# ---- rr_fifo_write_scheduler ----
### Clock nets, rr_fifo_write_scheduler

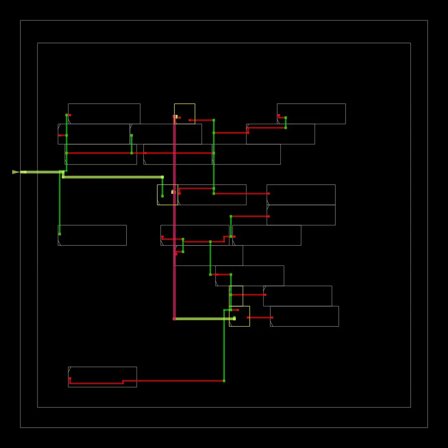

**config.mk**
```make
export PLATFORM = sky130hd
export DESIGN_NAME = rr_fifo_write_scheduler
export DESIGN_NICKNAME = d
export VERILOG_FILES = /design/src/rtl/rr_fifo_write_scheduler.sv
export SDC_FILE = /design/constraint.sdc
export NUM_CORES = 1
export LEC_CHECK = 0
export ABC_CLOCK_PERIOD_IN_PS = 4100
export CORE_MARGIN = 2
export CORE_UTILIZATION = 41
export DETAILED_ROUTE_END_ITERATION = 8
export GPL_ROUTABILITY_DRIVEN = 0
export PLACE_DENSITY = 0.81
export SLEW_MARGIN = 20
export SYNTH_ARGS = -nofsm -noshare
export SYNTH_HDL_FRONTEND = slang
export SYNTH_SLANG_ARGS = --single-unit
export TNS_END_PERCENT = 20
```
**constraint.sdc**
```tcl
create_clock -name i_clk -period 4.1 [get_ports i_clk]
set_clock_uncertainty 0.1 [all_clocks]
set_input_delay 0.41 -clock i_clk [delete_from_list [all_inputs] [get_ports i_clk]]
set_output_delay 0.41 -clock i_clk [all_outputs]
set_load 0.05 [all_outputs]
```
**src/rtl/rr_fifo_write_scheduler.sv**
```systemverilog
// Round-robin arbiter sharing one FIFO write port among several busy/request writers,
// with FIFO-full backpressure, a per-writer enable mask and rotating priority.
module rr_fifo_write_scheduler #(
    parameter int NUM_WRITERS = 4,
    parameter int DATA_W      = 8
) (
    input  logic                            i_clk,
    input  logic                            i_reset_n,
    input  logic [NUM_WRITERS*DATA_W-1:0]   i_data,
    input  logic [NUM_WRITERS-1:0]          i_req,
    input  logic [NUM_WRITERS-1:0]          i_enable,
    input  logic                            i_full,
    output logic [NUM_WRITERS-1:0]          o_busy,
    output logic [DATA_W-1:0]               o_data,
    output logic                            o_we,
    output logic [$clog2(NUM_WRITERS)-1:0]  o_grant_idx
);

    localparam int IDX_W = $clog2(NUM_WRITERS);

    typedef enum logic [1:0] {
        IDLE  = 2'd0,
        GRANT = 2'd1,
        WRITE = 2'd2
    } state_t;

    state_t             state;
    logic [IDX_W-1:0]   rr_ptr;
    logic [NUM_WRITERS-1:0] eligible;
    logic [IDX_W-1:0]   cand;
    logic [IDX_W-1:0]   pick;
    logic               found;
    logic [DATA_W-1:0]  data_arr [NUM_WRITERS];

    assign eligible = i_req & i_enable;

    for (genvar g = 0; g < NUM_WRITERS; g++) begin : g_unpack
        assign data_arr[g] = i_data[g*DATA_W +: DATA_W];
    end

    // Search upward from rr_ptr with explicit wrap so non-power-of-2 counts stay in range
    always_comb begin
        found = 1'b0;
        pick  = '0;
        cand  = '0;
        for (int off = 0; off < NUM_WRITERS; off++) begin
            if (int'(rr_ptr) + off >= NUM_WRITERS)
                cand = IDX_W'(int'(rr_ptr) + off - NUM_WRITERS);
            else
                cand = IDX_W'(int'(rr_ptr) + off);
            if (!found && eligible[cand]) begin
                found = 1'b1;
                pick  = cand;
            end
        end
    end

    always_ff @(posedge i_clk or negedge i_reset_n) begin
        if (!i_reset_n) begin
            state       <= IDLE;
            rr_ptr      <= '0;
            o_busy      <= '1;
            o_we        <= 1'b0;
            o_data      <= '0;
            o_grant_idx <= '0;
        end else begin
            case (state)
                IDLE: begin
                    o_busy <= '1;
                    o_we   <= 1'b0;
                    if (found && !i_full) begin
                        o_busy[pick] <= 1'b0;
                        o_grant_idx  <= pick;
                        rr_ptr       <= (pick == IDX_W'(NUM_WRITERS-1)) ? '0 : pick + 1'b1;
                        state        <= GRANT;
                    end
                end
                // Data is captured even if the writer dropped its request meanwhile
                GRANT: begin
                    o_data <= data_arr[o_grant_idx];
                    o_we   <= 1'b1;
                    o_busy <= '1;
                    state  <= WRITE;
                end
                WRITE: begin
                    o_we  <= 1'b0;
                    state <= IDLE;
                end
                default: begin
                    o_busy <= '1;
                    o_we   <= 1'b0;
                    state  <= IDLE;
                end
            endcase
        end
    end

endmodule

```
# ---- vote3_key_capture ----
<file path="config.mk">
export PLATFORM = sky130hd
export DESIGN_NAME = vote3_key_capture
export DESIGN_NICKNAME = d
export VERILOG_FILES = /design/src/rtl/vote3_key_capture.sv
export SDC_FILE = /design/constraint.sdc
export NUM_CORES = 1
export LEC_CHECK = 0
export CORE_MARGIN = 10
export CORE_UTILIZATION = 40
export DETAILED_ROUTE_END_ITERATION = 8
export SETUP_SLACK_MARGIN = 0.02
export SYNTH_ARGS = -nofsm -noshare
export SYNTH_HDL_FRONTEND = slang
export SYNTH_SLANG_ARGS = --single-unit
export TNS_END_PERCENT = 5
</file>
<file path="constraint.sdc">
create_clock -name CLK_50M -period 2.9 [get_ports CLK_50M]
set_clock_uncertainty 0.1 [all_clocks]
set_input_delay 0.58 -clock CLK_50M [delete_from_list [all_inputs] [get_ports CLK_50M]]
set_output_delay 0.58 -clock CLK_50M [all_outputs]
set_load 0.02 [all_outputs]
</file>
<file path="src/rtl/vote3_key_capture.sv">
// Three-voter key capture: synchronizes and debounces four push buttons and runs the voting session FSM.
// Define VOTE3_TIMEOUT_EN to add the window counter; without it a session closes only on a START press.
module vote3_key_capture #(
  parameter int unsigned DEBOUNCE_CNT = 1000000,
  parameter int unsigned WINDOW_CNT   = 250000000
) (
  input  logic       CLK_50M,
  input  logic       RST,
  input  logic       KEY_A,
  input  logic       KEY_B,
  input  logic       KEY_C,
  input  logic       KEY_START,
  output logic       A,
  output logic       B,
  output logic       C,
  output logic       VALID,
  output logic       OPEN,
  output logic [1:0] o_dbg_state
);

  localparam int unsigned DW = $clog2(DEBOUNCE_CNT + 1);
  localparam logic [DW-1:0] DB_LAST = DW'(DEBOUNCE_CNT - 1);

  typedef enum logic [1:0] {S_IDLE = 2'd0, S_OPEN = 2'd1, S_CLOSED = 2'd2} state_t;

  // Key vector order: {START, C, B, A}; all keys are active-low.
  logic [3:0]    w_raw;
  logic [3:0]    r_sync1;
  logic [3:0]    r_sync2;
  logic [3:0]    r_level;
  logic [3:0]    r_press;
  logic [DW-1:0] r_db_cnt [4];

  state_t r_state;
  state_t w_state_nxt;
  logic   w_a_nxt;
  logic   w_b_nxt;
  logic   w_c_nxt;
  logic   w_load;
  logic   w_expire;
  logic   w_press_start;

  assign w_raw         = {KEY_START, KEY_C, KEY_B, KEY_A};
  assign w_press_start = r_press[3];
  assign o_dbg_state   = r_state;

  // Press pulses are registered on the same edge that the debounced level falls.
  always_ff @(posedge CLK_50M) begin
    if (RST) begin
      r_sync1 <= '1;
      r_sync2 <= '1;
      r_level <= '1;
      r_press <= '0;
      for (int i = 0; i < 4; i++) r_db_cnt[i] <= '0;
    end else begin
      r_sync1 <= w_raw;
      r_sync2 <= r_sync1;
      r_press <= '0;
      for (int i = 0; i < 4; i++) begin
        if (r_sync2[i] == r_level[i]) begin
          r_db_cnt[i] <= '0;
        end else if (r_db_cnt[i] == DB_LAST) begin
          r_level[i]  <= r_sync2[i];
          r_db_cnt[i] <= '0;
          r_press[i]  <= ~r_sync2[i];
        end else begin
          r_db_cnt[i] <= r_db_cnt[i] + DW'(1);
        end
      end
    end
  end

`ifdef VOTE3_TIMEOUT_EN
  localparam int unsigned WW = (WINDOW_CNT > 1) ? $clog2(WINDOW_CNT) : 1;
  localparam logic [WW-1:0] WIN_LOAD = WW'(WINDOW_CNT - 1);
  logic [WW-1:0] r_win;

  assign w_expire = (r_win == '0);

  always_ff @(posedge CLK_50M) begin
    if (RST) begin
      r_win <= '0;
    end else if (w_load) begin
      r_win <= WIN_LOAD;
    end else if ((r_state == S_OPEN) && (r_win != '0)) begin
      r_win <= r_win - WW'(1);
    end
  end
`else
  assign w_expire = 1'b0;
`endif

  // Votes are OR-ed in on the closing edge too, so a coincident press still counts.
  always_comb begin
    w_state_nxt = r_state;
    w_a_nxt     = A;
    w_b_nxt     = B;
    w_c_nxt     = C;
    w_load      = 1'b0;
    unique case (r_state)
      S_IDLE, S_CLOSED: begin
        if (w_press_start) begin
          w_state_nxt = S_OPEN;
          w_a_nxt     = 1'b0;
          w_b_nxt     = 1'b0;
          w_c_nxt     = 1'b0;
          w_load      = 1'b1;
        end
      end
      S_OPEN: begin
        w_a_nxt = A | r_press[0];
        w_b_nxt = B | r_press[1];
        w_c_nxt = C | r_press[2];
        if (w_press_start || w_expire) w_state_nxt = S_CLOSED;
      end
      default: w_state_nxt = S_IDLE;
    endcase
  end

  always_ff @(posedge CLK_50M) begin
    if (RST) begin
      r_state <= S_IDLE;
      A       <= 1'b0;
      B       <= 1'b0;
      C       <= 1'b0;
      VALID   <= 1'b0;
      OPEN    <= 1'b0;
    end else begin
      r_state <= w_state_nxt;
      A       <= w_a_nxt;
      B       <= w_b_nxt;
      C       <= w_c_nxt;
      VALID   <= (w_state_nxt == S_CLOSED);
      OPEN    <= (w_state_nxt == S_OPEN);
    end
  end

endmodule

</file>

==> gallery <==
Pin placement.
(a)
(3 px per um) Pins as bars across the die edge, other pins in gray.
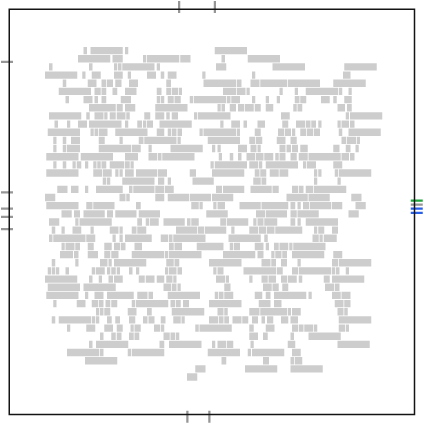
(b)
(6 px per um) Pins as bars across the die edge, other pins in gray.
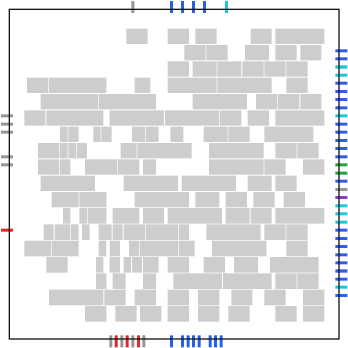
| picture | from |
|---|---|
| (b) | rr_fifo_write_scheduler |
| (a) | vote3_key_capture |
Of these, largest die: (a)

Key to (b):
| color | port | pins | direction | edge |
|---|---|---|---|---|
| cyan | `o_data` | 8 | output | 7 right, 1 top |
| purple | `i_reset_n` | 1 | input | right |
| blue | `i_data` | 32 | input | 20 right, 8 bottom, 4 top |
| red | `i_req` | 4 | input | 3 bottom, 1 left |
| green | `o_grant_idx` | 2 | output | right |

### Clock nets, vote3_key_capture

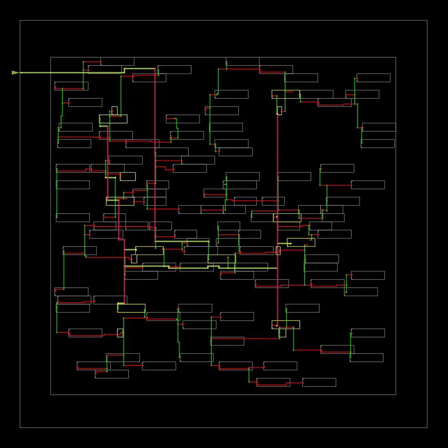
total number of clock tree sinks: 103
final sequential cell count: 103

### Met4 routing, vote3_key_capture

(3 px per um)
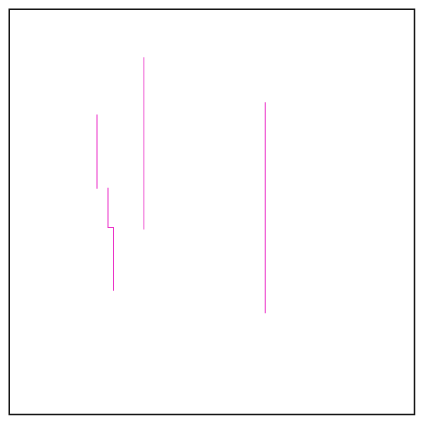
share of all routed wire: 1.9%
longest straight run: 70.0 um
vias post-DR: 3,770
wire length reported by the detailed router: 9.71 mm

==> GITHUB_STEP_SUMMARY, vote3_key_capture <==
## Synthesis and layout report

| Metric | Value |
|---|---|
| Run status | `complete, no violations` |
| TritonCTS buffer count | `9` |
| Ordered cell list for the critical path | `nor4b_1 > nand4_1 > o211ai_1 > buf_4 > a21oi_1` |
| Final critical-path share of the clock period | `86.6%` |
| Dominant Register Cell | `sky130_fd_sc_hd__edfxtp_1` |
| Wire length on met2 | `4.59 mm` |
| Final Net Count | `593` |
| Relative area of non-clock buffer cells in the final design | `2.70%` |
| Total of clock buffers placed in the layout | `12` |
| Post-detailed-route count of antenna-violating nets | `0` |
| Setup Viol. Count Final | `0` |
| Placed wire-length estimate after detailed placement | `6.91 mm` |
| Largest stage delay, worst path | `0.65 ns` |
| Adder and majority cell fraction of the synthesized area | `0.953%` |
| Post-layout instance count excluding filler cells | `760` |
| Most frequent cells in the layout | `sky130_fd_sc_hd__edfxtp_1 (80), sky130_fd_sc_hd__conb_1 (80), sky130_fd_sc_hd__nor2_1 (57)` |
vote3_key_capture: worst paths after layout:
kind,to
worst min register to register,r_sync2[2]
worst min-delay path,r_sync2[2]
worst max-delay path,r_db_cnt[1][19]
worst max register to register,r_db_cnt[1][19]
vote3_key_capture: report_power, final:
group	leakage [nW]	internal [W]	switching, W
registers	1.01	0.00164	0.0000573
logic	0.914	0.0000489	0.0000712
clock network	0.137	0.000603	0.000531
total	2.06	0.00229	0.000659
### Gate-type map, rr_fifo_write_scheduler

(6 px per um)
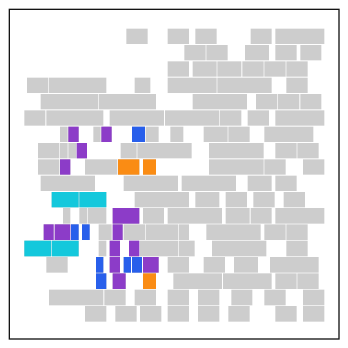
| color | family | cells |
|---|---|---|
| purple | inverting AOI/OAI gates | 13 |
| blue | NAND gates | 7 |
| cyan | adder and majority cells | 4 |
| orange | AND and OR gates | 3 |
combinational share of cell area: 32.0%
most common cell after layout, fill and taps aside: sky130_fd_sc_hd__clkdlybuf4s50_1

Notes on 'Clock nets' of rr_fifo_write_scheduler above:
clock latency reported for the late side of the worst-skew pair: 0.30 ns
total number of clock tree sinks: 19
total of clock buffers placed in the layout: 3
final sequential cell count: 19
TritonCTS buffer count: 3

==> GITHUB_STEP_SUMMARY, rr_fifo_write_scheduler <==
## Synthesis and layout report

| Metric | Value |
|---|---|
| Area contributors post-synth | `sky130_fd_sc_hd__dfrtp_1 (36%), sky130_fd_sc_hd__mux4_2 (17%), sky130_fd_sc_hd__dfstp_2 (10%)` |
| Achievable frequency | `0.413 GHz` |
| Leading registers by flop count | `o_data (8), o_busy (4)` |
| # DRC | `0` |
| Chip Area, Yosys | `1050 sq um` |
| Post-placement worst setup slack | `1.88 ns` |
| Vias post-DR | `860` |
| Clock tree from TritonCTS | `built` |
| Site row count | `18` |
| Final global-route overflow total | `0` |
| Initial antenna violation count | `0` |
| Run status | `complete, no violations` |
| Starting density of the core | `43.0%` |
| Setup Viol. Count Final | `0` |
| Number of buffer and inverter stages on the critical path | `1` |
| Placed wire-length estimate after detailed placement | `2.02 mm` |
| Setup crit end kind | `primary output` |
| Cell family with the largest share of critical-path delay | `buffers and inverters` |
| Fraction of layout instances using a drive strength above 1 | `21.2%` |
==> rr_fifo_write_scheduler: cell usage after synthesis, drive strengths merged <==
cell / count
a31o: 1
ha: 4
nand3: 2
a31oi: 1
mux2: 10
buf: 2
or3: 1
nor2: 4
dfrtp: 15
o21ai: 4
a21oi: 5
o31ai: 1
nor2b: 3
a211oi: 1
a22oi: 1
dfstp: 4
nand2b: 1
clkinv: 1
and4b: 1
and2: 1
inv: 3
nand2: 4
mux4: 8
clkbuf: 1

# ---- truth_table_sweeper_flat ----
### Clock network drawn from the DEF, truth_table_sweeper_flat

(6 px per um)
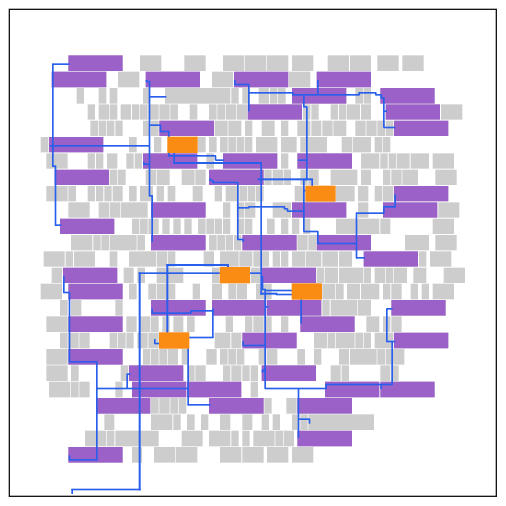

$ cat config.mk
export PLATFORM = sky130hd
export DESIGN_NAME = truth_table_sweeper_flat
export DESIGN_NICKNAME = d
export VERILOG_FILES = /design/src/rtl/truth_table_sweeper_if.sv /design/src/rtl/truth_table_sweeper.sv /design/src/flat_wrapper.sv
export SDC_FILE = /design/constraint.sdc
export NUM_CORES = 1
export LEC_CHECK = 0
export ABC_AREA = 1
export CORE_MARGIN = 5
export CORE_UTILIZATION = 52
export DETAILED_ROUTE_END_ITERATION = 8
export GPL_ROUTABILITY_DRIVEN = 0
export PLACE_DENSITY = 0.79
export SLEW_MARGIN = 20
export SYNTH_ARGS = -nofsm -noshare
export SYNTH_HDL_FRONTEND = slang
export SYNTH_SLANG_ARGS = --single-unit
$ cat constraint.sdc
create_clock -name clk -period 2.4 [get_ports clk]
set_input_delay 0.72 -clock clk [delete_from_list [all_inputs] [get_ports clk]]
set_output_delay 0.72 -clock clk [all_outputs]
set_load 0.01 [all_outputs]
$ cat src/rtl/truth_table_sweeper_if.sv
// Bus interface for truth_table_sweeper: start/expected-table request,
// the single-bit DUT response and the sweep status/result signals.
// Optional macro STOP_ON_MISMATCH_EN adds the fail_idx result field.
interface truth_table_sweeper_if #(
    parameter int N_IN = 4
);
    logic                   start;
    logic [(1<<N_IN)-1:0]   exp_tt;
    logic                   dut_out;
    logic [N_IN-1:0]        vec;
    logic                   busy;
    logic                   done;
    logic                   pass;
    logic [(1<<N_IN)-1:0]   captured;
    logic [N_IN:0]          mismatch_cnt;
`ifdef STOP_ON_MISMATCH_EN
    logic [N_IN-1:0]        fail_idx;
`endif

    // Controller / DUT side: requests sweeps, supplies the response.
    modport master (
        output start, exp_tt, dut_out,
        input  vec, busy, done, pass, captured, mismatch_cnt
`ifdef STOP_ON_MISMATCH_EN
        , input fail_idx
`endif
    );

    // Sweeper side.
    modport slave (
        input  start, exp_tt, dut_out,
        output vec, busy, done, pass, captured, mismatch_cnt
`ifdef STOP_ON_MISMATCH_EN
        , output fail_idx
`endif
    );
endinterface

$ cat src/rtl/truth_table_sweeper.sv
// truth_table_sweeper: walks all 2^N_IN input vectors in binary order,
// holding each for DWELL cycles, samples the DUT response on the last
// dwell cycle into a captured truth table and counts mismatches against
// an expected table latched at start.
// Optional macro STOP_ON_MISMATCH_EN: the first mismatching sample ends
// the sweep and its vector index is reported on fail_idx.
module truth_table_sweeper #(
    parameter int N_IN  = 4,
    parameter int DWELL = 62
) (
    input  logic                  clk,
    input  logic                  rst_n,
    truth_table_sweeper_if.slave  sw
);
    localparam int NVEC = 1 << N_IN;
    localparam int DW_W = (DWELL > 1) ? $clog2(DWELL) : 1;
    localparam logic [N_IN-1:0] LAST_IDX   = {N_IN{1'b1}};
    localparam logic [DW_W-1:0] DWELL_LAST = DW_W'(DWELL - 1);

    typedef enum logic [1:0] {
        IDLE  = 2'd0,
        DRIVE = 2'd1,
        DONE  = 2'd2
    } state_t;

    state_t            state_q, state_d;
    logic [N_IN-1:0]   idx_q, idx_d;
    logic [DW_W-1:0]   dwell_q, dwell_d;
    logic [NVEC-1:0]   exp_q, exp_d;
    logic [NVEC-1:0]   cap_q, cap_d;
    logic [N_IN:0]     mm_q, mm_d;
    logic              miss;
    logic              halt;
`ifdef STOP_ON_MISMATCH_EN
    logic [N_IN-1:0]   fidx_q, fidx_d;
`endif

    // Next-state and datapath updates for the sweep FSM.
    always_comb begin
        // NOTE: every variable gets a default before the case so no path
        // leaves one unassigned, which would infer a latch.
        state_d = state_q;
        idx_d   = idx_q;
        dwell_d = dwell_q;
        exp_d   = exp_q;
        cap_d   = cap_q;
        mm_d    = mm_q;
        miss    = 1'b0;
        halt    = 1'b0;
`ifdef STOP_ON_MISMATCH_EN
        fidx_d  = fidx_q;
`endif
        case (state_q)
            IDLE, DONE: begin
                if (sw.start) begin
                    exp_d   = sw.exp_tt;
                    cap_d   = '0;
                    mm_d    = '0;
                    idx_d   = '0;
                    dwell_d = '0;
`ifdef STOP_ON_MISMATCH_EN
                    fidx_d  = '0;
`endif
                    state_d = DRIVE;
                end
            end
            DRIVE: begin
                if (dwell_q == DWELL_LAST) begin
                    // Last dwell cycle: the DUT has settled on this vector.
                    miss         = (sw.dut_out != exp_q[idx_q]);
                    cap_d[idx_q] = sw.dut_out;
                    mm_d         = mm_q + (N_IN+1)'(miss);
                    dwell_d      = '0;
                    halt         = (idx_q == LAST_IDX);
`ifdef STOP_ON_MISMATCH_EN
                    if (miss) begin
                        fidx_d = idx_q;
                        halt   = 1'b1;
                    end
`endif
                    // idx never wraps: the final vector exits to DONE.
                    if (halt) state_d = DONE;
                    else      idx_d   = idx_q + N_IN'(1);
                end else begin
                    dwell_d = dwell_q + DW_W'(1);
                end
            end
            default: state_d = IDLE;
        endcase
    end

    // State and datapath registers with asynchronous reset.
    always_ff @(posedge clk or negedge rst_n) begin
        // NOTE: the latched expected table and captured word are plain
        // registers, so they are reset like everything else; all outputs
        // read zero immediately on reset.
        if (!rst_n) begin
            state_q <= IDLE;
            idx_q   <= '0;
            dwell_q <= '0;
            exp_q   <= '0;
            cap_q   <= '0;
            mm_q    <= '0;
`ifdef STOP_ON_MISMATCH_EN
            fidx_q  <= '0;
`endif
        end else begin
            // NOTE: non-blocking assignments so every register updates
            // from the same pre-edge values.
            state_q <= state_d;
            idx_q   <= idx_d;
            dwell_q <= dwell_d;
            exp_q   <= exp_d;
            cap_q   <= cap_d;
            mm_q    <= mm_d;
`ifdef STOP_ON_MISMATCH_EN
            fidx_q  <= fidx_d;
`endif
        end
    end

    assign sw.vec          = idx_q;
    assign sw.busy         = (state_q == DRIVE);
    assign sw.done         = (state_q == DONE);
    assign sw.pass         = (state_q == DONE) && (mm_q == '0);
    assign sw.captured     = cap_q;
    assign sw.mismatch_cnt = mm_q;
`ifdef STOP_ON_MISMATCH_EN
    assign sw.fail_idx     = fidx_q;
`endif
endmodule

$ cat src/flat_wrapper.sv
// flat-port wrapper written by rule: the top's interface ports become plain ports
module truth_table_sweeper_flat 
#(
    parameter int N_IN  = 4,
    parameter int DWELL = 62
)
  (clk, rst_n, sw_start, sw_exp_tt, sw_dut_out, sw_vec, sw_busy, sw_done, sw_pass, sw_captured, sw_mismatch_cnt);
  truth_table_sweeper_if #(.N_IN(N_IN)) sw_i ();
  input  logic clk;
  input  logic rst_n;
  input wire logic [$bits(sw_i.start)-1:0] sw_start;
  input wire logic [$bits(sw_i.exp_tt)-1:0] sw_exp_tt;
  input wire logic [$bits(sw_i.dut_out)-1:0] sw_dut_out;
  output wire logic [$bits(sw_i.vec)-1:0] sw_vec;
  output wire logic [$bits(sw_i.busy)-1:0] sw_busy;
  output wire logic [$bits(sw_i.done)-1:0] sw_done;
  output wire logic [$bits(sw_i.pass)-1:0] sw_pass;
  output wire logic [$bits(sw_i.captured)-1:0] sw_captured;
  output wire logic [$bits(sw_i.mismatch_cnt)-1:0] sw_mismatch_cnt;
  assign sw_i.start = sw_start;
  assign sw_i.exp_tt = sw_exp_tt;
  assign sw_i.dut_out = sw_dut_out;
  assign sw_vec = sw_i.vec;
  assign sw_busy = sw_i.busy;
  assign sw_done = sw_i.done;
  assign sw_pass = sw_i.pass;
  assign sw_captured = sw_i.captured;
  assign sw_mismatch_cnt = sw_i.mismatch_cnt;
  truth_table_sweeper #(.N_IN(N_IN), .DWELL(DWELL)) u_core (.clk(clk), .rst_n(rst_n), .sw(sw_i));
endmodule
# ---- rollback_ctrl ----
<file path="config.mk">
export PLATFORM = sky130hd
export DESIGN_NAME = rollback_ctrl
export DESIGN_NICKNAME = d
export VERILOG_FILES = /design/src/rtl/rollback_ctrl_pkg.sv /design/src/rtl/rob_age_select.sv /design/src/rtl/rollback_ctrl.sv
export SDC_FILE = /design/constraint.sdc
export NUM_CORES = 1
export LEC_CHECK = 0
export ABC_AREA = 1
export CAP_MARGIN = 20
export CORE_ASPECT_RATIO = 0.8
export CORE_UTILIZATION = 58
export CTS_CLUSTER_SIZE = 12
export DETAILED_ROUTE_END_ITERATION = 8
export DONT_BUFFER_PORTS = 1
export PLACE_DENSITY = 0.86
export SYNTH_ARGS = -nofsm -noshare
export SYNTH_HDL_FRONTEND = slang
export SYNTH_SLANG_ARGS = --single-unit
export TNS_END_PERCENT = 20
</file>
<file path="constraint.sdc">
create_clock -name clock -period 4.6 [get_ports clock]
set_input_delay 0.46 -clock clock [delete_from_list [all_inputs] [get_ports clock]]
set_output_delay 0.46 -clock clock [all_outputs]
set_load 0.02 [all_outputs]
</file>
<file path="src/rtl/rollback_ctrl_pkg.sv">
// rollback_ctrl_pkg: shared sizing constants and FSM state type for the rollback controller
package rollback_ctrl_pkg;
  localparam int NUM_ROB = 32;
  localparam int NUM_SUPER = 2;
  typedef enum logic [1:0] {IDLE = 2'd0, FLUSH = 2'd1, DRAIN = 2'd2} ROLLBACK_STATE_t;
endpackage

</file>
<file path="src/rtl/rob_age_select.sv">
// rob_age_select: picks the oldest valid lane by modular ROB age, lowest lane on ties
module rob_age_select #(
  parameter int NUM_ROB = 32,
  parameter int NUM_SUPER = 2,
  localparam int IW = $clog2(NUM_ROB),
  localparam int LW = NUM_SUPER > 1 ? $clog2(NUM_SUPER) : 1
) (
  input  logic [IW-1:0]           head,
  input  logic [NUM_SUPER-1:0]    valid,
  input  logic [NUM_SUPER*IW-1:0] idx,
  output logic                    win_valid,
  output logic [LW-1:0]           win_lane,
  output logic [IW-1:0]           win_age
);
  logic [IW-1:0] ages [NUM_SUPER];
  for (genvar g = 0; g < NUM_SUPER; g++) begin : g_age
    assign ages[g] = idx[g*IW +: IW] - head;
  end
  always_comb begin
    win_valid = 1'b0;
    win_lane = '0;
    win_age = '0;
    for (int i = 0; i < NUM_SUPER; i++) begin
      if (valid[i] && (!win_valid || ages[i] < win_age)) begin
        win_valid = 1'b1;
        win_lane = LW'(i);
        win_age = ages[i];
      end
    end
  end
endmodule

</file>
<file path="src/rtl/rollback_ctrl.sv">
// rollback_ctrl: selects the oldest mispredicted branch and sequences the ROB rollback and fetch redirect
module rollback_ctrl #(
  parameter int NUM_ROB = rollback_ctrl_pkg::NUM_ROB,
  parameter int NUM_SUPER = rollback_ctrl_pkg::NUM_SUPER,
  parameter int DRAIN_CYCLES = 2,
  localparam int IW = $clog2(NUM_ROB),
  localparam int LW = NUM_SUPER > 1 ? $clog2(NUM_SUPER) : 1
) (
  input  logic                    clock,
  input  logic                    reset,
  input  logic                    en,
  input  logic [IW-1:0]           rob_head,
  input  logic [NUM_SUPER-1:0]    br_valid,
  input  logic [NUM_SUPER-1:0]    br_mispredict,
  input  logic [NUM_SUPER*IW-1:0] br_ROB_idx,
  input  logic [NUM_SUPER*64-1:0] br_target,
  output logic                    rollback_en,
  output logic [IW-1:0]           ROB_rollback_idx,
  output logic                    redirect_en,
  output logic [63:0]             redirect_PC,
  output logic                    stall_dispatch,
  output logic                    busy
);
  import rollback_ctrl_pkg::*;
  ROLLBACK_STATE_t state;
  logic [3:0] cnt;
  logic [IW-1:0] pend_idx, pend_age, win_age;
  logic [63:0] pend_tgt;
  logic win_valid, take, pulse;
  logic [LW-1:0] win_lane;
  rob_age_select #(.NUM_ROB(NUM_ROB), .NUM_SUPER(NUM_SUPER)) u_sel (
    .head(rob_head),
    .valid(br_valid & br_mispredict & {NUM_SUPER{en}}),
    .idx(br_ROB_idx),
    .win_valid(win_valid),
    .win_lane(win_lane),
    .win_age(win_age)
  );
  assign pend_age = pend_idx - rob_head;
  // a younger-or-equal winner while busy is already squashed by the pending rollback
  assign take = win_valid && (state == IDLE || win_age < pend_age);
  always_ff @(posedge clock) begin
    if (reset) begin
      state <= IDLE;
      cnt <= '0;
      pend_idx <= '0;
      pend_tgt <= '0;
    end else if (en) begin
      if (take) begin
        state <= FLUSH;
        pend_idx <= br_ROB_idx[int'(win_lane)*IW +: IW];
        pend_tgt <= br_target[int'(win_lane)*64 +: 64];
      end else if (state == FLUSH) begin
        state <= DRAIN;
        cnt <= 4'(DRAIN_CYCLES);
      end else if (state == DRAIN) begin
        cnt <= cnt - 4'd1;
        state <= cnt == 4'd1 ? IDLE : DRAIN;
      end
    end
  end
  assign pulse = en && state == FLUSH;
  assign rollback_en = pulse;
  assign redirect_en = pulse;
  assign ROB_rollback_idx = pulse ? pend_idx : '0;
  assign redirect_PC = pulse ? pend_tgt : '0;
  assign busy = state != IDLE;
  assign stall_dispatch = busy || win_valid;
endmodule
</file>
# ---- ddp_token_sequencer ----
**src/rtl/ddp_token_sequencer.sv**
```systemverilog
// Round-robin arbiter that turns four button-event channels into {id, seq} tokens
// and delivers each over a 4-phase SEND/ACK handshake with a per-phase timeout.
module ddp_token_sequencer #(
    parameter int SEQ_W  = 6,
    parameter int TO_CYC = 3125000
) (
    input  logic             CLK,
    input  logic             RST,
    input  logic [3:0]       BEV,
    input  logic             EN,
    input  logic             CLR_ERR,
    input  logic             DDP_ACK,
    output logic             DDP_SEND,
    output logic [SEQ_W+1:0] DDP_DATA,
    output logic             BUSY,
    output logic             ERR,
    output logic [1:0]       LED
);

    localparam int CNT_W = (TO_CYC > 2) ? $clog2(TO_CYC) : 1;
    localparam logic [CNT_W-1:0] TO_LAST = CNT_W'(TO_CYC - 1);

    typedef enum logic [1:0] {
        IDLE = 2'd0,
        REQ  = 2'd1,
        REL  = 2'd2
    } state_t;

    state_t           state_reg;
    logic [3:0]       pend_reg;
    logic [SEQ_W-1:0] seq_reg;
    logic [1:0]       rr_ptr_reg;
    logic [CNT_W-1:0] to_cnt_reg;
    logic             ack_meta_reg;
    logic             ack_s;

    logic       grant_vld;
    logic [1:0] grant_id;
    logic       grant_fire;
    logic [3:0] grant_mask;

    // Scan downward so the last hit, i.e. the one closest to rr_ptr, wins.
    always_comb begin
        grant_vld = 1'b0;
        grant_id  = 2'd0;
        for (int k = 3; k >= 0; k--) begin
            if (pend_reg[rr_ptr_reg + 2'(k)]) begin
                grant_vld = 1'b1;
                grant_id  = rr_ptr_reg + 2'(k);
            end
        end
    end

    // A stale ACK still seen from the previous token blocks any new grant.
    assign grant_fire = (state_reg == IDLE) && EN && grant_vld && !ack_s;
    assign grant_mask = grant_fire ? (4'b0001 << grant_id) : 4'b0000;

    always_ff @(posedge CLK or posedge RST) begin
        if (RST) begin
            ack_meta_reg <= 1'b0;
            ack_s        <= 1'b0;
        end else begin
            ack_meta_reg <= DDP_ACK;
            ack_s        <= ack_meta_reg;
        end
    end

    // New events are OR-ed in after the grant clear, so a same-cycle event re-arms the channel.
    always_ff @(posedge CLK or posedge RST) begin
        if (RST) begin
            pend_reg <= 4'b0000;
        end else begin
            pend_reg <= (pend_reg & ~grant_mask) | BEV;
        end
    end

    always_ff @(posedge CLK or posedge RST) begin
        if (RST) begin
            state_reg  <= IDLE;
            DDP_SEND   <= 1'b0;
            DDP_DATA   <= '0;
            ERR        <= 1'b0;
            seq_reg    <= '0;
            rr_ptr_reg <= 2'd0;
            to_cnt_reg <= '0;
        end else begin
            // Clear first so a timeout set later in this block takes priority.
            if (CLR_ERR) begin
                ERR <= 1'b0;
            end
            case (state_reg)
                IDLE: begin
                    if (grant_fire) begin
                        DDP_DATA   <= {grant_id, seq_reg};
                        DDP_SEND   <= 1'b1;
                        rr_ptr_reg <= grant_id + 2'd1;
                        to_cnt_reg <= '0;
                        state_reg  <= REQ;
                    end
                end
                REQ: begin
                    if (ack_s) begin
                        DDP_SEND   <= 1'b0;
                        seq_reg    <= seq_reg + 1'b1;
                        to_cnt_reg <= '0;
                        state_reg  <= REL;
                    end else if (to_cnt_reg == TO_LAST) begin
                        DDP_SEND   <= 1'b0;
                        ERR        <= 1'b1;
                        to_cnt_reg <= '0;
                        state_reg  <= REL;
                    end else begin
                        to_cnt_reg <= to_cnt_reg + 1'b1;
                    end
                end
                REL: begin
                    if (!ack_s) begin
                        state_reg <= IDLE;
                    end else if (to_cnt_reg == TO_LAST) begin
                        ERR       <= 1'b1;
                        state_reg <= IDLE;
                    end else begin
                        to_cnt_reg <= to_cnt_reg + 1'b1;
                    end
                end
                default: begin
                    DDP_SEND  <= 1'b0;
                    state_reg <= IDLE;
                end
            endcase
        end
    end

    assign BUSY = (state_reg != IDLE);
    assign LED  = {BUSY, ERR};

endmodule

```
**config.mk**
```make
export PLATFORM = sky130hd
export DESIGN_NAME = ddp_token_sequencer
export DESIGN_NICKNAME = d
export VERILOG_FILES = /design/src/rtl/ddp_token_sequencer.sv
export SDC_FILE = /design/constraint.sdc
export NUM_CORES = 1
export LEC_CHECK = 0
export ABC_CLOCK_PERIOD_IN_PS = 2190
export CAP_MARGIN = 10
export CORE_ASPECT_RATIO = 1.4
export CORE_MARGIN = 3
export CORE_UTILIZATION = 30
export DETAILED_ROUTE_END_ITERATION = 16
export SLEW_MARGIN = 20
export SYNTH_ARGS = -nofsm -noshare
export SYNTH_HDL_FRONTEND = slang
export SYNTH_SLANG_ARGS = --single-unit
```
**constraint.sdc**
```tcl
create_clock -name CLK -period 2.19 [get_ports CLK]
set_input_delay 0.3285 -clock CLK [delete_from_list [all_inputs] [get_ports CLK]]
set_output_delay 0.3285 -clock CLK [all_outputs]
set_load 0.01 [all_outputs]
```
# ---- keylock_ctrl_param ----
**src/rtl/keylock_ctrl_param.sv**
```systemverilog
`default_nettype none
// ============================================================================
//  Module   : keylock_ctrl_param
//  Purpose  : Parametrised keypad lock controller. Buffers entered digits,
//             compares them against an internally held code, supports code
//             reprogramming (old / new / confirm), failed-attempt lockout and
//             a mid-entry idle timeout.
//  Ports    : clk, reset      - clock, synchronous active-high reset
//             rdy, keypress   - one-cycle key strobe and key code
//             locked          - current lock state (1 = locked)
//             unlock_pulse    - one cycle on a successful lock/unlock toggle
//             prog_done       - one cycle on a successful code change
//             err_pulse       - one cycle on every entry to ERR_BLINK/LOCKOUT
//             led_ok, led_err - indication LEDs
//             lockout, busy   - state indications
//             fail_cnt        - consecutive failed code count
//  Revision : 1.0 - initial release
// ============================================================================
module keylock_ctrl_param #(
    parameter int                           KEY_W        = 4,
    parameter int                           CODE_LEN     = 4,
    parameter logic [CODE_LEN*KEY_W-1:0]    DEFAULT_CODE = 16'h1234,
    parameter int                           KEY_LOCK     = 9,
    parameter int                           KEY_PROG     = 8,
    parameter int                           KEY_CANCEL   = 7,
    parameter int                           MAX_FAIL     = 3,
    parameter int                           LOCKOUT_CYC  = 1000,
    parameter int                           TIMEOUT_CYC  = 5000,
    parameter int                           BLINK_CYC    = 50
) (
    input  logic                            clk,
    input  logic                            reset,
    input  logic                            rdy,
    input  logic [KEY_W-1:0]                keypress,
    output logic                            locked,
    output logic                            unlock_pulse,
    output logic                            prog_done,
    output logic                            err_pulse,
    output logic                            led_ok,
    output logic                            led_err,
    output logic                            lockout,
    output logic                            busy,
    output logic [$clog2(MAX_FAIL+1)-1:0]   fail_cnt
);

    localparam int CODE_W  = CODE_LEN * KEY_W;
    localparam int CNT_W   = $clog2(CODE_LEN + 2);   // must hold CODE_LEN+1
    localparam int FAIL_W  = $clog2(MAX_FAIL + 1);
    localparam int TMR_MAX = (LOCKOUT_CYC > TIMEOUT_CYC)
                           ? ((LOCKOUT_CYC > BLINK_CYC) ? LOCKOUT_CYC : BLINK_CYC)
                           : ((TIMEOUT_CYC > BLINK_CYC) ? TIMEOUT_CYC : BLINK_CYC);
    localparam int TMR_W   = $clog2(TMR_MAX + 1);

    localparam logic [KEY_W-1:0]  C_KEY_LOCK   = KEY_W'(KEY_LOCK);
    localparam logic [KEY_W-1:0]  C_KEY_PROG   = KEY_W'(KEY_PROG);
    localparam logic [KEY_W-1:0]  C_KEY_CANCEL = KEY_W'(KEY_CANCEL);
    localparam logic [CNT_W-1:0]  C_CNT_FULL   = CNT_W'(CODE_LEN);
    localparam logic [CNT_W-1:0]  C_CNT_SAT    = CNT_W'(CODE_LEN + 1);
    localparam logic [FAIL_W-1:0] C_FAIL_MAX   = FAIL_W'(MAX_FAIL);
    localparam logic [TMR_W-1:0]  C_BLINK_END  = TMR_W'(BLINK_CYC - 1);
    localparam logic [TMR_W-1:0]  C_LOCK_END   = TMR_W'(LOCKOUT_CYC - 1);
    localparam logic [TMR_W-1:0]  C_TOUT_END   = TMR_W'(TIMEOUT_CYC - 1);

    typedef enum logic [2:0] {
        S_IDLE      = 3'd0,
        S_ENTER     = 3'd1,
        S_PROG_OLD  = 3'd2,
        S_PROG_NEW  = 3'd3,
        S_PROG_CONF = 3'd4,
        S_OK_BLINK  = 3'd5,
        S_ERR_BLINK = 3'd6,
        S_LOCKOUT   = 3'd7
    } state_e;

    state_e              state_q, state_d;
    logic                locked_q, locked_d;
    logic [CODE_W-1:0]   code_q, code_d;
    logic [CODE_W-1:0]   new_q, new_d;
    logic [CODE_W-1:0]   buf_q, buf_d;
    logic [CNT_W-1:0]    cnt_q, cnt_d;
    logic [FAIL_W-1:0]   fail_q, fail_d;
    logic [TMR_W-1:0]    tmr_q, tmr_d;
    logic                unlock_q, unlock_d;
    logic                prog_q, prog_d;
    logic                err_q, err_d;
    logic                led_ok_q, led_err_q, lockout_q, busy_q;

    logic                w_is_digit;
    logic                w_len_ok;
    logic                w_code_ok;
    logic [FAIL_W-1:0]   w_fail_inc;
    logic                w_entry_st;

    assign w_is_digit = (keypress != C_KEY_LOCK) && (keypress != C_KEY_PROG) &&
                        (keypress != C_KEY_CANCEL);
    // Extra digits push the count to CODE_LEN+1, so an overlong entry never matches.
    assign w_len_ok   = (cnt_q == C_CNT_FULL);
    assign w_code_ok  = w_len_ok && (buf_q == code_q);
    assign w_fail_inc = fail_q + FAIL_W'(1);
    assign w_entry_st = (state_q == S_ENTER) || (state_q == S_PROG_OLD) ||
                        (state_q == S_PROG_NEW) || (state_q == S_PROG_CONF);

    always_comb begin
        state_d  = state_q;
        locked_d = locked_q;
        code_d   = code_q;
        new_d    = new_q;
        buf_d    = buf_q;
        cnt_d    = cnt_q;
        fail_d   = fail_q;
        tmr_d    = tmr_q;
        unlock_d = 1'b0;
        prog_d   = 1'b0;

        if (w_entry_st) begin
            if (rdy) begin
                tmr_d = '0;
                if (w_is_digit) begin
                    buf_d = CODE_W'({buf_q, keypress});
                    if (cnt_q != C_CNT_SAT) cnt_d = cnt_q + CNT_W'(1);
                end
            end else if (tmr_q == C_TOUT_END) begin
                state_d = S_ERR_BLINK;
                new_d   = '0;
            end else begin
                tmr_d = tmr_q + TMR_W'(1);
            end
        end

        case (state_q)
            S_IDLE: begin
                if (rdy && keypress == C_KEY_LOCK) begin
                    state_d = S_ENTER;
                end else if (rdy && keypress == C_KEY_PROG) begin
                    state_d = locked_q ? S_ERR_BLINK : S_PROG_OLD;
                end
            end
            S_ENTER: begin
                if (rdy && keypress == C_KEY_CANCEL) begin
                    state_d = S_ERR_BLINK;
                end else if (rdy && keypress == C_KEY_LOCK) begin
                    if (w_code_ok) begin
                        locked_d = ~locked_q;
                        unlock_d = 1'b1;
                        fail_d   = '0;
                        state_d  = S_OK_BLINK;
                    end else begin
                        fail_d  = w_fail_inc;
                        state_d = (w_fail_inc == C_FAIL_MAX) ? S_LOCKOUT : S_ERR_BLINK;
                    end
                end
            end
            S_PROG_OLD: begin
                if (rdy && keypress == C_KEY_CANCEL) begin
                    state_d = S_ERR_BLINK;
                end else if (rdy && keypress == C_KEY_PROG) begin
                    if (w_code_ok) begin
                        state_d = S_PROG_NEW;
                    end else begin
                        fail_d  = w_fail_inc;
                        state_d = (w_fail_inc == C_FAIL_MAX) ? S_LOCKOUT : S_ERR_BLINK;
                    end
                end
            end
            S_PROG_NEW: begin
                if (rdy && keypress == C_KEY_CANCEL) begin
                    state_d = S_ERR_BLINK;
                end else if (rdy && keypress == C_KEY_PROG) begin
                    if (w_len_ok) begin
                        new_d   = buf_q;
                        state_d = S_PROG_CONF;
                    end else begin
                        state_d = S_ERR_BLINK;
                    end
                end
            end
            S_PROG_CONF: begin
                if (rdy && keypress == C_KEY_CANCEL) begin
                    state_d = S_ERR_BLINK;
                end else if (rdy && keypress == C_KEY_PROG) begin
                    if (w_len_ok && buf_q == new_q) begin
                        code_d  = new_q;
                        prog_d  = 1'b1;
                        state_d = S_OK_BLINK;
                    end else begin
                        state_d = S_ERR_BLINK;
                    end
                end
            end
            S_OK_BLINK, S_ERR_BLINK: begin
                if (tmr_q == C_BLINK_END) state_d = S_IDLE;
                else                      tmr_d   = tmr_q + TMR_W'(1);
            end
            S_LOCKOUT: begin
                if (tmr_q == C_LOCK_END) begin
                    state_d = S_IDLE;
                    fail_d  = '0;
                end else begin
                    tmr_d = tmr_q + TMR_W'(1);
                end
            end
            default: state_d = S_IDLE;
        endcase

        // Every state change restarts the shared timer; entering any entry
        // state starts a fresh digit buffer.
        if (state_d != state_q) begin
            tmr_d = '0;
            if (state_d == S_ENTER || state_d == S_PROG_OLD ||
                state_d == S_PROG_NEW || state_d == S_PROG_CONF) begin
                buf_d = '0;
                cnt_d = '0;
            end
        end

        err_d = (state_d != state_q) &&
                (state_d == S_ERR_BLINK || state_d == S_LOCKOUT);
    end

    always_ff @(posedge clk) begin
        if (reset) begin
            state_q   <= S_IDLE;
            locked_q  <= 1'b1;
            code_q    <= DEFAULT_CODE;
            new_q     <= '0;
            buf_q     <= '0;
            cnt_q     <= '0;
            fail_q    <= '0;
            tmr_q     <= '0;
            unlock_q  <= 1'b0;
            prog_q    <= 1'b0;
            err_q     <= 1'b0;
            led_ok_q  <= 1'b0;
            led_err_q <= 1'b0;
            lockout_q <= 1'b0;
            busy_q    <= 1'b0;
        end else begin
            state_q   <= state_d;
            locked_q  <= locked_d;
            code_q    <= code_d;
            new_q     <= new_d;
            buf_q     <= buf_d;
            cnt_q     <= cnt_d;
            fail_q    <= fail_d;
            tmr_q     <= tmr_d;
            unlock_q  <= unlock_d;
            prog_q    <= prog_d;
            err_q     <= err_d;
            // State-decoded outputs are registered from the next state so
            // they line up with the state register.
            led_ok_q  <= (state_d == S_OK_BLINK);
            led_err_q <= (state_d == S_ERR_BLINK) || (state_d == S_LOCKOUT);
            lockout_q <= (state_d == S_LOCKOUT);
            busy_q    <= (state_d != S_IDLE);
        end
    end

    assign locked       = locked_q;
    assign unlock_pulse = unlock_q;
    assign prog_done    = prog_q;
    assign err_pulse    = err_q;
    assign led_ok       = led_ok_q;
    assign led_err      = led_err_q;
    assign lockout      = lockout_q;
    assign busy         = busy_q;
    assign fail_cnt     = fail_q;

endmodule
`default_nettype wire

```
**config.mk**
```make
export PLATFORM = sky130hd
export DESIGN_NAME = keylock_ctrl_param
export DESIGN_NICKNAME = d
export VERILOG_FILES = /design/src/rtl/keylock_ctrl_param.sv
export SDC_FILE = /design/constraint.sdc
export NUM_CORES = 1
export LEC_CHECK = 0
export CORE_ASPECT_RATIO = 1.5
export CORE_MARGIN = 2
export CORE_UTILIZATION = 35
export CTS_CLUSTER_DIAMETER = 50
export DETAILED_ROUTE_END_ITERATION = 10
export HOLD_SLACK_MARGIN = 0.1
export PLACE_DENSITY = 0.56
export RECOVER_POWER = 50
export SETUP_SLACK_MARGIN = 0.5
export SLEW_MARGIN = 30
export SYNTH_ARGS = -nofsm -noshare
export SYNTH_HDL_FRONTEND = slang
export SYNTH_SLANG_ARGS = --single-unit
```
**constraint.sdc**
```tcl
create_clock -name clk -period 5.1 [get_ports clk]
set_clock_uncertainty 0.05 [all_clocks]
set_input_delay 0.51 -clock clk [delete_from_list [all_inputs] [get_ports clk]]
set_output_delay 0.51 -clock clk [all_outputs]
set_load 0.03 [all_outputs]
```
### Gate-type map, rollback_ctrl

(4 px per um)
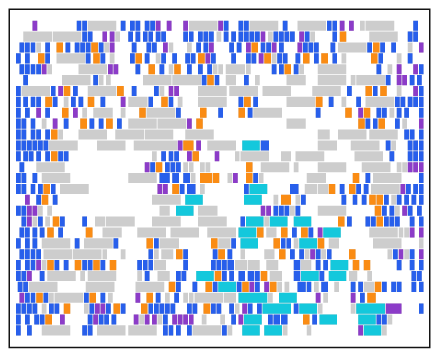
| color | family | cells | most used |
|---|---|---|---|
| purple | NOR gates | 86 | nor2_1 |
| orange | inverting AOI/OAI gates | 95 | a21oi_1 |
| cyan | adder and majority cells | 28 | ha_1 |
| blue | NAND gates | 396 | nand2_1 |
post-layout instance count excluding filler cells: 925
most common cell after layout, fill and taps aside: sky130_fd_sc_hd__nand2_1

### Clock nets, rollback_ctrl

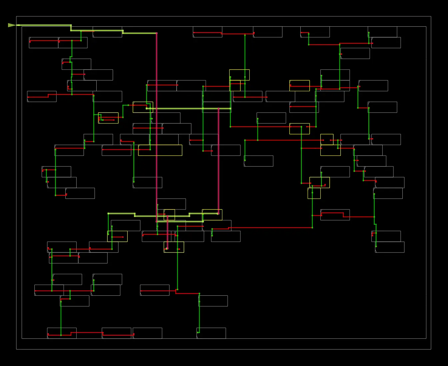
power dissipated in the clock network: 0.000506 W
TritonCTS buffer count: 9

==> GITHUB_STEP_SUMMARY, rollback_ctrl <==
## Synthesis and layout report

| Metric | Value |
|---|---|
| Run status | `complete, no violations` |
| Buffers outside the clock class | `8` |
| Synthesis-to-layout area growth | `4.29%` |
| Total of clock buffers placed in the layout | `10` |
| Total number of clock tree sinks | `75` |
| Setup crit start kind | `input port` |
| Top Ports | `223` |
| Multiplexer area fraction after synthesis | `0%` |
| CTS resizes | `0` |
| Sequential element share of the synthesized area | `30.7%` |
| Max-slew violations | `0` |
| Routed metal-1 wire length | `4.95 mm` |
| Multi-input combinational cell area | `2800 sq um` |
| Hold Path Class | `in2reg` |
| Area contributors post-synth | `sky130_fd_sc_hd__dfxtp_1 (31%), sky130_fd_sc_hd__nand2_1 (29%), sky130_fd_sc_hd__a21oi_1 (8.3%)` |
| Post-DP Area | `4910 sq um` |
| Worst setup path start | `rob_head[1]` |
| Register fraction of the total cell area | `29.4%` |
| Commonest cells in the synthesized netlist | `sky130_fd_sc_hd__nand2_1 (382), sky130_fd_sc_hd__inv_1 (100), sky130_fd_sc_hd__nor2_1 (85)` |
| Initial antenna violation count | `0` |
rollback_ctrl: where the power goes:
| group | total, W | switching, W | internal [W] |
|---|---|---|---|
| combinational | 0.000333 | 0.000213 | 0.000120 |
| sequential | 0.000713 | 0.0000232 | 0.000690 |
| clock | 0.000506 | 0.000241 | 0.000265 |
| total | 0.00155 | 0.000477 | 0.00107 |
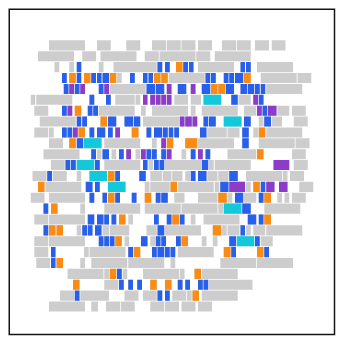
*Gate-type map, truth_table_sweeper_flat*
(4 px per um)
| color | family | cells | most used |
|---|---|---|---|
| cyan | adder and majority cells | 8 | ha_1 |
| purple | NOR gates | 28 | nor2_1 |
| blue | NAND gates | 142 | nand2_1 |
| orange | inverting AOI/OAI gates | 45 | o21ai_0 |
post-layout instance count excluding filler cells: 457
combinational share of cell area: 34.4%

### Metal layers overlaid, truth_table_sweeper_flat

(3 px per um) Only two layers are drawn.
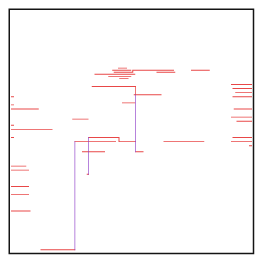
| color | layer | wire length |
|---|---|---|
| red | met3 | 274 um |
| purple | met4 | 67.3 um |
detailed-route wire length per cell: 12.0 um
wire length reported by the detailed router: 5.50 mm
vias post-DR: 2,286
aggregate global-route resource usage: 18.7%

## Picture notes: 'Clock network drawn from the DEF' of truth_table_sweeper_flat
[blue] clock wires | length: 568 um
[orange] cells driving clock nets | count: 5
[purple] flip-flops | count: 49
flops lie: widely spread
routed clock nets: 6
clock network fraction of design power: 27.4%
power dissipated in the clock network: 0.000690 W

==> GITHUB_STEP_SUMMARY, truth_table_sweeper_flat <==
## Synthesis and layout report

| Metric | Value |
|---|---|
| Run status | `complete, no violations` |
| Most common cell after layout, fill and taps aside | `sky130_fd_sc_hd__nand2_1` |
| Number of max-cap violations | `0` |
| Setup Viol. Count Final | `0` |
| # Taps | `67` |
| Achievable frequency | `0.453 GHz` |
| Post-CTS Setup Bufs | `0` |
| Synthesized-area fraction occupied by ao, oa, aoi and oai cells | `8.85%` |
| Overall power | `0.00252 W` |
| Combinational cell power | `0.000756 W` |
| CP Data Arrival Time | `1.49 ns` |
| Input/output buffers | `47` |
| Reg2reg start | `u_core.sw.vec[2]` |
| Clock-pin slew reported for the worst setup and hold paths after clock tree synthesis | `0.09 ns` |
| Area contributors post-synth | `sky130_fd_sc_hd__dfrtp_1 (47%), sky130_fd_sc_hd__nand2_1 (15%), sky130_fd_sc_hd__inv_1 (5.6%)` |
| Internal power summed over all cells | `0.00171 W` |
| Final critical-path required period | `2.21 ns` |
| Cell with the biggest individual delay on the critical path | `sky130_fd_sc_hd__clkdlybuf4s50_1` |
| Group drawing the most power | `sequential cells` |
| Number of levels in the clock H-tree | `2` |
| Synthesis-to-layout area growth | `26.5%` |
| Worst-margin pin slew | `0.511 ns` |
| Site row count | `25` |
| Nonclk inv count | `46` |
## truth_table_sweeper_flat: per-stage QoR
step	setup TNS [ns]	util (%)	cell area, sq um	setup slack [ns]
4_1_cts	0	68.6	3310	0.190
5_1_grt	-0.00188	68.7	3310	-0.00188
3_3_place_gp	0	65.8	3170	0.0971
3_5_place_dp	0	65.8	3170	0.0483
2_1_floorplan	0	-	2620	0.360
6_report	0	68.7	3310	0.192
## truth_table_sweeper_flat: routing by layer
metal  up-vias  track usage, %  share of wire, %
met3         7            3.10               5.0
met4         0            6.76               1.2
li1       1178               -                 -
met5         -               0                 0
met1      1046            24.2                46
met2        55            31.4                48
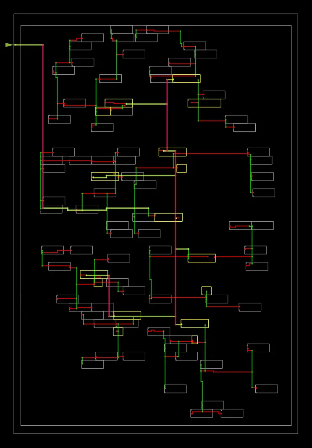
*Clock nets, keylock_ctrl_param*
clock latency reported for the late side of the worst-skew pair: 0.34 ns
final sequential cell count: 77

==> GITHUB_STEP_SUMMARY, keylock_ctrl_param <==
## Synthesis and layout report

| Metric | Value |
|---|---|
| Run status | `complete, no violations` |
| Max-slew headroom | `12.6%` |
| Fraction of power consumed by combinational cells | `11.7%` |
| Setup crit start kind | `input port` |
| Cell at the root of the clock tree | `sky130_fd_sc_hd__clkbuf_16` |
| Power attributed to sequential cells | `0.000616 W` |
| Cell family with the largest share of critical-path delay | `buffers and inverters` |
| Number of levels in the clock H-tree | `3` |
| Simple-gate area share of the yosys netlist | `25.1%` |
| Leading registers by flop count | `buf_q (16), code_q (16), new_q (16)` |
| Warning count from the yosys run | `0` |
| Net count of the mapped netlist | `490` |
| Overall power | `0.00144 W` |
| Number of buffer and inverter stages on the critical path | `2` |
| Total number of clock tree sinks | `77` |
| Post-synthesis instance area | `4310 sq um` |
| Max-slew violations | `0` |
| Leakage dissipation | `1.70 nW` |
keylock_ctrl_param: final timing paths:
kind / from / endpoint / slack, ns / depth (start not counted)
min: new_q[12] / new_q[12] / 0.45 / 2
max: rdy / code_q[4] / 1.17 / 7
min reg2reg: new_q[12] / new_q[12] / 0.45 / 2
max reg2reg: tmr_q[0] / cnt_q[2] / 1.26 / 9
keylock_ctrl_param: layout by cell type (no fill, tap or decap), drive strengths merged, types with 16 or more instances in the layout:
cell and instances:
dfxtp 77, nand2 42, nor2 36, xor2 34, a21oi 30, mux2i 28
nand3 27, nor3 21, a211oi 21, o21ai 16
### Clock network drawn from the DEF, ddp_token_sequencer

(4 px per um)
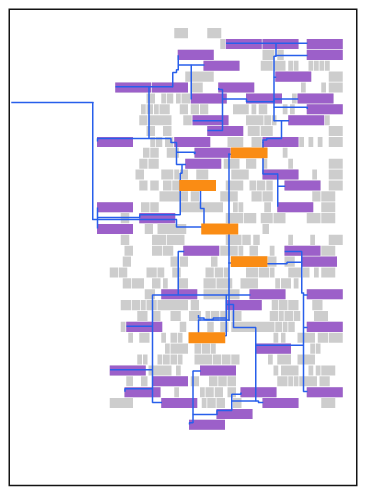
[purple] flip-flops | count: 48
[blue] clock wires | length: 677 um
[orange] cells driving clock nets | count: 5
routed clock nets: 6
clock latency reported for the late side of the worst-skew pair: 0.29 ns
power dissipated in the clock network: 0.00100 W
final worst clock skew: 0.00428 ns
clock network fraction of design power: 27.5%

### Pin placement, ddp_token_sequencer

(3 px per um) Pins as bars across the die edge, other pins in gray.
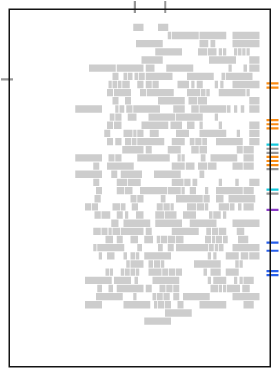
| color | port | pins | direction | edge |
|---|---|---|---|---|
| cyan | `LED` | 2 | output | right |
| purple | `EN` | 1 | input | right |
| orange | `DDP_DATA` | 8 | output | right |
| blue | `BEV` | 4 | input | right |
width of the die: 86.5 um
Die Y: 119 um

==> GITHUB_STEP_SUMMARY, ddp_token_sequencer <==
## Synthesis and layout report

| Metric | Value |
|---|---|
| Clock-cell share of area | `5.97%` |
| Wire length on met2 | `3.04 mm` |
| Final critical-path required period | `2.07 ns` |
| Commonest cells in the synthesized netlist | `sky130_fd_sc_hd__nand2_1 (51), sky130_fd_sc_hd__dfrtp_1 (48), sky130_fd_sc_hd__a31oi_1 (29)` |
| Starting density of the core | `31.2%` |
| Adder and majority cell fraction of the synthesized area | `5.06%` |
| Total number of clock tree sinks | `48` |
| Final Net Count | `323` |
| Run status | `complete, no violations` |
| Aggregate global-route resource usage | `11.5%` |
| Global-route met1 utilization | `12.2%` |
| CP Data Arrival Time | `1.74 ns` |
| Antenna Diode Count | `0` |
| Total non-filler cell area in the finished layout | `3250 sq um` |
| Count of library flops with an enable pin | `0` |
| Chip Area, Yosys | `2720 sq um` |
| Number of max-cap violations | `0` |
| Clock-pin slew reported for the worst setup and hold paths after clock tree synthesis | `0.07 ns` |
| Routed via count divided by cell count | `5.23` |
| Via count of the first global-routing pass | `2,186` |
| TritonCTS buffer count | `5` |
[ddp_token_sequencer: stage by stage]
stage / total power (W) / worst slack [ns] / util, % / hold slack [ns] / cells
3_3_place_gp: 0.00263 / 0.0777 / 35.0 / 0.336 / 401
4_1_cts: 0.00370 / 0.116 / 37.2 / 0.353 / 409
5_1_grt: 0.00391 / 0.0371 / 37.3 / 0.359 / 409
6_report: 0.00365 / 0.121 / 37.3 / 0.340 / 409
3_5_place_dp: 0.00268 / 0.0382 / 35.0 / 0.337 / 401
2_1_floorplan: 0.00229 / 0.405 / - / 0.331 / 277

# ---- muldiv_unit ----
### Gate-type map, muldiv_unit

(2 px per um)
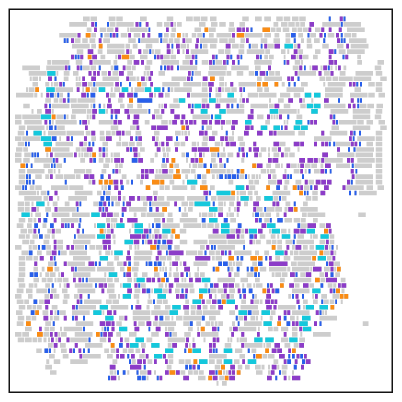

<file path="src/rtl/muldiv_unit.sv">
// Iterative radix-2 RV32M multiply/divide unit: one shift-add or shift-subtract per clock.
// Division by zero and signed overflow finish straight from IDLE; flush aborts with no writeback.
module muldiv_unit #(
  parameter int dataWidth    = 32,
  parameter int AddressWidth = $clog2(dataWidth)
) (
  input  logic                    Clk,
  input  logic                    reset,
  input  logic                    start,
  input  logic [2:0]              funct3,
  input  logic [AddressWidth-1:0] rd,
  input  logic [dataWidth-1:0]    opA,
  input  logic [dataWidth-1:0]    opB,
  input  logic                    flush,
  output logic                    busy,
  output logic                    done,
  output logic                    RFwrite,
  output logic [AddressWidth-1:0] RegW,
  output logic [dataWidth-1:0]    dataW
);

  localparam int CW = $clog2(dataWidth) + 1;

  typedef enum logic [1:0] {IDLE, CALC, FIX, DONE} state_t;

  state_t                 state_q, state_d;
  logic [2:0]             op_q;
  logic                   sign_a, sign_b;
  logic [dataWidth-1:0]   hi, lo, opnd;
  logic [CW-1:0]          cnt;

  // operand decode in IDLE
  logic                   a_signed, b_signed, neg_a, neg_b;
  logic [dataWidth-1:0]   abs_a, abs_b;
  logic                   div_zero, div_ovf, special;
  logic [dataWidth-1:0]   special_res;

  // iteration and sign-fix datapath
  logic [dataWidth:0]     mul_sum;
  logic [dataWidth:0]     div_shift, div_diff;
  logic                   div_ge;
  logic [2*dataWidth-1:0] prod, prod_s;
  logic [dataWidth-1:0]   quot_fix, rem_fix, fix_res;

  always_comb begin
    a_signed = (funct3 == 3'b001) || (funct3 == 3'b010) ||
               (funct3 == 3'b100) || (funct3 == 3'b110);
    b_signed = (funct3 == 3'b001) || (funct3 == 3'b100) || (funct3 == 3'b110);
    neg_a    = a_signed && opA[dataWidth-1];
    neg_b    = b_signed && opB[dataWidth-1];
    abs_a    = neg_a ? -opA : opA;
    abs_b    = neg_b ? -opB : opB;

    div_zero = funct3[2] && (opB == '0);
    div_ovf  = funct3[2] && !funct3[0] && (opB == '1) &&
               (opA == {1'b1, {(dataWidth-1){1'b0}}});
    special  = div_zero || div_ovf;
    if (div_zero) special_res = funct3[1] ? opA : '1;
    else          special_res = funct3[1] ? '0 : opA;
  end

  always_comb begin
    mul_sum   = {1'b0, hi} + {1'b0, opnd};
    div_shift = {hi, lo[dataWidth-1]};
    div_diff  = div_shift - {1'b0, opnd};
    // the remainder stays below the divisor, so the borrow bit alone decides
    div_ge    = !div_diff[dataWidth];

    prod     = {hi, lo};
    prod_s   = (sign_a ^ sign_b) ? -prod : prod;
    quot_fix = (sign_a ^ sign_b) ? -lo : lo;
    rem_fix  = sign_a ? -hi : hi;

    case (op_q)
      3'b000:                 fix_res = prod_s[dataWidth-1:0];
      3'b001, 3'b010, 3'b011: fix_res = prod_s[2*dataWidth-1:dataWidth];
      3'b100, 3'b101:         fix_res = quot_fix;
      default:                fix_res = rem_fix;
    endcase
  end

  always_ff @(posedge Clk or negedge reset) begin
    if (!reset) state_q <= IDLE;
    else        state_q <= state_d;
  end

  always_comb begin
    state_d = state_q;
    case (state_q)
      IDLE: if (start) state_d = special ? DONE : CALC;
      CALC: if (cnt == CW'(1)) state_d = FIX;
      FIX:  state_d = DONE;
      DONE: state_d = IDLE;
      default: state_d = IDLE;
    endcase
    if (flush) state_d = IDLE;
  end

  always_comb begin
    busy    = 1'b0;
    done    = 1'b0;
    RFwrite = 1'b0;
    busy    = (state_q != IDLE);
    done    = (state_q == DONE);
    RFwrite = done && (RegW != '0);
  end

  // hi:lo holds the product (multiply) or remainder:quotient (divide)
  always_ff @(posedge Clk or negedge reset) begin
    if (!reset) begin
      op_q   <= '0;
      sign_a <= 1'b0;
      sign_b <= 1'b0;
      hi     <= '0;
      lo     <= '0;
      opnd   <= '0;
      cnt    <= '0;
      RegW   <= '0;
      dataW  <= '0;
    end else if (!flush) begin
      case (state_q)
        IDLE: if (start) begin
          op_q   <= funct3;
          RegW   <= rd;
          sign_a <= neg_a;
          sign_b <= neg_b;
          hi     <= '0;
          lo     <= abs_a;
          opnd   <= abs_b;
          cnt    <= CW'(dataWidth);
          if (special) dataW <= special_res;
        end
        CALC: begin
          cnt <= cnt - CW'(1);
          if (!op_q[2]) begin
            if (lo[0]) {hi, lo} <= {mul_sum, lo[dataWidth-1:1]};
            else       {hi, lo} <= {1'b0, hi, lo[dataWidth-1:1]};
          end else begin
            hi <= div_ge ? div_diff[dataWidth-1:0] : div_shift[dataWidth-1:0];
            lo <= {lo[dataWidth-2:0], div_ge};
          end
        end
        FIX: dataW <= fix_res;
        default: ;
      endcase
    end
  end

endmodule
</file>
<file path="config.mk">
export PLATFORM = sky130hd
export DESIGN_NAME = muldiv_unit
export DESIGN_NICKNAME = d
export VERILOG_FILES = /design/src/rtl/muldiv_unit.sv
export SDC_FILE = /design/constraint.sdc
export NUM_CORES = 1
export LEC_CHECK = 0
export CORE_MARGIN = 2
export CORE_UTILIZATION = 45
export CTS_CLUSTER_SIZE = 28
export DETAILED_ROUTE_END_ITERATION = 7
export PLACE_DENSITY_LB_ADDON = 0.25
export RECOVER_POWER = 50
export SYNTH_ARGS = -nofsm -noshare
export SYNTH_HDL_FRONTEND = slang
export SYNTH_SLANG_ARGS = --single-unit
</file>
<file path="constraint.sdc">
create_clock -name Clk -period 3.3 [get_ports Clk]
set_input_delay 0.66 -clock Clk [delete_from_list [all_inputs] [get_ports Clk]]
set_output_delay 0.66 -clock Clk [all_outputs]
set_load 0.02 [all_outputs]
</file>
# ---- ls669_chain_ctrl ----
**config.mk**
```make
export PLATFORM = sky130hd
export DESIGN_NAME = ls669_chain_ctrl
export DESIGN_NICKNAME = d
export VERILOG_FILES = /design/src/rtl/ls669_ctrl_pkg.sv /design/src/rtl/ls669_shadow_cnt.sv /design/src/rtl/ls669_chain_ctrl.sv
export SDC_FILE = /design/constraint.sdc
export NUM_CORES = 1
export LEC_CHECK = 0
export CAP_MARGIN = 25
export CORE_AREA = 2 2 70 72
export DETAILED_ROUTE_END_ITERATION = 10
export DIE_AREA = 0 0 72 74
export GPL_TIMING_DRIVEN = 0
export PLACE_DENSITY = 0.78
export SLEW_MARGIN = 20
export SYNTH_ARGS = -nofsm -noshare
export SYNTH_HDL_FRONTEND = slang
export SYNTH_HIERARCHICAL = 1
export SYNTH_SLANG_ARGS = --single-unit
```
**constraint.sdc**
```tcl
create_clock -name CLOCK -period 2.7 [get_ports CLOCK]
set_clock_uncertainty 0.05 [all_clocks]
set_input_delay 0.54 -clock CLOCK [delete_from_list [all_inputs] [get_ports CLOCK]]
set_output_delay 0.54 -clock CLOCK [all_outputs]
set_load 0.02 [all_outputs]
```
**src/rtl/ls669_ctrl_pkg.sv**
```systemverilog
// rtl/ls669_ctrl_pkg.sv - shared state and direction encodings for the LS669 chain controller
package ls669_ctrl_pkg;

    typedef enum logic [1:0] {
        ST_IDLE   = 2'd0,
        ST_SETDIR = 2'd1,
        ST_LOAD   = 2'd2,
        ST_COUNT  = 2'd3
    } state_e;

    localparam logic DIR_UP = 1'b1;
    localparam logic DIR_DN = 1'b0;

endpackage

```
**src/rtl/ls669_shadow_cnt.sv**
```systemverilog
// rtl/ls669_shadow_cnt.sv - shadow up/down counter holding the value the chain should show
module ls669_shadow_cnt
    import ls669_ctrl_pkg::*;
#(
    parameter int W = 8
) (
    input  logic         clk,
    input  logic         rst,
    input  logic         load,
    input  logic         en,
    input  logic         up,
    input  logic [W-1:0] start,
    output logic [W-1:0] count
);

    logic [W-1:0] count_q, count_d;

    always_comb begin
        count_d = count_q;
        if (load) begin
            count_d = start;
        end else if (en) begin
            count_d = (up == DIR_DN) ? count_q - W'(1) : count_q + W'(1);
        end
    end

    always_ff @(posedge clk) begin
        if (rst) begin
            count_q <= '0;
        end else begin
            count_q <= count_d;
        end
    end

    assign count = count_q;

endmodule

```
**src/rtl/ls669_chain_ctrl.sv**
```systemverilog
// rtl/ls669_chain_ctrl.sv - command sequencer for a cascade of LS669 up/down counters
module ls669_chain_ctrl
    import ls669_ctrl_pkg::*;
#(
    parameter  int STAGES = 2,
    localparam int W      = 4 * STAGES
) (
    input  logic         CLOCK,
    input  logic         RESET,
    input  logic         CMD_VALID,
    output logic         CMD_READY,
    input  logic [W-1:0] CMD_START,
    input  logic [W-1:0] CMD_LEN,
    input  logic         CMD_DIR,
    input  logic         HOLD,
    output logic         LOADn,
    output logic         U_Dn,
    output logic         ENABLE_Pn,
    output logic         ENABLE_Tn,
    output logic [W-1:0] DATA,
    input  logic [W-1:0] Q,
    input  logic         RCOn,
    output logic         BUSY,
    output logic         DONE,
    output logic         WRAP,
    output logic         MISMATCH
);

    state_e       state_q, state_d;
    logic         loadn_q, loadn_d;
    logic         ud_q, ud_d;
    logic         enp_q, enp_d;
    logic         ent_q, ent_d;
    logic [W-1:0] data_q, data_d;
    logic [W-1:0] start_q, start_d;
    logic [W-1:0] rem_q, rem_d;
    logic         ready_q, ready_d;
    logic         busy_q, busy_d;
    logic         done_q, done_d;
    logic         wrap_q, wrap_d;
    logic         mism_q, mism_d;
    logic [W-1:0] shadow;
    logic         shadow_load;
    logic         shadow_en;

    // The shadow steps on exactly the edges where the chain itself counts.
    assign shadow_load = (state_q == ST_LOAD);
    assign shadow_en   = (state_q == ST_COUNT) && !enp_q;

    ls669_shadow_cnt #(.W(W)) u_shadow (
        .clk   (CLOCK),
        .rst   (RESET),
        .load  (shadow_load),
        .en    (shadow_en),
        .up    (ud_q),
        .start (start_q),
        .count (shadow)
    );

    always_comb begin
        state_d = state_q;
        loadn_d = 1'b1;
        enp_d   = 1'b1;
        ent_d   = 1'b1;
        ud_d    = ud_q;
        data_d  = data_q;
        start_d = start_q;
        rem_d   = rem_q;
        done_d  = 1'b0;
        wrap_d  = wrap_q;
        mism_d  = mism_q;

        if ((state_q == ST_COUNT || done_q) && Q != shadow) begin
            mism_d = 1'b1;
        end
        if (state_q == ST_COUNT && !enp_q && !ent_q && !RCOn) begin
            wrap_d = 1'b1;
        end

        case (state_q)
            ST_IDLE: begin
                if (CMD_VALID) begin
                    start_d = CMD_START;
                    rem_d   = CMD_LEN;
                    ud_d    = CMD_DIR;
                    wrap_d  = 1'b0;
                    mism_d  = 1'b0;
                    state_d = ST_SETDIR;
                end
            end
            ST_SETDIR: begin
                loadn_d = 1'b0;
                data_d  = start_q;
                state_d = ST_LOAD;
            end
            ST_LOAD: begin
                if (rem_q == '0) begin
                    done_d  = 1'b1;
                    state_d = ST_IDLE;
                end else begin
                    ent_d   = 1'b0;
                    enp_d   = HOLD;
                    state_d = ST_COUNT;
                end
            end
            ST_COUNT: begin
                ent_d = 1'b0;
                enp_d = HOLD;
                if (!enp_q) begin
                    rem_d = rem_q - W'(1);
                    if (rem_q == W'(1)) begin
                        ent_d   = 1'b1;
                        enp_d   = 1'b1;
                        done_d  = 1'b1;
                        state_d = ST_IDLE;
                    end
                end
            end
            default: state_d = ST_IDLE;
        endcase

        ready_d = (state_d == ST_IDLE);
        busy_d  = !ready_d;
    end

    always_ff @(posedge CLOCK) begin
        if (RESET) begin
            state_q <= ST_IDLE;
            loadn_q <= 1'b1;
            ud_q    <= DIR_UP;
            enp_q   <= 1'b1;
            ent_q   <= 1'b1;
            data_q  <= '0;
            start_q <= '0;
            rem_q   <= '0;
            ready_q <= 1'b1;
            busy_q  <= 1'b0;
            done_q  <= 1'b0;
            wrap_q  <= 1'b0;
            mism_q  <= 1'b0;
        end else begin
            state_q <= state_d;
            loadn_q <= loadn_d;
            ud_q    <= ud_d;
            enp_q   <= enp_d;
            ent_q   <= ent_d;
            data_q  <= data_d;
            start_q <= start_d;
            rem_q   <= rem_d;
            ready_q <= ready_d;
            busy_q  <= busy_d;
            done_q  <= done_d;
            wrap_q  <= wrap_d;
            mism_q  <= mism_d;
        end
    end

    assign CMD_READY = ready_q;
    assign LOADn     = loadn_q;
    assign U_Dn      = ud_q;
    assign ENABLE_Pn = enp_q;
    assign ENABLE_Tn = ent_q;
    assign DATA      = data_q;
    assign BUSY      = busy_q;
    assign DONE      = done_q;
    assign WRAP      = wrap_q;
    assign MISMATCH  = mism_q;

endmodule
```
# ---- ir_cmd_sequencer ----
## config.mk

```make
export PLATFORM = sky130hd
export DESIGN_NAME = ir_cmd_sequencer
export DESIGN_NICKNAME = d
export VERILOG_FILES = /design/src/rtl/ir_cmd_sequencer.sv
export SDC_FILE = /design/constraint.sdc
export NUM_CORES = 1
export LEC_CHECK = 0
export CORE_ASPECT_RATIO = 0.6
export CORE_MARGIN = 2
export CORE_UTILIZATION = 59
export DETAILED_ROUTE_END_ITERATION = 16
export PLACE_DENSITY_LB_ADDON = 0.2
export SETUP_SLACK_MARGIN = 0.05
export SLEW_MARGIN = 10
export SYNTH_ARGS = -nofsm -noshare
export SYNTH_HDL_FRONTEND = slang
export SYNTH_SLANG_ARGS = --single-unit
```

## constraint.sdc

```tcl
create_clock -name clk -period 4.8 [get_ports clk]
set_input_delay 0.48 -clock clk [delete_from_list [all_inputs] [get_ports clk]]
set_output_delay 0.48 -clock clk [all_outputs]
set_load 0.03 [all_outputs]
```

## src/rtl/ir_cmd_sequencer.sv

```systemverilog
// NEC command sequencer: validates decoded IR frames, turns key holds into
// rate-limited auto-repeats and queues commands in a small FWFT FIFO.
module ir_cmd_sequencer #(
  parameter logic [7:0]  DEV_ADDR     = 8'h00,
  parameter bit          CHECK_ADDR   = 1'b1,
  parameter int unsigned CNT_W        = 26,
  parameter int unsigned REPEAT_DELAY = 25_000_000,
  parameter int unsigned REPEAT_RATE  = 5_000_000,
  parameter int unsigned HOLD_TIMEOUT = 7_500_000,
  parameter int unsigned FIFO_DEPTH   = 4
) (
  input  logic                         clk,
  input  logic                         rst,
  input  logic                         frame_valid,
  input  logic [31:0]                  frame_data,
  input  logic                         repeat_pulse,
  output logic                         cmd_valid,
  output logic [7:0]                   cmd_data,
  output logic                         cmd_is_repeat,
  input  logic                         cmd_ready,
  output logic                         bad_frame,
  output logic [7:0]                   drop_cnt,
  output logic [$clog2(FIFO_DEPTH):0]  fifo_level
);

  localparam int unsigned PTR_W = (FIFO_DEPTH > 1) ? $clog2(FIFO_DEPTH) : 1;
  localparam int unsigned LVL_W = $clog2(FIFO_DEPTH) + 1;

  localparam logic [0:0] ST_IDLE = 1'b0;
  localparam logic [0:0] ST_HELD = 1'b1;

  typedef struct packed {
    logic       rpt;
    logic [7:0] cmd;
  } entry_t;

  function automatic logic [CNT_W-1:0] sat_inc(input logic [CNT_W-1:0] v);
    return (v == '1) ? v : v + CNT_W'(1);
  endfunction

  function automatic logic [PTR_W-1:0] ptr_inc(input logic [PTR_W-1:0] p);
    return (p == PTR_W'(FIFO_DEPTH - 1)) ? '0 : p + PTR_W'(1);
  endfunction

  logic [0:0]       state, state_nxt;
  logic [CNT_W-1:0] hold_cnt, hold_cnt_nxt;
  logic [CNT_W-1:0] emit_cnt, emit_cnt_nxt;
  logic [CNT_W-1:0] idle_cnt, idle_cnt_nxt;
  logic [7:0]       last_cmd, last_cmd_nxt;
  logic             bad_frame_nxt;
  logic             frame_good_c;
  logic             push_c;
  entry_t           push_entry_c;

  entry_t           mem [FIFO_DEPTH];
  logic [PTR_W-1:0] wr_ptr, rd_ptr, rd_ptr_nxt;
  logic [LVL_W-1:0] level_nxt, remain_c;
  logic             pop_c, full_c, wr_en_c, drop_c;
  entry_t           head_nxt;

  // Frame integrity: both inverted bytes must match, address optionally filtered
  always_comb begin
    frame_good_c = (frame_data[7:0]   == ~frame_data[15:8]) &&
                   (frame_data[23:16] == ~frame_data[31:24]) &&
                   (!CHECK_ADDR || (frame_data[7:0] == DEV_ADDR));
  end

  always_ff @(posedge clk or posedge rst) begin
    if (rst) begin
      state     <= ST_IDLE;
      hold_cnt  <= '0;
      emit_cnt  <= '0;
      idle_cnt  <= '0;
      last_cmd  <= '0;
      bad_frame <= 1'b0;
    end else begin
      state     <= state_nxt;
      hold_cnt  <= hold_cnt_nxt;
      emit_cnt  <= emit_cnt_nxt;
      idle_cnt  <= idle_cnt_nxt;
      last_cmd  <= last_cmd_nxt;
      bad_frame <= bad_frame_nxt;
    end
  end

  // Next-state: a frame always wins over a same-cycle repeat; timeout wins over a late repeat
  always_comb begin
    state_nxt     = state;
    hold_cnt_nxt  = hold_cnt;
    emit_cnt_nxt  = emit_cnt;
    idle_cnt_nxt  = idle_cnt;
    last_cmd_nxt  = last_cmd;
    bad_frame_nxt = 1'b0;
    push_c        = 1'b0;
    push_entry_c  = '{rpt: 1'b0, cmd: frame_data[23:16]};

    if (state == ST_HELD) begin
      hold_cnt_nxt = sat_inc(hold_cnt);
      emit_cnt_nxt = sat_inc(emit_cnt);
      idle_cnt_nxt = sat_inc(idle_cnt);
    end

    if (frame_valid) begin
      if (frame_good_c) begin
        push_c       = 1'b1;
        push_entry_c = '{rpt: 1'b0, cmd: frame_data[23:16]};
        last_cmd_nxt = frame_data[23:16];
        hold_cnt_nxt = '0;
        emit_cnt_nxt = '0;
        idle_cnt_nxt = '0;
        state_nxt    = ST_HELD;
      end else begin
        bad_frame_nxt = 1'b1;
        state_nxt     = ST_IDLE;
      end
    end else if (state == ST_HELD) begin
      if (idle_cnt >= CNT_W'(HOLD_TIMEOUT)) begin
        state_nxt = ST_IDLE;
      end else if (repeat_pulse) begin
        idle_cnt_nxt = '0;
        if ((hold_cnt >= CNT_W'(REPEAT_DELAY)) && (emit_cnt >= CNT_W'(REPEAT_RATE))) begin
          push_c       = 1'b1;
          push_entry_c = '{rpt: 1'b1, cmd: last_cmd};
          emit_cnt_nxt = '0;
        end
      end
    end
  end

  // FIFO control: a push into a full FIFO survives only if the head leaves the same cycle
  always_comb begin
    pop_c      = cmd_ready && (fifo_level != '0);
    full_c     = (fifo_level == LVL_W'(FIFO_DEPTH));
    wr_en_c    = push_c && (!full_c || pop_c);
    drop_c     = push_c && full_c && !pop_c;
    remain_c   = fifo_level - LVL_W'(pop_c);
    level_nxt  = remain_c + LVL_W'(wr_en_c);
    rd_ptr_nxt = pop_c ? ptr_inc(rd_ptr) : rd_ptr;
    head_nxt   = (remain_c == '0) ? push_entry_c : mem[rd_ptr_nxt];
  end

  always_ff @(posedge clk) begin
    if (wr_en_c) begin
      mem[wr_ptr] <= push_entry_c;
    end
  end

  // Head registers present the next head so the FIFO looks first-word-fall-through
  always_ff @(posedge clk or posedge rst) begin
    if (rst) begin
      wr_ptr        <= '0;
      rd_ptr        <= '0;
      fifo_level    <= '0;
      cmd_valid     <= 1'b0;
      cmd_data      <= '0;
      cmd_is_repeat <= 1'b0;
      drop_cnt      <= '0;
    end else begin
      rd_ptr     <= rd_ptr_nxt;
      fifo_level <= level_nxt;
      cmd_valid  <= (level_nxt != '0);
      if (wr_en_c) begin
        wr_ptr <= ptr_inc(wr_ptr);
      end
      if (level_nxt != '0) begin
        cmd_data      <= head_nxt.cmd;
        cmd_is_repeat <= head_nxt.rpt;
      end
      if (drop_c && (drop_cnt != 8'hFF)) begin
        drop_cnt <= drop_cnt + 8'd1;
      end
    end
  end

endmodule

```

# ---- uart_temp_frame_rx ----
## src/rtl/uart_temp_frame_rx.sv

```systemverilog
// Purpose : receives the 3-byte core-temperature stream (8N1, LSB first) into per-core registers.
// Latency : byte_valid rises 2 + OVERSAMPLE/2 + 9*OVERSAMPLE edges after rx low first reaches sync flop 1.
// Backpr. : none; the serial line cannot be stalled, so every output is a 1-cycle pulse or a held register.
//
// Ports:
//   tranclk      clock, OVERSAMPLE x bit rate
//   rst_n        synchronous active-low reset
//   rx           asynchronous UART input, idle high
//   temp_core0-2 last valid byte received in frame slots 0..2
//   byte_valid   pulse: a temp_coreN register updated this cycle
//   frame_valid  pulse: slot 2 updated, frame complete
//   framing_err  pulse: stop bit sampled low, byte discarded
//   sync_lost    pulse: inter-byte idle timeout forced frame resync
//
// Optional feature: define UART_RX_TIMEOUT_EN to enable the inter-byte idle timeout.
// Without it, sync_lost is tied low and slot tracking advances only on valid bytes.

module uart_temp_frame_rx #(
  parameter int OVERSAMPLE   = 16,
  parameter int TIMEOUT_BITS = 20
) (
  input  logic       tranclk,
  input  logic       rst_n,
  input  logic       rx,
  output logic [7:0] temp_core0,
  output logic [7:0] temp_core1,
  output logic [7:0] temp_core2,
  output logic       byte_valid,
  output logic       frame_valid,
  output logic       framing_err,
  output logic       sync_lost
);

  localparam int CNT_W = $clog2(OVERSAMPLE);
  localparam logic [CNT_W-1:0] BIT_LAST  = CNT_W'(OVERSAMPLE - 1);
  localparam logic [CNT_W-1:0] HALF_LAST = CNT_W'(OVERSAMPLE / 2 - 1);

  // Reject configurations the mid-bit sampling scheme cannot handle.
  if (OVERSAMPLE < 4 || (OVERSAMPLE % 2) != 0 || TIMEOUT_BITS < 1) begin : g_param_check
    $error("uart_temp_frame_rx: OVERSAMPLE must be even and >= 4, TIMEOUT_BITS >= 1");
  end

  typedef enum logic [2:0] {
    IDLE,
    START,
    DATA,
    STOP,
    WAIT_HIGH
  } state_t;

  state_t           state;
  logic [CNT_W-1:0] cnt;
  logic [2:0]       bit_idx;
  logic [1:0]       byte_idx;
  logic [7:0]       shift;
  logic             rx_meta;
  logic             rx_s;

`ifdef UART_RX_TIMEOUT_EN
  localparam int TO_LIMIT = TIMEOUT_BITS * OVERSAMPLE;
  localparam int TO_W     = $clog2(TO_LIMIT + 1);
  logic [TO_W-1:0] idle_cnt;
`else
  assign sync_lost = 1'b0;
`endif

  always_ff @(posedge tranclk) begin
    if (!rst_n) begin
      state       <= IDLE;
      cnt         <= '0;
      bit_idx     <= '0;
      byte_idx    <= '0;
      shift       <= '0;
      rx_meta     <= 1'b1;
      rx_s        <= 1'b1;
      temp_core0  <= '0;
      temp_core1  <= '0;
      temp_core2  <= '0;
      byte_valid  <= 1'b0;
      frame_valid <= 1'b0;
      framing_err <= 1'b0;
`ifdef UART_RX_TIMEOUT_EN
      idle_cnt    <= '0;
      sync_lost   <= 1'b0;
`endif
    end else begin
      rx_meta     <= rx;
      rx_s        <= rx_meta;
      byte_valid  <= 1'b0;
      frame_valid <= 1'b0;
      framing_err <= 1'b0;
`ifdef UART_RX_TIMEOUT_EN
      sync_lost   <= 1'b0;
`endif

      case (state)
        IDLE: begin
          if (!rx_s) begin
            state <= START;
            cnt   <= '0;
`ifdef UART_RX_TIMEOUT_EN
            idle_cnt <= '0;
`endif
          end
`ifdef UART_RX_TIMEOUT_EN
          // A stalled partial frame is abandoned so the next byte lands in slot 0.
          else if (byte_idx != 2'd0) begin
            if (idle_cnt == TO_W'(TO_LIMIT - 1)) begin
              byte_idx  <= 2'd0;
              sync_lost <= 1'b1;
              idle_cnt  <= '0;
            end else begin
              idle_cnt <= idle_cnt + 1'b1;
            end
          end
`endif
        end

        START: begin
          // Re-check the line at mid start bit; a glitch returns quietly to IDLE.
          if (cnt == HALF_LAST) begin
            if (!rx_s) begin
              state   <= DATA;
              cnt     <= '0;
              bit_idx <= '0;
            end else begin
              state <= IDLE;
            end
          end else begin
            cnt <= cnt + 1'b1;
          end
        end

        DATA: begin
          if (cnt == BIT_LAST) begin
            shift[bit_idx] <= rx_s;
            cnt            <= '0;
            if (bit_idx == 3'd7) begin
              state <= STOP;
            end else begin
              bit_idx <= bit_idx + 1'b1;
            end
          end else begin
            cnt <= cnt + 1'b1;
          end
        end

        STOP: begin
          if (cnt == BIT_LAST) begin
            cnt <= '0;
            if (rx_s) begin
              byte_valid <= 1'b1;
              state      <= IDLE;
              // Slot index 3 cannot occur; it is handled as slot 0.
              case (byte_idx)
                2'd1: begin
                  temp_core1 <= shift;
                  byte_idx   <= 2'd2;
                end
                2'd2: begin
                  temp_core2  <= shift;
                  byte_idx    <= 2'd0;
                  frame_valid <= 1'b1;
                end
                default: begin
                  temp_core0 <= shift;
                  byte_idx   <= 2'd1;
                end
              endcase
            end else begin
              framing_err <= 1'b1;
              state       <= WAIT_HIGH;
            end
          end else begin
            cnt <= cnt + 1'b1;
          end
        end

        // A held-low line (break) must not be decoded as a stream of zero bytes.
        WAIT_HIGH: begin
          if (rx_s) begin
            state <= IDLE;
          end
        end

        default: state <= IDLE;
      endcase
    end
  end

endmodule
```

## config.mk

```make
export PLATFORM = sky130hd
export DESIGN_NAME = uart_temp_frame_rx
export DESIGN_NICKNAME = d
export VERILOG_FILES = /design/src/rtl/uart_temp_frame_rx.sv
export SDC_FILE = /design/constraint.sdc
export NUM_CORES = 1
export LEC_CHECK = 0
export ABC_AREA = 1
export CORE_UTILIZATION = 30
export CTS_CLUSTER_SIZE = 12
export DETAILED_ROUTE_END_ITERATION = 6
export PLACE_DENSITY = 0.55
export SYNTH_ARGS = -nofsm -noshare
export SYNTH_HDL_FRONTEND = slang
export SYNTH_SLANG_ARGS = --single-unit
```

## constraint.sdc

```tcl
create_clock -name tranclk -period 1.9 [get_ports tranclk]
set_input_delay 0.475 -clock tranclk [delete_from_list [all_inputs] [get_ports tranclk]]
set_output_delay 0.475 -clock tranclk [all_outputs]
set_load 0.1 [all_outputs]
```

### Metal layers overlaid, ls669_chain_ctrl

(4 px per um) Only two layers are drawn.
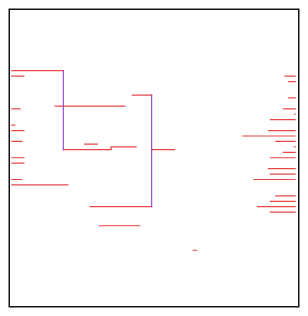
| color | layer | wire length |
|---|---|---|
| red | met3 | 222 um |
| purple | met4 | 47.6 um |
detailed-route wire length per cell: 14.6 um
vias post-DR: 2,008
aggregate global-route resource usage: 20.9%
wire length reported by the detailed router: 5.25 mm

==> GITHUB_STEP_SUMMARY, ls669_chain_ctrl <==
## Synthesis and layout report

| Metric | Value |
|---|---|
| Combinational share of cell area | `46.0%` |
| Leakage dissipation | `1.08 nW` |
| Most frequent cells in the layout | `sky130_fd_sc_hd__clkdlybuf4s50_1 (45), sky130_fd_sc_hd__dfxtp_1 (43), sky130_fd_sc_hd__nand2_1 (33)` |
| Clock-pin slew reported for the worst setup and hold paths after clock tree synthesis | `0.10 ns` |
| Top Ports | `47` |
| # DRC | `0` |
| Post-detailed-route count of antenna-violating nets | `0` |
| Largest stage delay, worst path | `0.41 ns` |
| Total of clock buffers placed in the layout | `5` |
| Initial antenna violation count | `0` |
| Startpoint of the worst hold path | `DATA[2]` |
| Run status | `complete, no violations` |
| Worst-margin pin slew | `0.487 ns` |
| Post-CTS Hold Fix Bufs | `0` |
| Power dissipated in the clock network | `0.000428 W` |
| Count of library flops with an enable pin | `0` |
| Multi-input combinational cell area | `1320 sq um` |
| Post-CTS Setup Bufs | `0` |
| Endpoints failing hold | `0` |
| Warning count from the yosys run | `6` |
| Nonclk inv count | `6` |
| Via count of the first global-routing pass | `1,929` |
| TritonCTS buffer count | `5` |
| Post-layout instance count excluding filler cells | `361` |
| Post-placement worst setup slack | `0.560 ns` |
| Worst vdd rail ir drop | `0.294 mV` |
| Power attributed to sequential cells | `0.000772 W` |
-- ls669_chain_ctrl: routing by layer --
metal	global-route usage, %	up-vias	share of wire, %
li1	-	1028	-
met1	26.1	933	46
met2	37.1	42	49
met3	4.34	5	4.2
met4	4.82	0	0.89
met5	0	-	0
-- ls669_chain_ctrl: state kept, by name, summed over array words and instances, names as in the netlist --
register / count
MISMATCH: 1
u_shadow/count: 8
rem_q: 8
ENABLE_Pn: 1
DONE: 1
WRAP: 1
ENABLE_Tn: 1
U_Dn: 1
CMD_READY: 1
LOADn: 1
start_q: 8
state_q: 2
DATA: 8
BUSY: 1
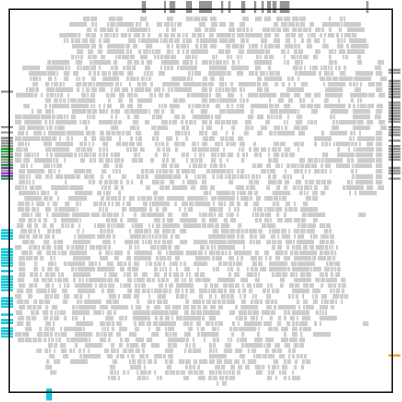
*Pin placement, muldiv_unit*
(2 px per um) Pins as bars across the die edge, other pins in gray.
| color | port | pins | direction | edge |
|---|---|---|---|---|
| cyan | `opB` | 32 | input | 29 left, 3 bottom |
| green | `rd` | 5 | input | left |
| orange | `reset` | 1 | input | right |
| purple | `funct3` | 3 | input | left |
all pins by edge: 48 left, 33 right, 32 top, 3 bottom
input/output buffers: 115
width of the die: 191 um
Die Y: 191 um

### Clock nets, muldiv_unit

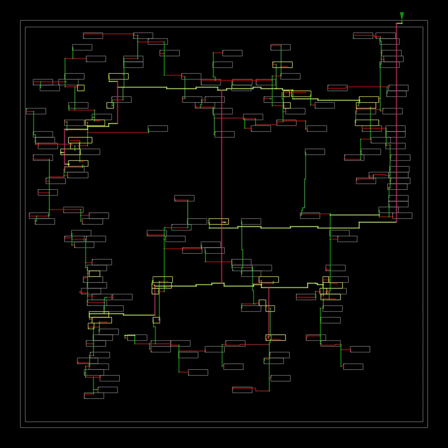
final worst clock skew: 0.0106 ns
total number of clock tree sinks: 146
power dissipated in the clock network: 0.00206 W
TritonCTS buffer count: 17

Notes on 'Gate-type map' of muldiv_unit above:
| color | family | cells | most used |
|---|---|---|---|
| cyan | adder and majority cells | 100 | ha_1 |
| purple | inverting AOI/OAI gates | 578 | o21ai_0 |
| orange | AND and OR gates | 88 | or3_1 |
| blue | NAND gates | 366 | nand2_1 |
post-layout instance count excluding filler cells: 2,783
most common cell after layout, fill and taps aside: sky130_fd_sc_hd__nand2_1
combinational share of cell area: 58.1%

==> GITHUB_STEP_SUMMARY, muldiv_unit <==
## Synthesis and layout report

| Metric | Value |
|---|---|
| Top Ports | `116` |
| Detailed-route wire length per cell | `20.8 um` |
| Number of buffer and inverter stages on the critical path | `2` |
| Setup crit end kind | `register` |
| Violations in the final reports | `max-capacitance violations, max-slew violations` |
| Met2 Track Usage GR | `47.9%` |
| Multi-input combinational cell area | `11,300 sq um` |
| Number of max-cap violations | `1` |
| Run status | `finished with violations` |
| Hold Path Class | `reg2reg` |
| Cell count after synthesis | `2,102` |
| Initial antenna violation count | `1` |
| Core region area | `34,500 sq um` |
| Count of filler cells inserted in the layout | `3,262` |
| Min-Delay Endpoint | `dataW[25]` |
| Depth of the most critical reg-to-reg path | `12` |
| First-pass GRT wire length | `89.7 mm` |
| Antenna Diode Count | `0` |
| Max-slew violations | `50` |
| Type of the worst setup path | `reg2reg` |
| Overall power | `0.0230 W` |
| Maximum number of pins on one net before global-route repair | `70` |
==> muldiv_unit: registers in the layout, indices dropped and copies added (netlist names) <==
| signal | count |
|---|---|
| dataW | 32 |
| lo | 32 |
| sign_b | 1 |
| RegW | 5 |
| op_q | 3 |
| hi | 32 |
| state_q | 2 |
| opnd | 32 |
| sign_a | 1 |
| cnt | 6 |
==> muldiv_unit: power by group <==
group | internal [W] | switching, W | total (W) | leakage [nW]
logic | 0.00714 | 0.0100 | 0.0171 | 6.15
registers | 0.00262 | 0.00116 | 0.00378 | 1.86
clock network | 0.00116 | 0.000901 | 0.00206 | 0.288
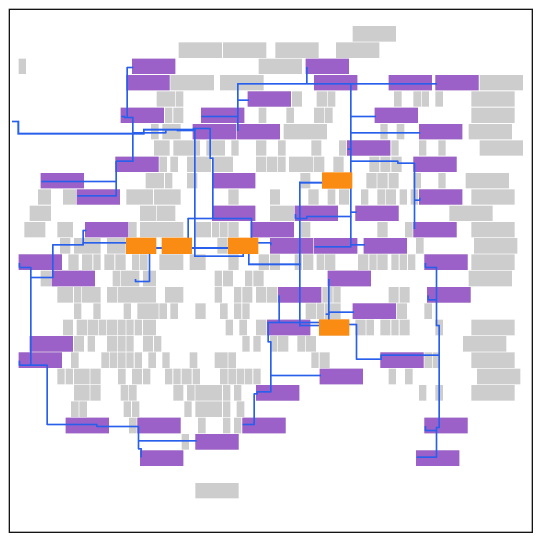
*Clock network drawn from the DEF, uart_temp_frame_rx*
(6 px per um)
[orange] cells driving clock nets | count: 5
[purple] flip-flops | count: 49
[blue] clock wires | length: 591 um
flops lie: widely spread
routed clock nets: 6
clock network fraction of design power: 25.8%
clock latency reported for the late side of the worst-skew pair: 0.30 ns
final worst clock skew: 0.00912 ns
power dissipated in the clock network: 0.000636 W

==> GITHUB_STEP_SUMMARY, uart_temp_frame_rx <==
## Synthesis and layout report

| Metric | Value |
|---|---|
| Run status | `complete, no violations` |
| Top metal layer carrying routed signals | `met4` |
| Largest stage delay, worst path | `0.37 ns` |
| Cell with the biggest individual delay on the critical path | `sky130_fd_sc_hd__dfxtp_1` |
| Antenna Diode Count | `0` |
| Combinational share of cell area | `35.7%` |
| Post-CTS Setup Bufs | `0` |
| Number of warning messages in the logs | `28` |
| Commonest cells in the synthesized netlist | `sky130_fd_sc_hd__nor2_1 (61), sky130_fd_sc_hd__dfxtp_1 (49), sky130_fd_sc_hd__nand2_1 (47)` |
| Most common cell after layout, fill and taps aside | `sky130_fd_sc_hd__nor2_1` |
| Warning count from the yosys run | `0` |
| Top Ports | `31` |
| Startpoint of the worst hold path | `rx_meta` |
| Drt first pass iters | `4` |
| Placed wire-length estimate after detailed placement | `3.43 mm` |
| First-pass GRT wire length | `7.52 mm` |
| Worst path setup slack after routing | `0.260 ns` |
| Register fraction of the total cell area | `33.7%` |
==> uart_temp_frame_rx: critical path, delay by kind of cell (launching register included) <==
| kind | cells | cell delay [ns] |
|---|---|---|
| DFF | 1 | 0.37 |
| AOI/OAI and AO/OA | 1 | 0.20 |
| and+or+nand+nor | 5 | 0.62 |
| adders and majority gates | 1 | 0.27 |
| buffers and inverters | 1 | 0.09 |
==> uart_temp_frame_rx: where the power goes <==
group	internal [W]	switching (W)
clock network	0.000266	0.000370
registers	0.00109	0.0000937
logic	0.000216	0.000427
total	0.00157	0.000890
### Met4 routing, ir_cmd_sequencer

(3 px per um)
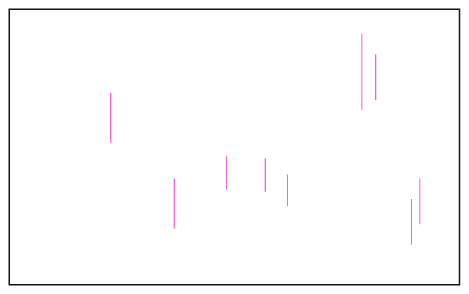
nets with wire on the layer: 8
longest straight run: 25.2 um
main direction: vertical
share of all routed wire: 0.81%
wire length on this layer: 135 um
vias post-DR: 5,658
wire length reported by the detailed router: 16.6 mm

==> GITHUB_STEP_SUMMARY, ir_cmd_sequencer <==
## Synthesis and layout report

| Metric | Value |
|---|---|
| Post-layout instance count excluding filler cells | `970` |
| Count of different cell masters after synthesis | `59` |
| Unrepaired setup endpoints after global routing | `false` |
| Run status | `complete, no violations` |
| Hold Path Class | `reg2reg` |
| Top metal layer carrying routed signals | `met4` |
| Post-route setup TNS | `0 ns` |
| Setup crit end kind | `register` |
| First-pass GRT wire length | `28.0 mm` |
| Startpoint of the worst hold path | `drop_cnt[4]` |
| Setup slack on the worst flop-to-flop path | `1.12 ns` |
| Post-CTS Setup Bufs | `0` |
| Antenna Diode Count | `0` |
| Setup Viol. Count Final | `0` |
| Fraction of post-synthesis cell area in the top cell type by area | `37.7%` |
| Avg Inst Size Synth | `10.3 sq um` |
| Cell Pwr Density | `419 nW/um^2` |
| Fraction of power consumed by combinational cells | `26.1%` |
| Violation count after the first detailed-routing iteration | `385` |
| Placed cells | `938` |
| Routed metal-1 wire length | `8.09 mm` |
## ir_cmd_sequencer: final cells by class
cell class,count,share of cell area [%]
clock buffers,20,5.23
clock inverters,12,1.43
inverters,33,1.43
multi-input cells,528,38.3
flip-flops and latches,149,44.3
well taps,165,2.34
repair buffers,63,7.00
## ir_cmd_sequencer: registers in the layout, summed over array words and instances, names as in the netlist, 2 cells and up
| signal | cells |
|---|---|
| wr_ptr | 2 |
| drop_cnt | 8 |
| mem | 36 |
| cmd_data | 8 |
| fifo_level | 3 |
| idle_cnt | 26 |
| last_cmd | 8 |
| rd_ptr | 2 |
| emit_cnt | 26 |
| hold_cnt | 26 |


==> notes/layouts.md <==
Pictures saved along the way, in no particular order.

Met4 routing.
picture 1
(4 px per um)
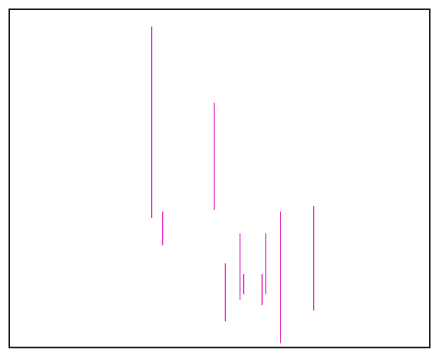
picture 2
(2 px per um)
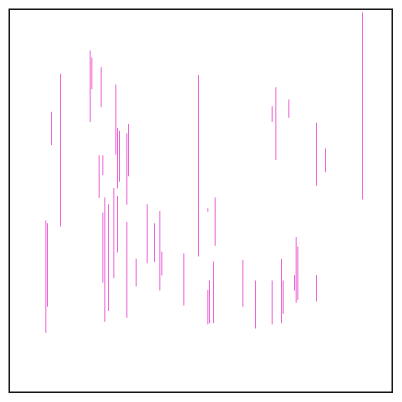
picture 3
(3 px per um)
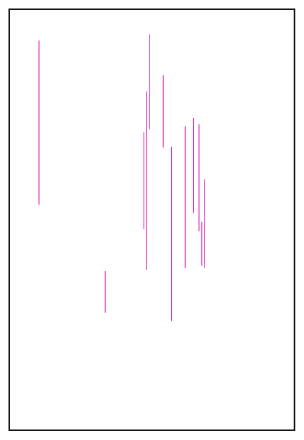
Picture 3 is keylock_ctrl_param.
Picture 2 is muldiv_unit.
Picture 1 is rollback_ctrl.
- largest die: picture 2

Key to picture 2:
share of all routed wire: 2.5%
main direction: vertical
nets with wire on the layer: 39
longest straight run: 93.2 um
wire length on this layer: 1,420 um


==> screenshots <==
Gate-type map.
Plate I
(3 px per um)
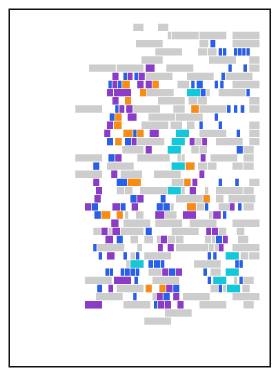
Plate II
(4 px per um)
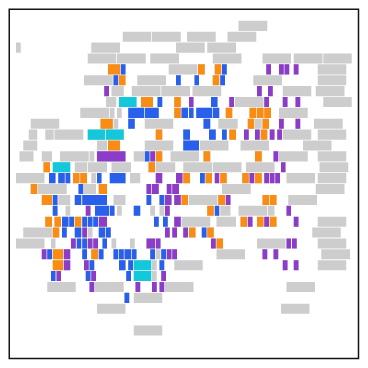
Plate III
(3 px per um)
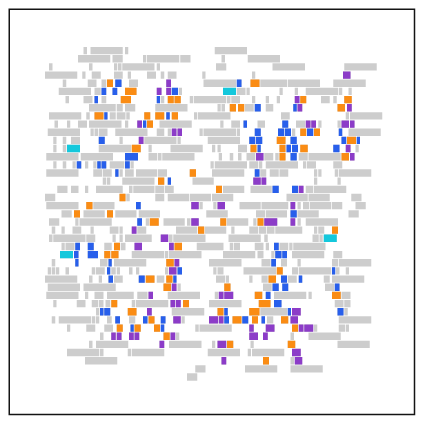
Plate IV
(3 px per um)
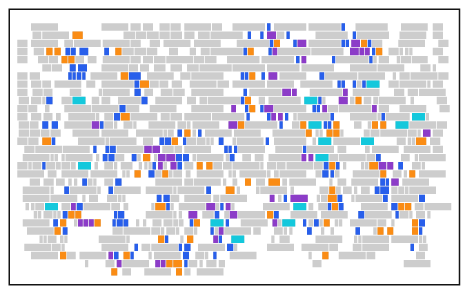
Plate V
(3 px per um)
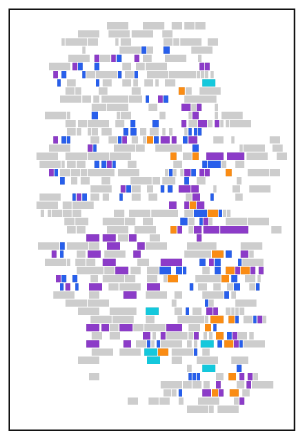
Plate VI
(4 px per um)
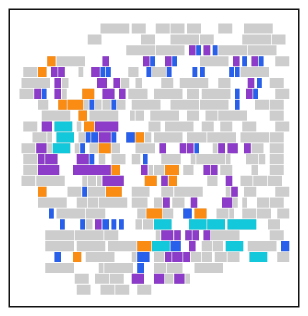
Plate VI -> ls669_chain_ctrl
Plate II -> uart_temp_frame_rx
Plate V -> keylock_ctrl_param
Plate IV -> ir_cmd_sequencer
Plate III -> vote3_key_capture
Plate I -> ddp_token_sequencer

Key to Plate V:
| color | family | cells | most used |
|---|---|---|---|
| cyan | adder and majority cells | 6 | ha_1 |
| blue | NAND gates | 84 | nand2_1 |
| orange | AND and OR gates | 22 | or3_1 |
| purple | inverting AOI/OAI gates | 83 | a21oi_1 |

Power is estimated from default activity; no workload was simulated.
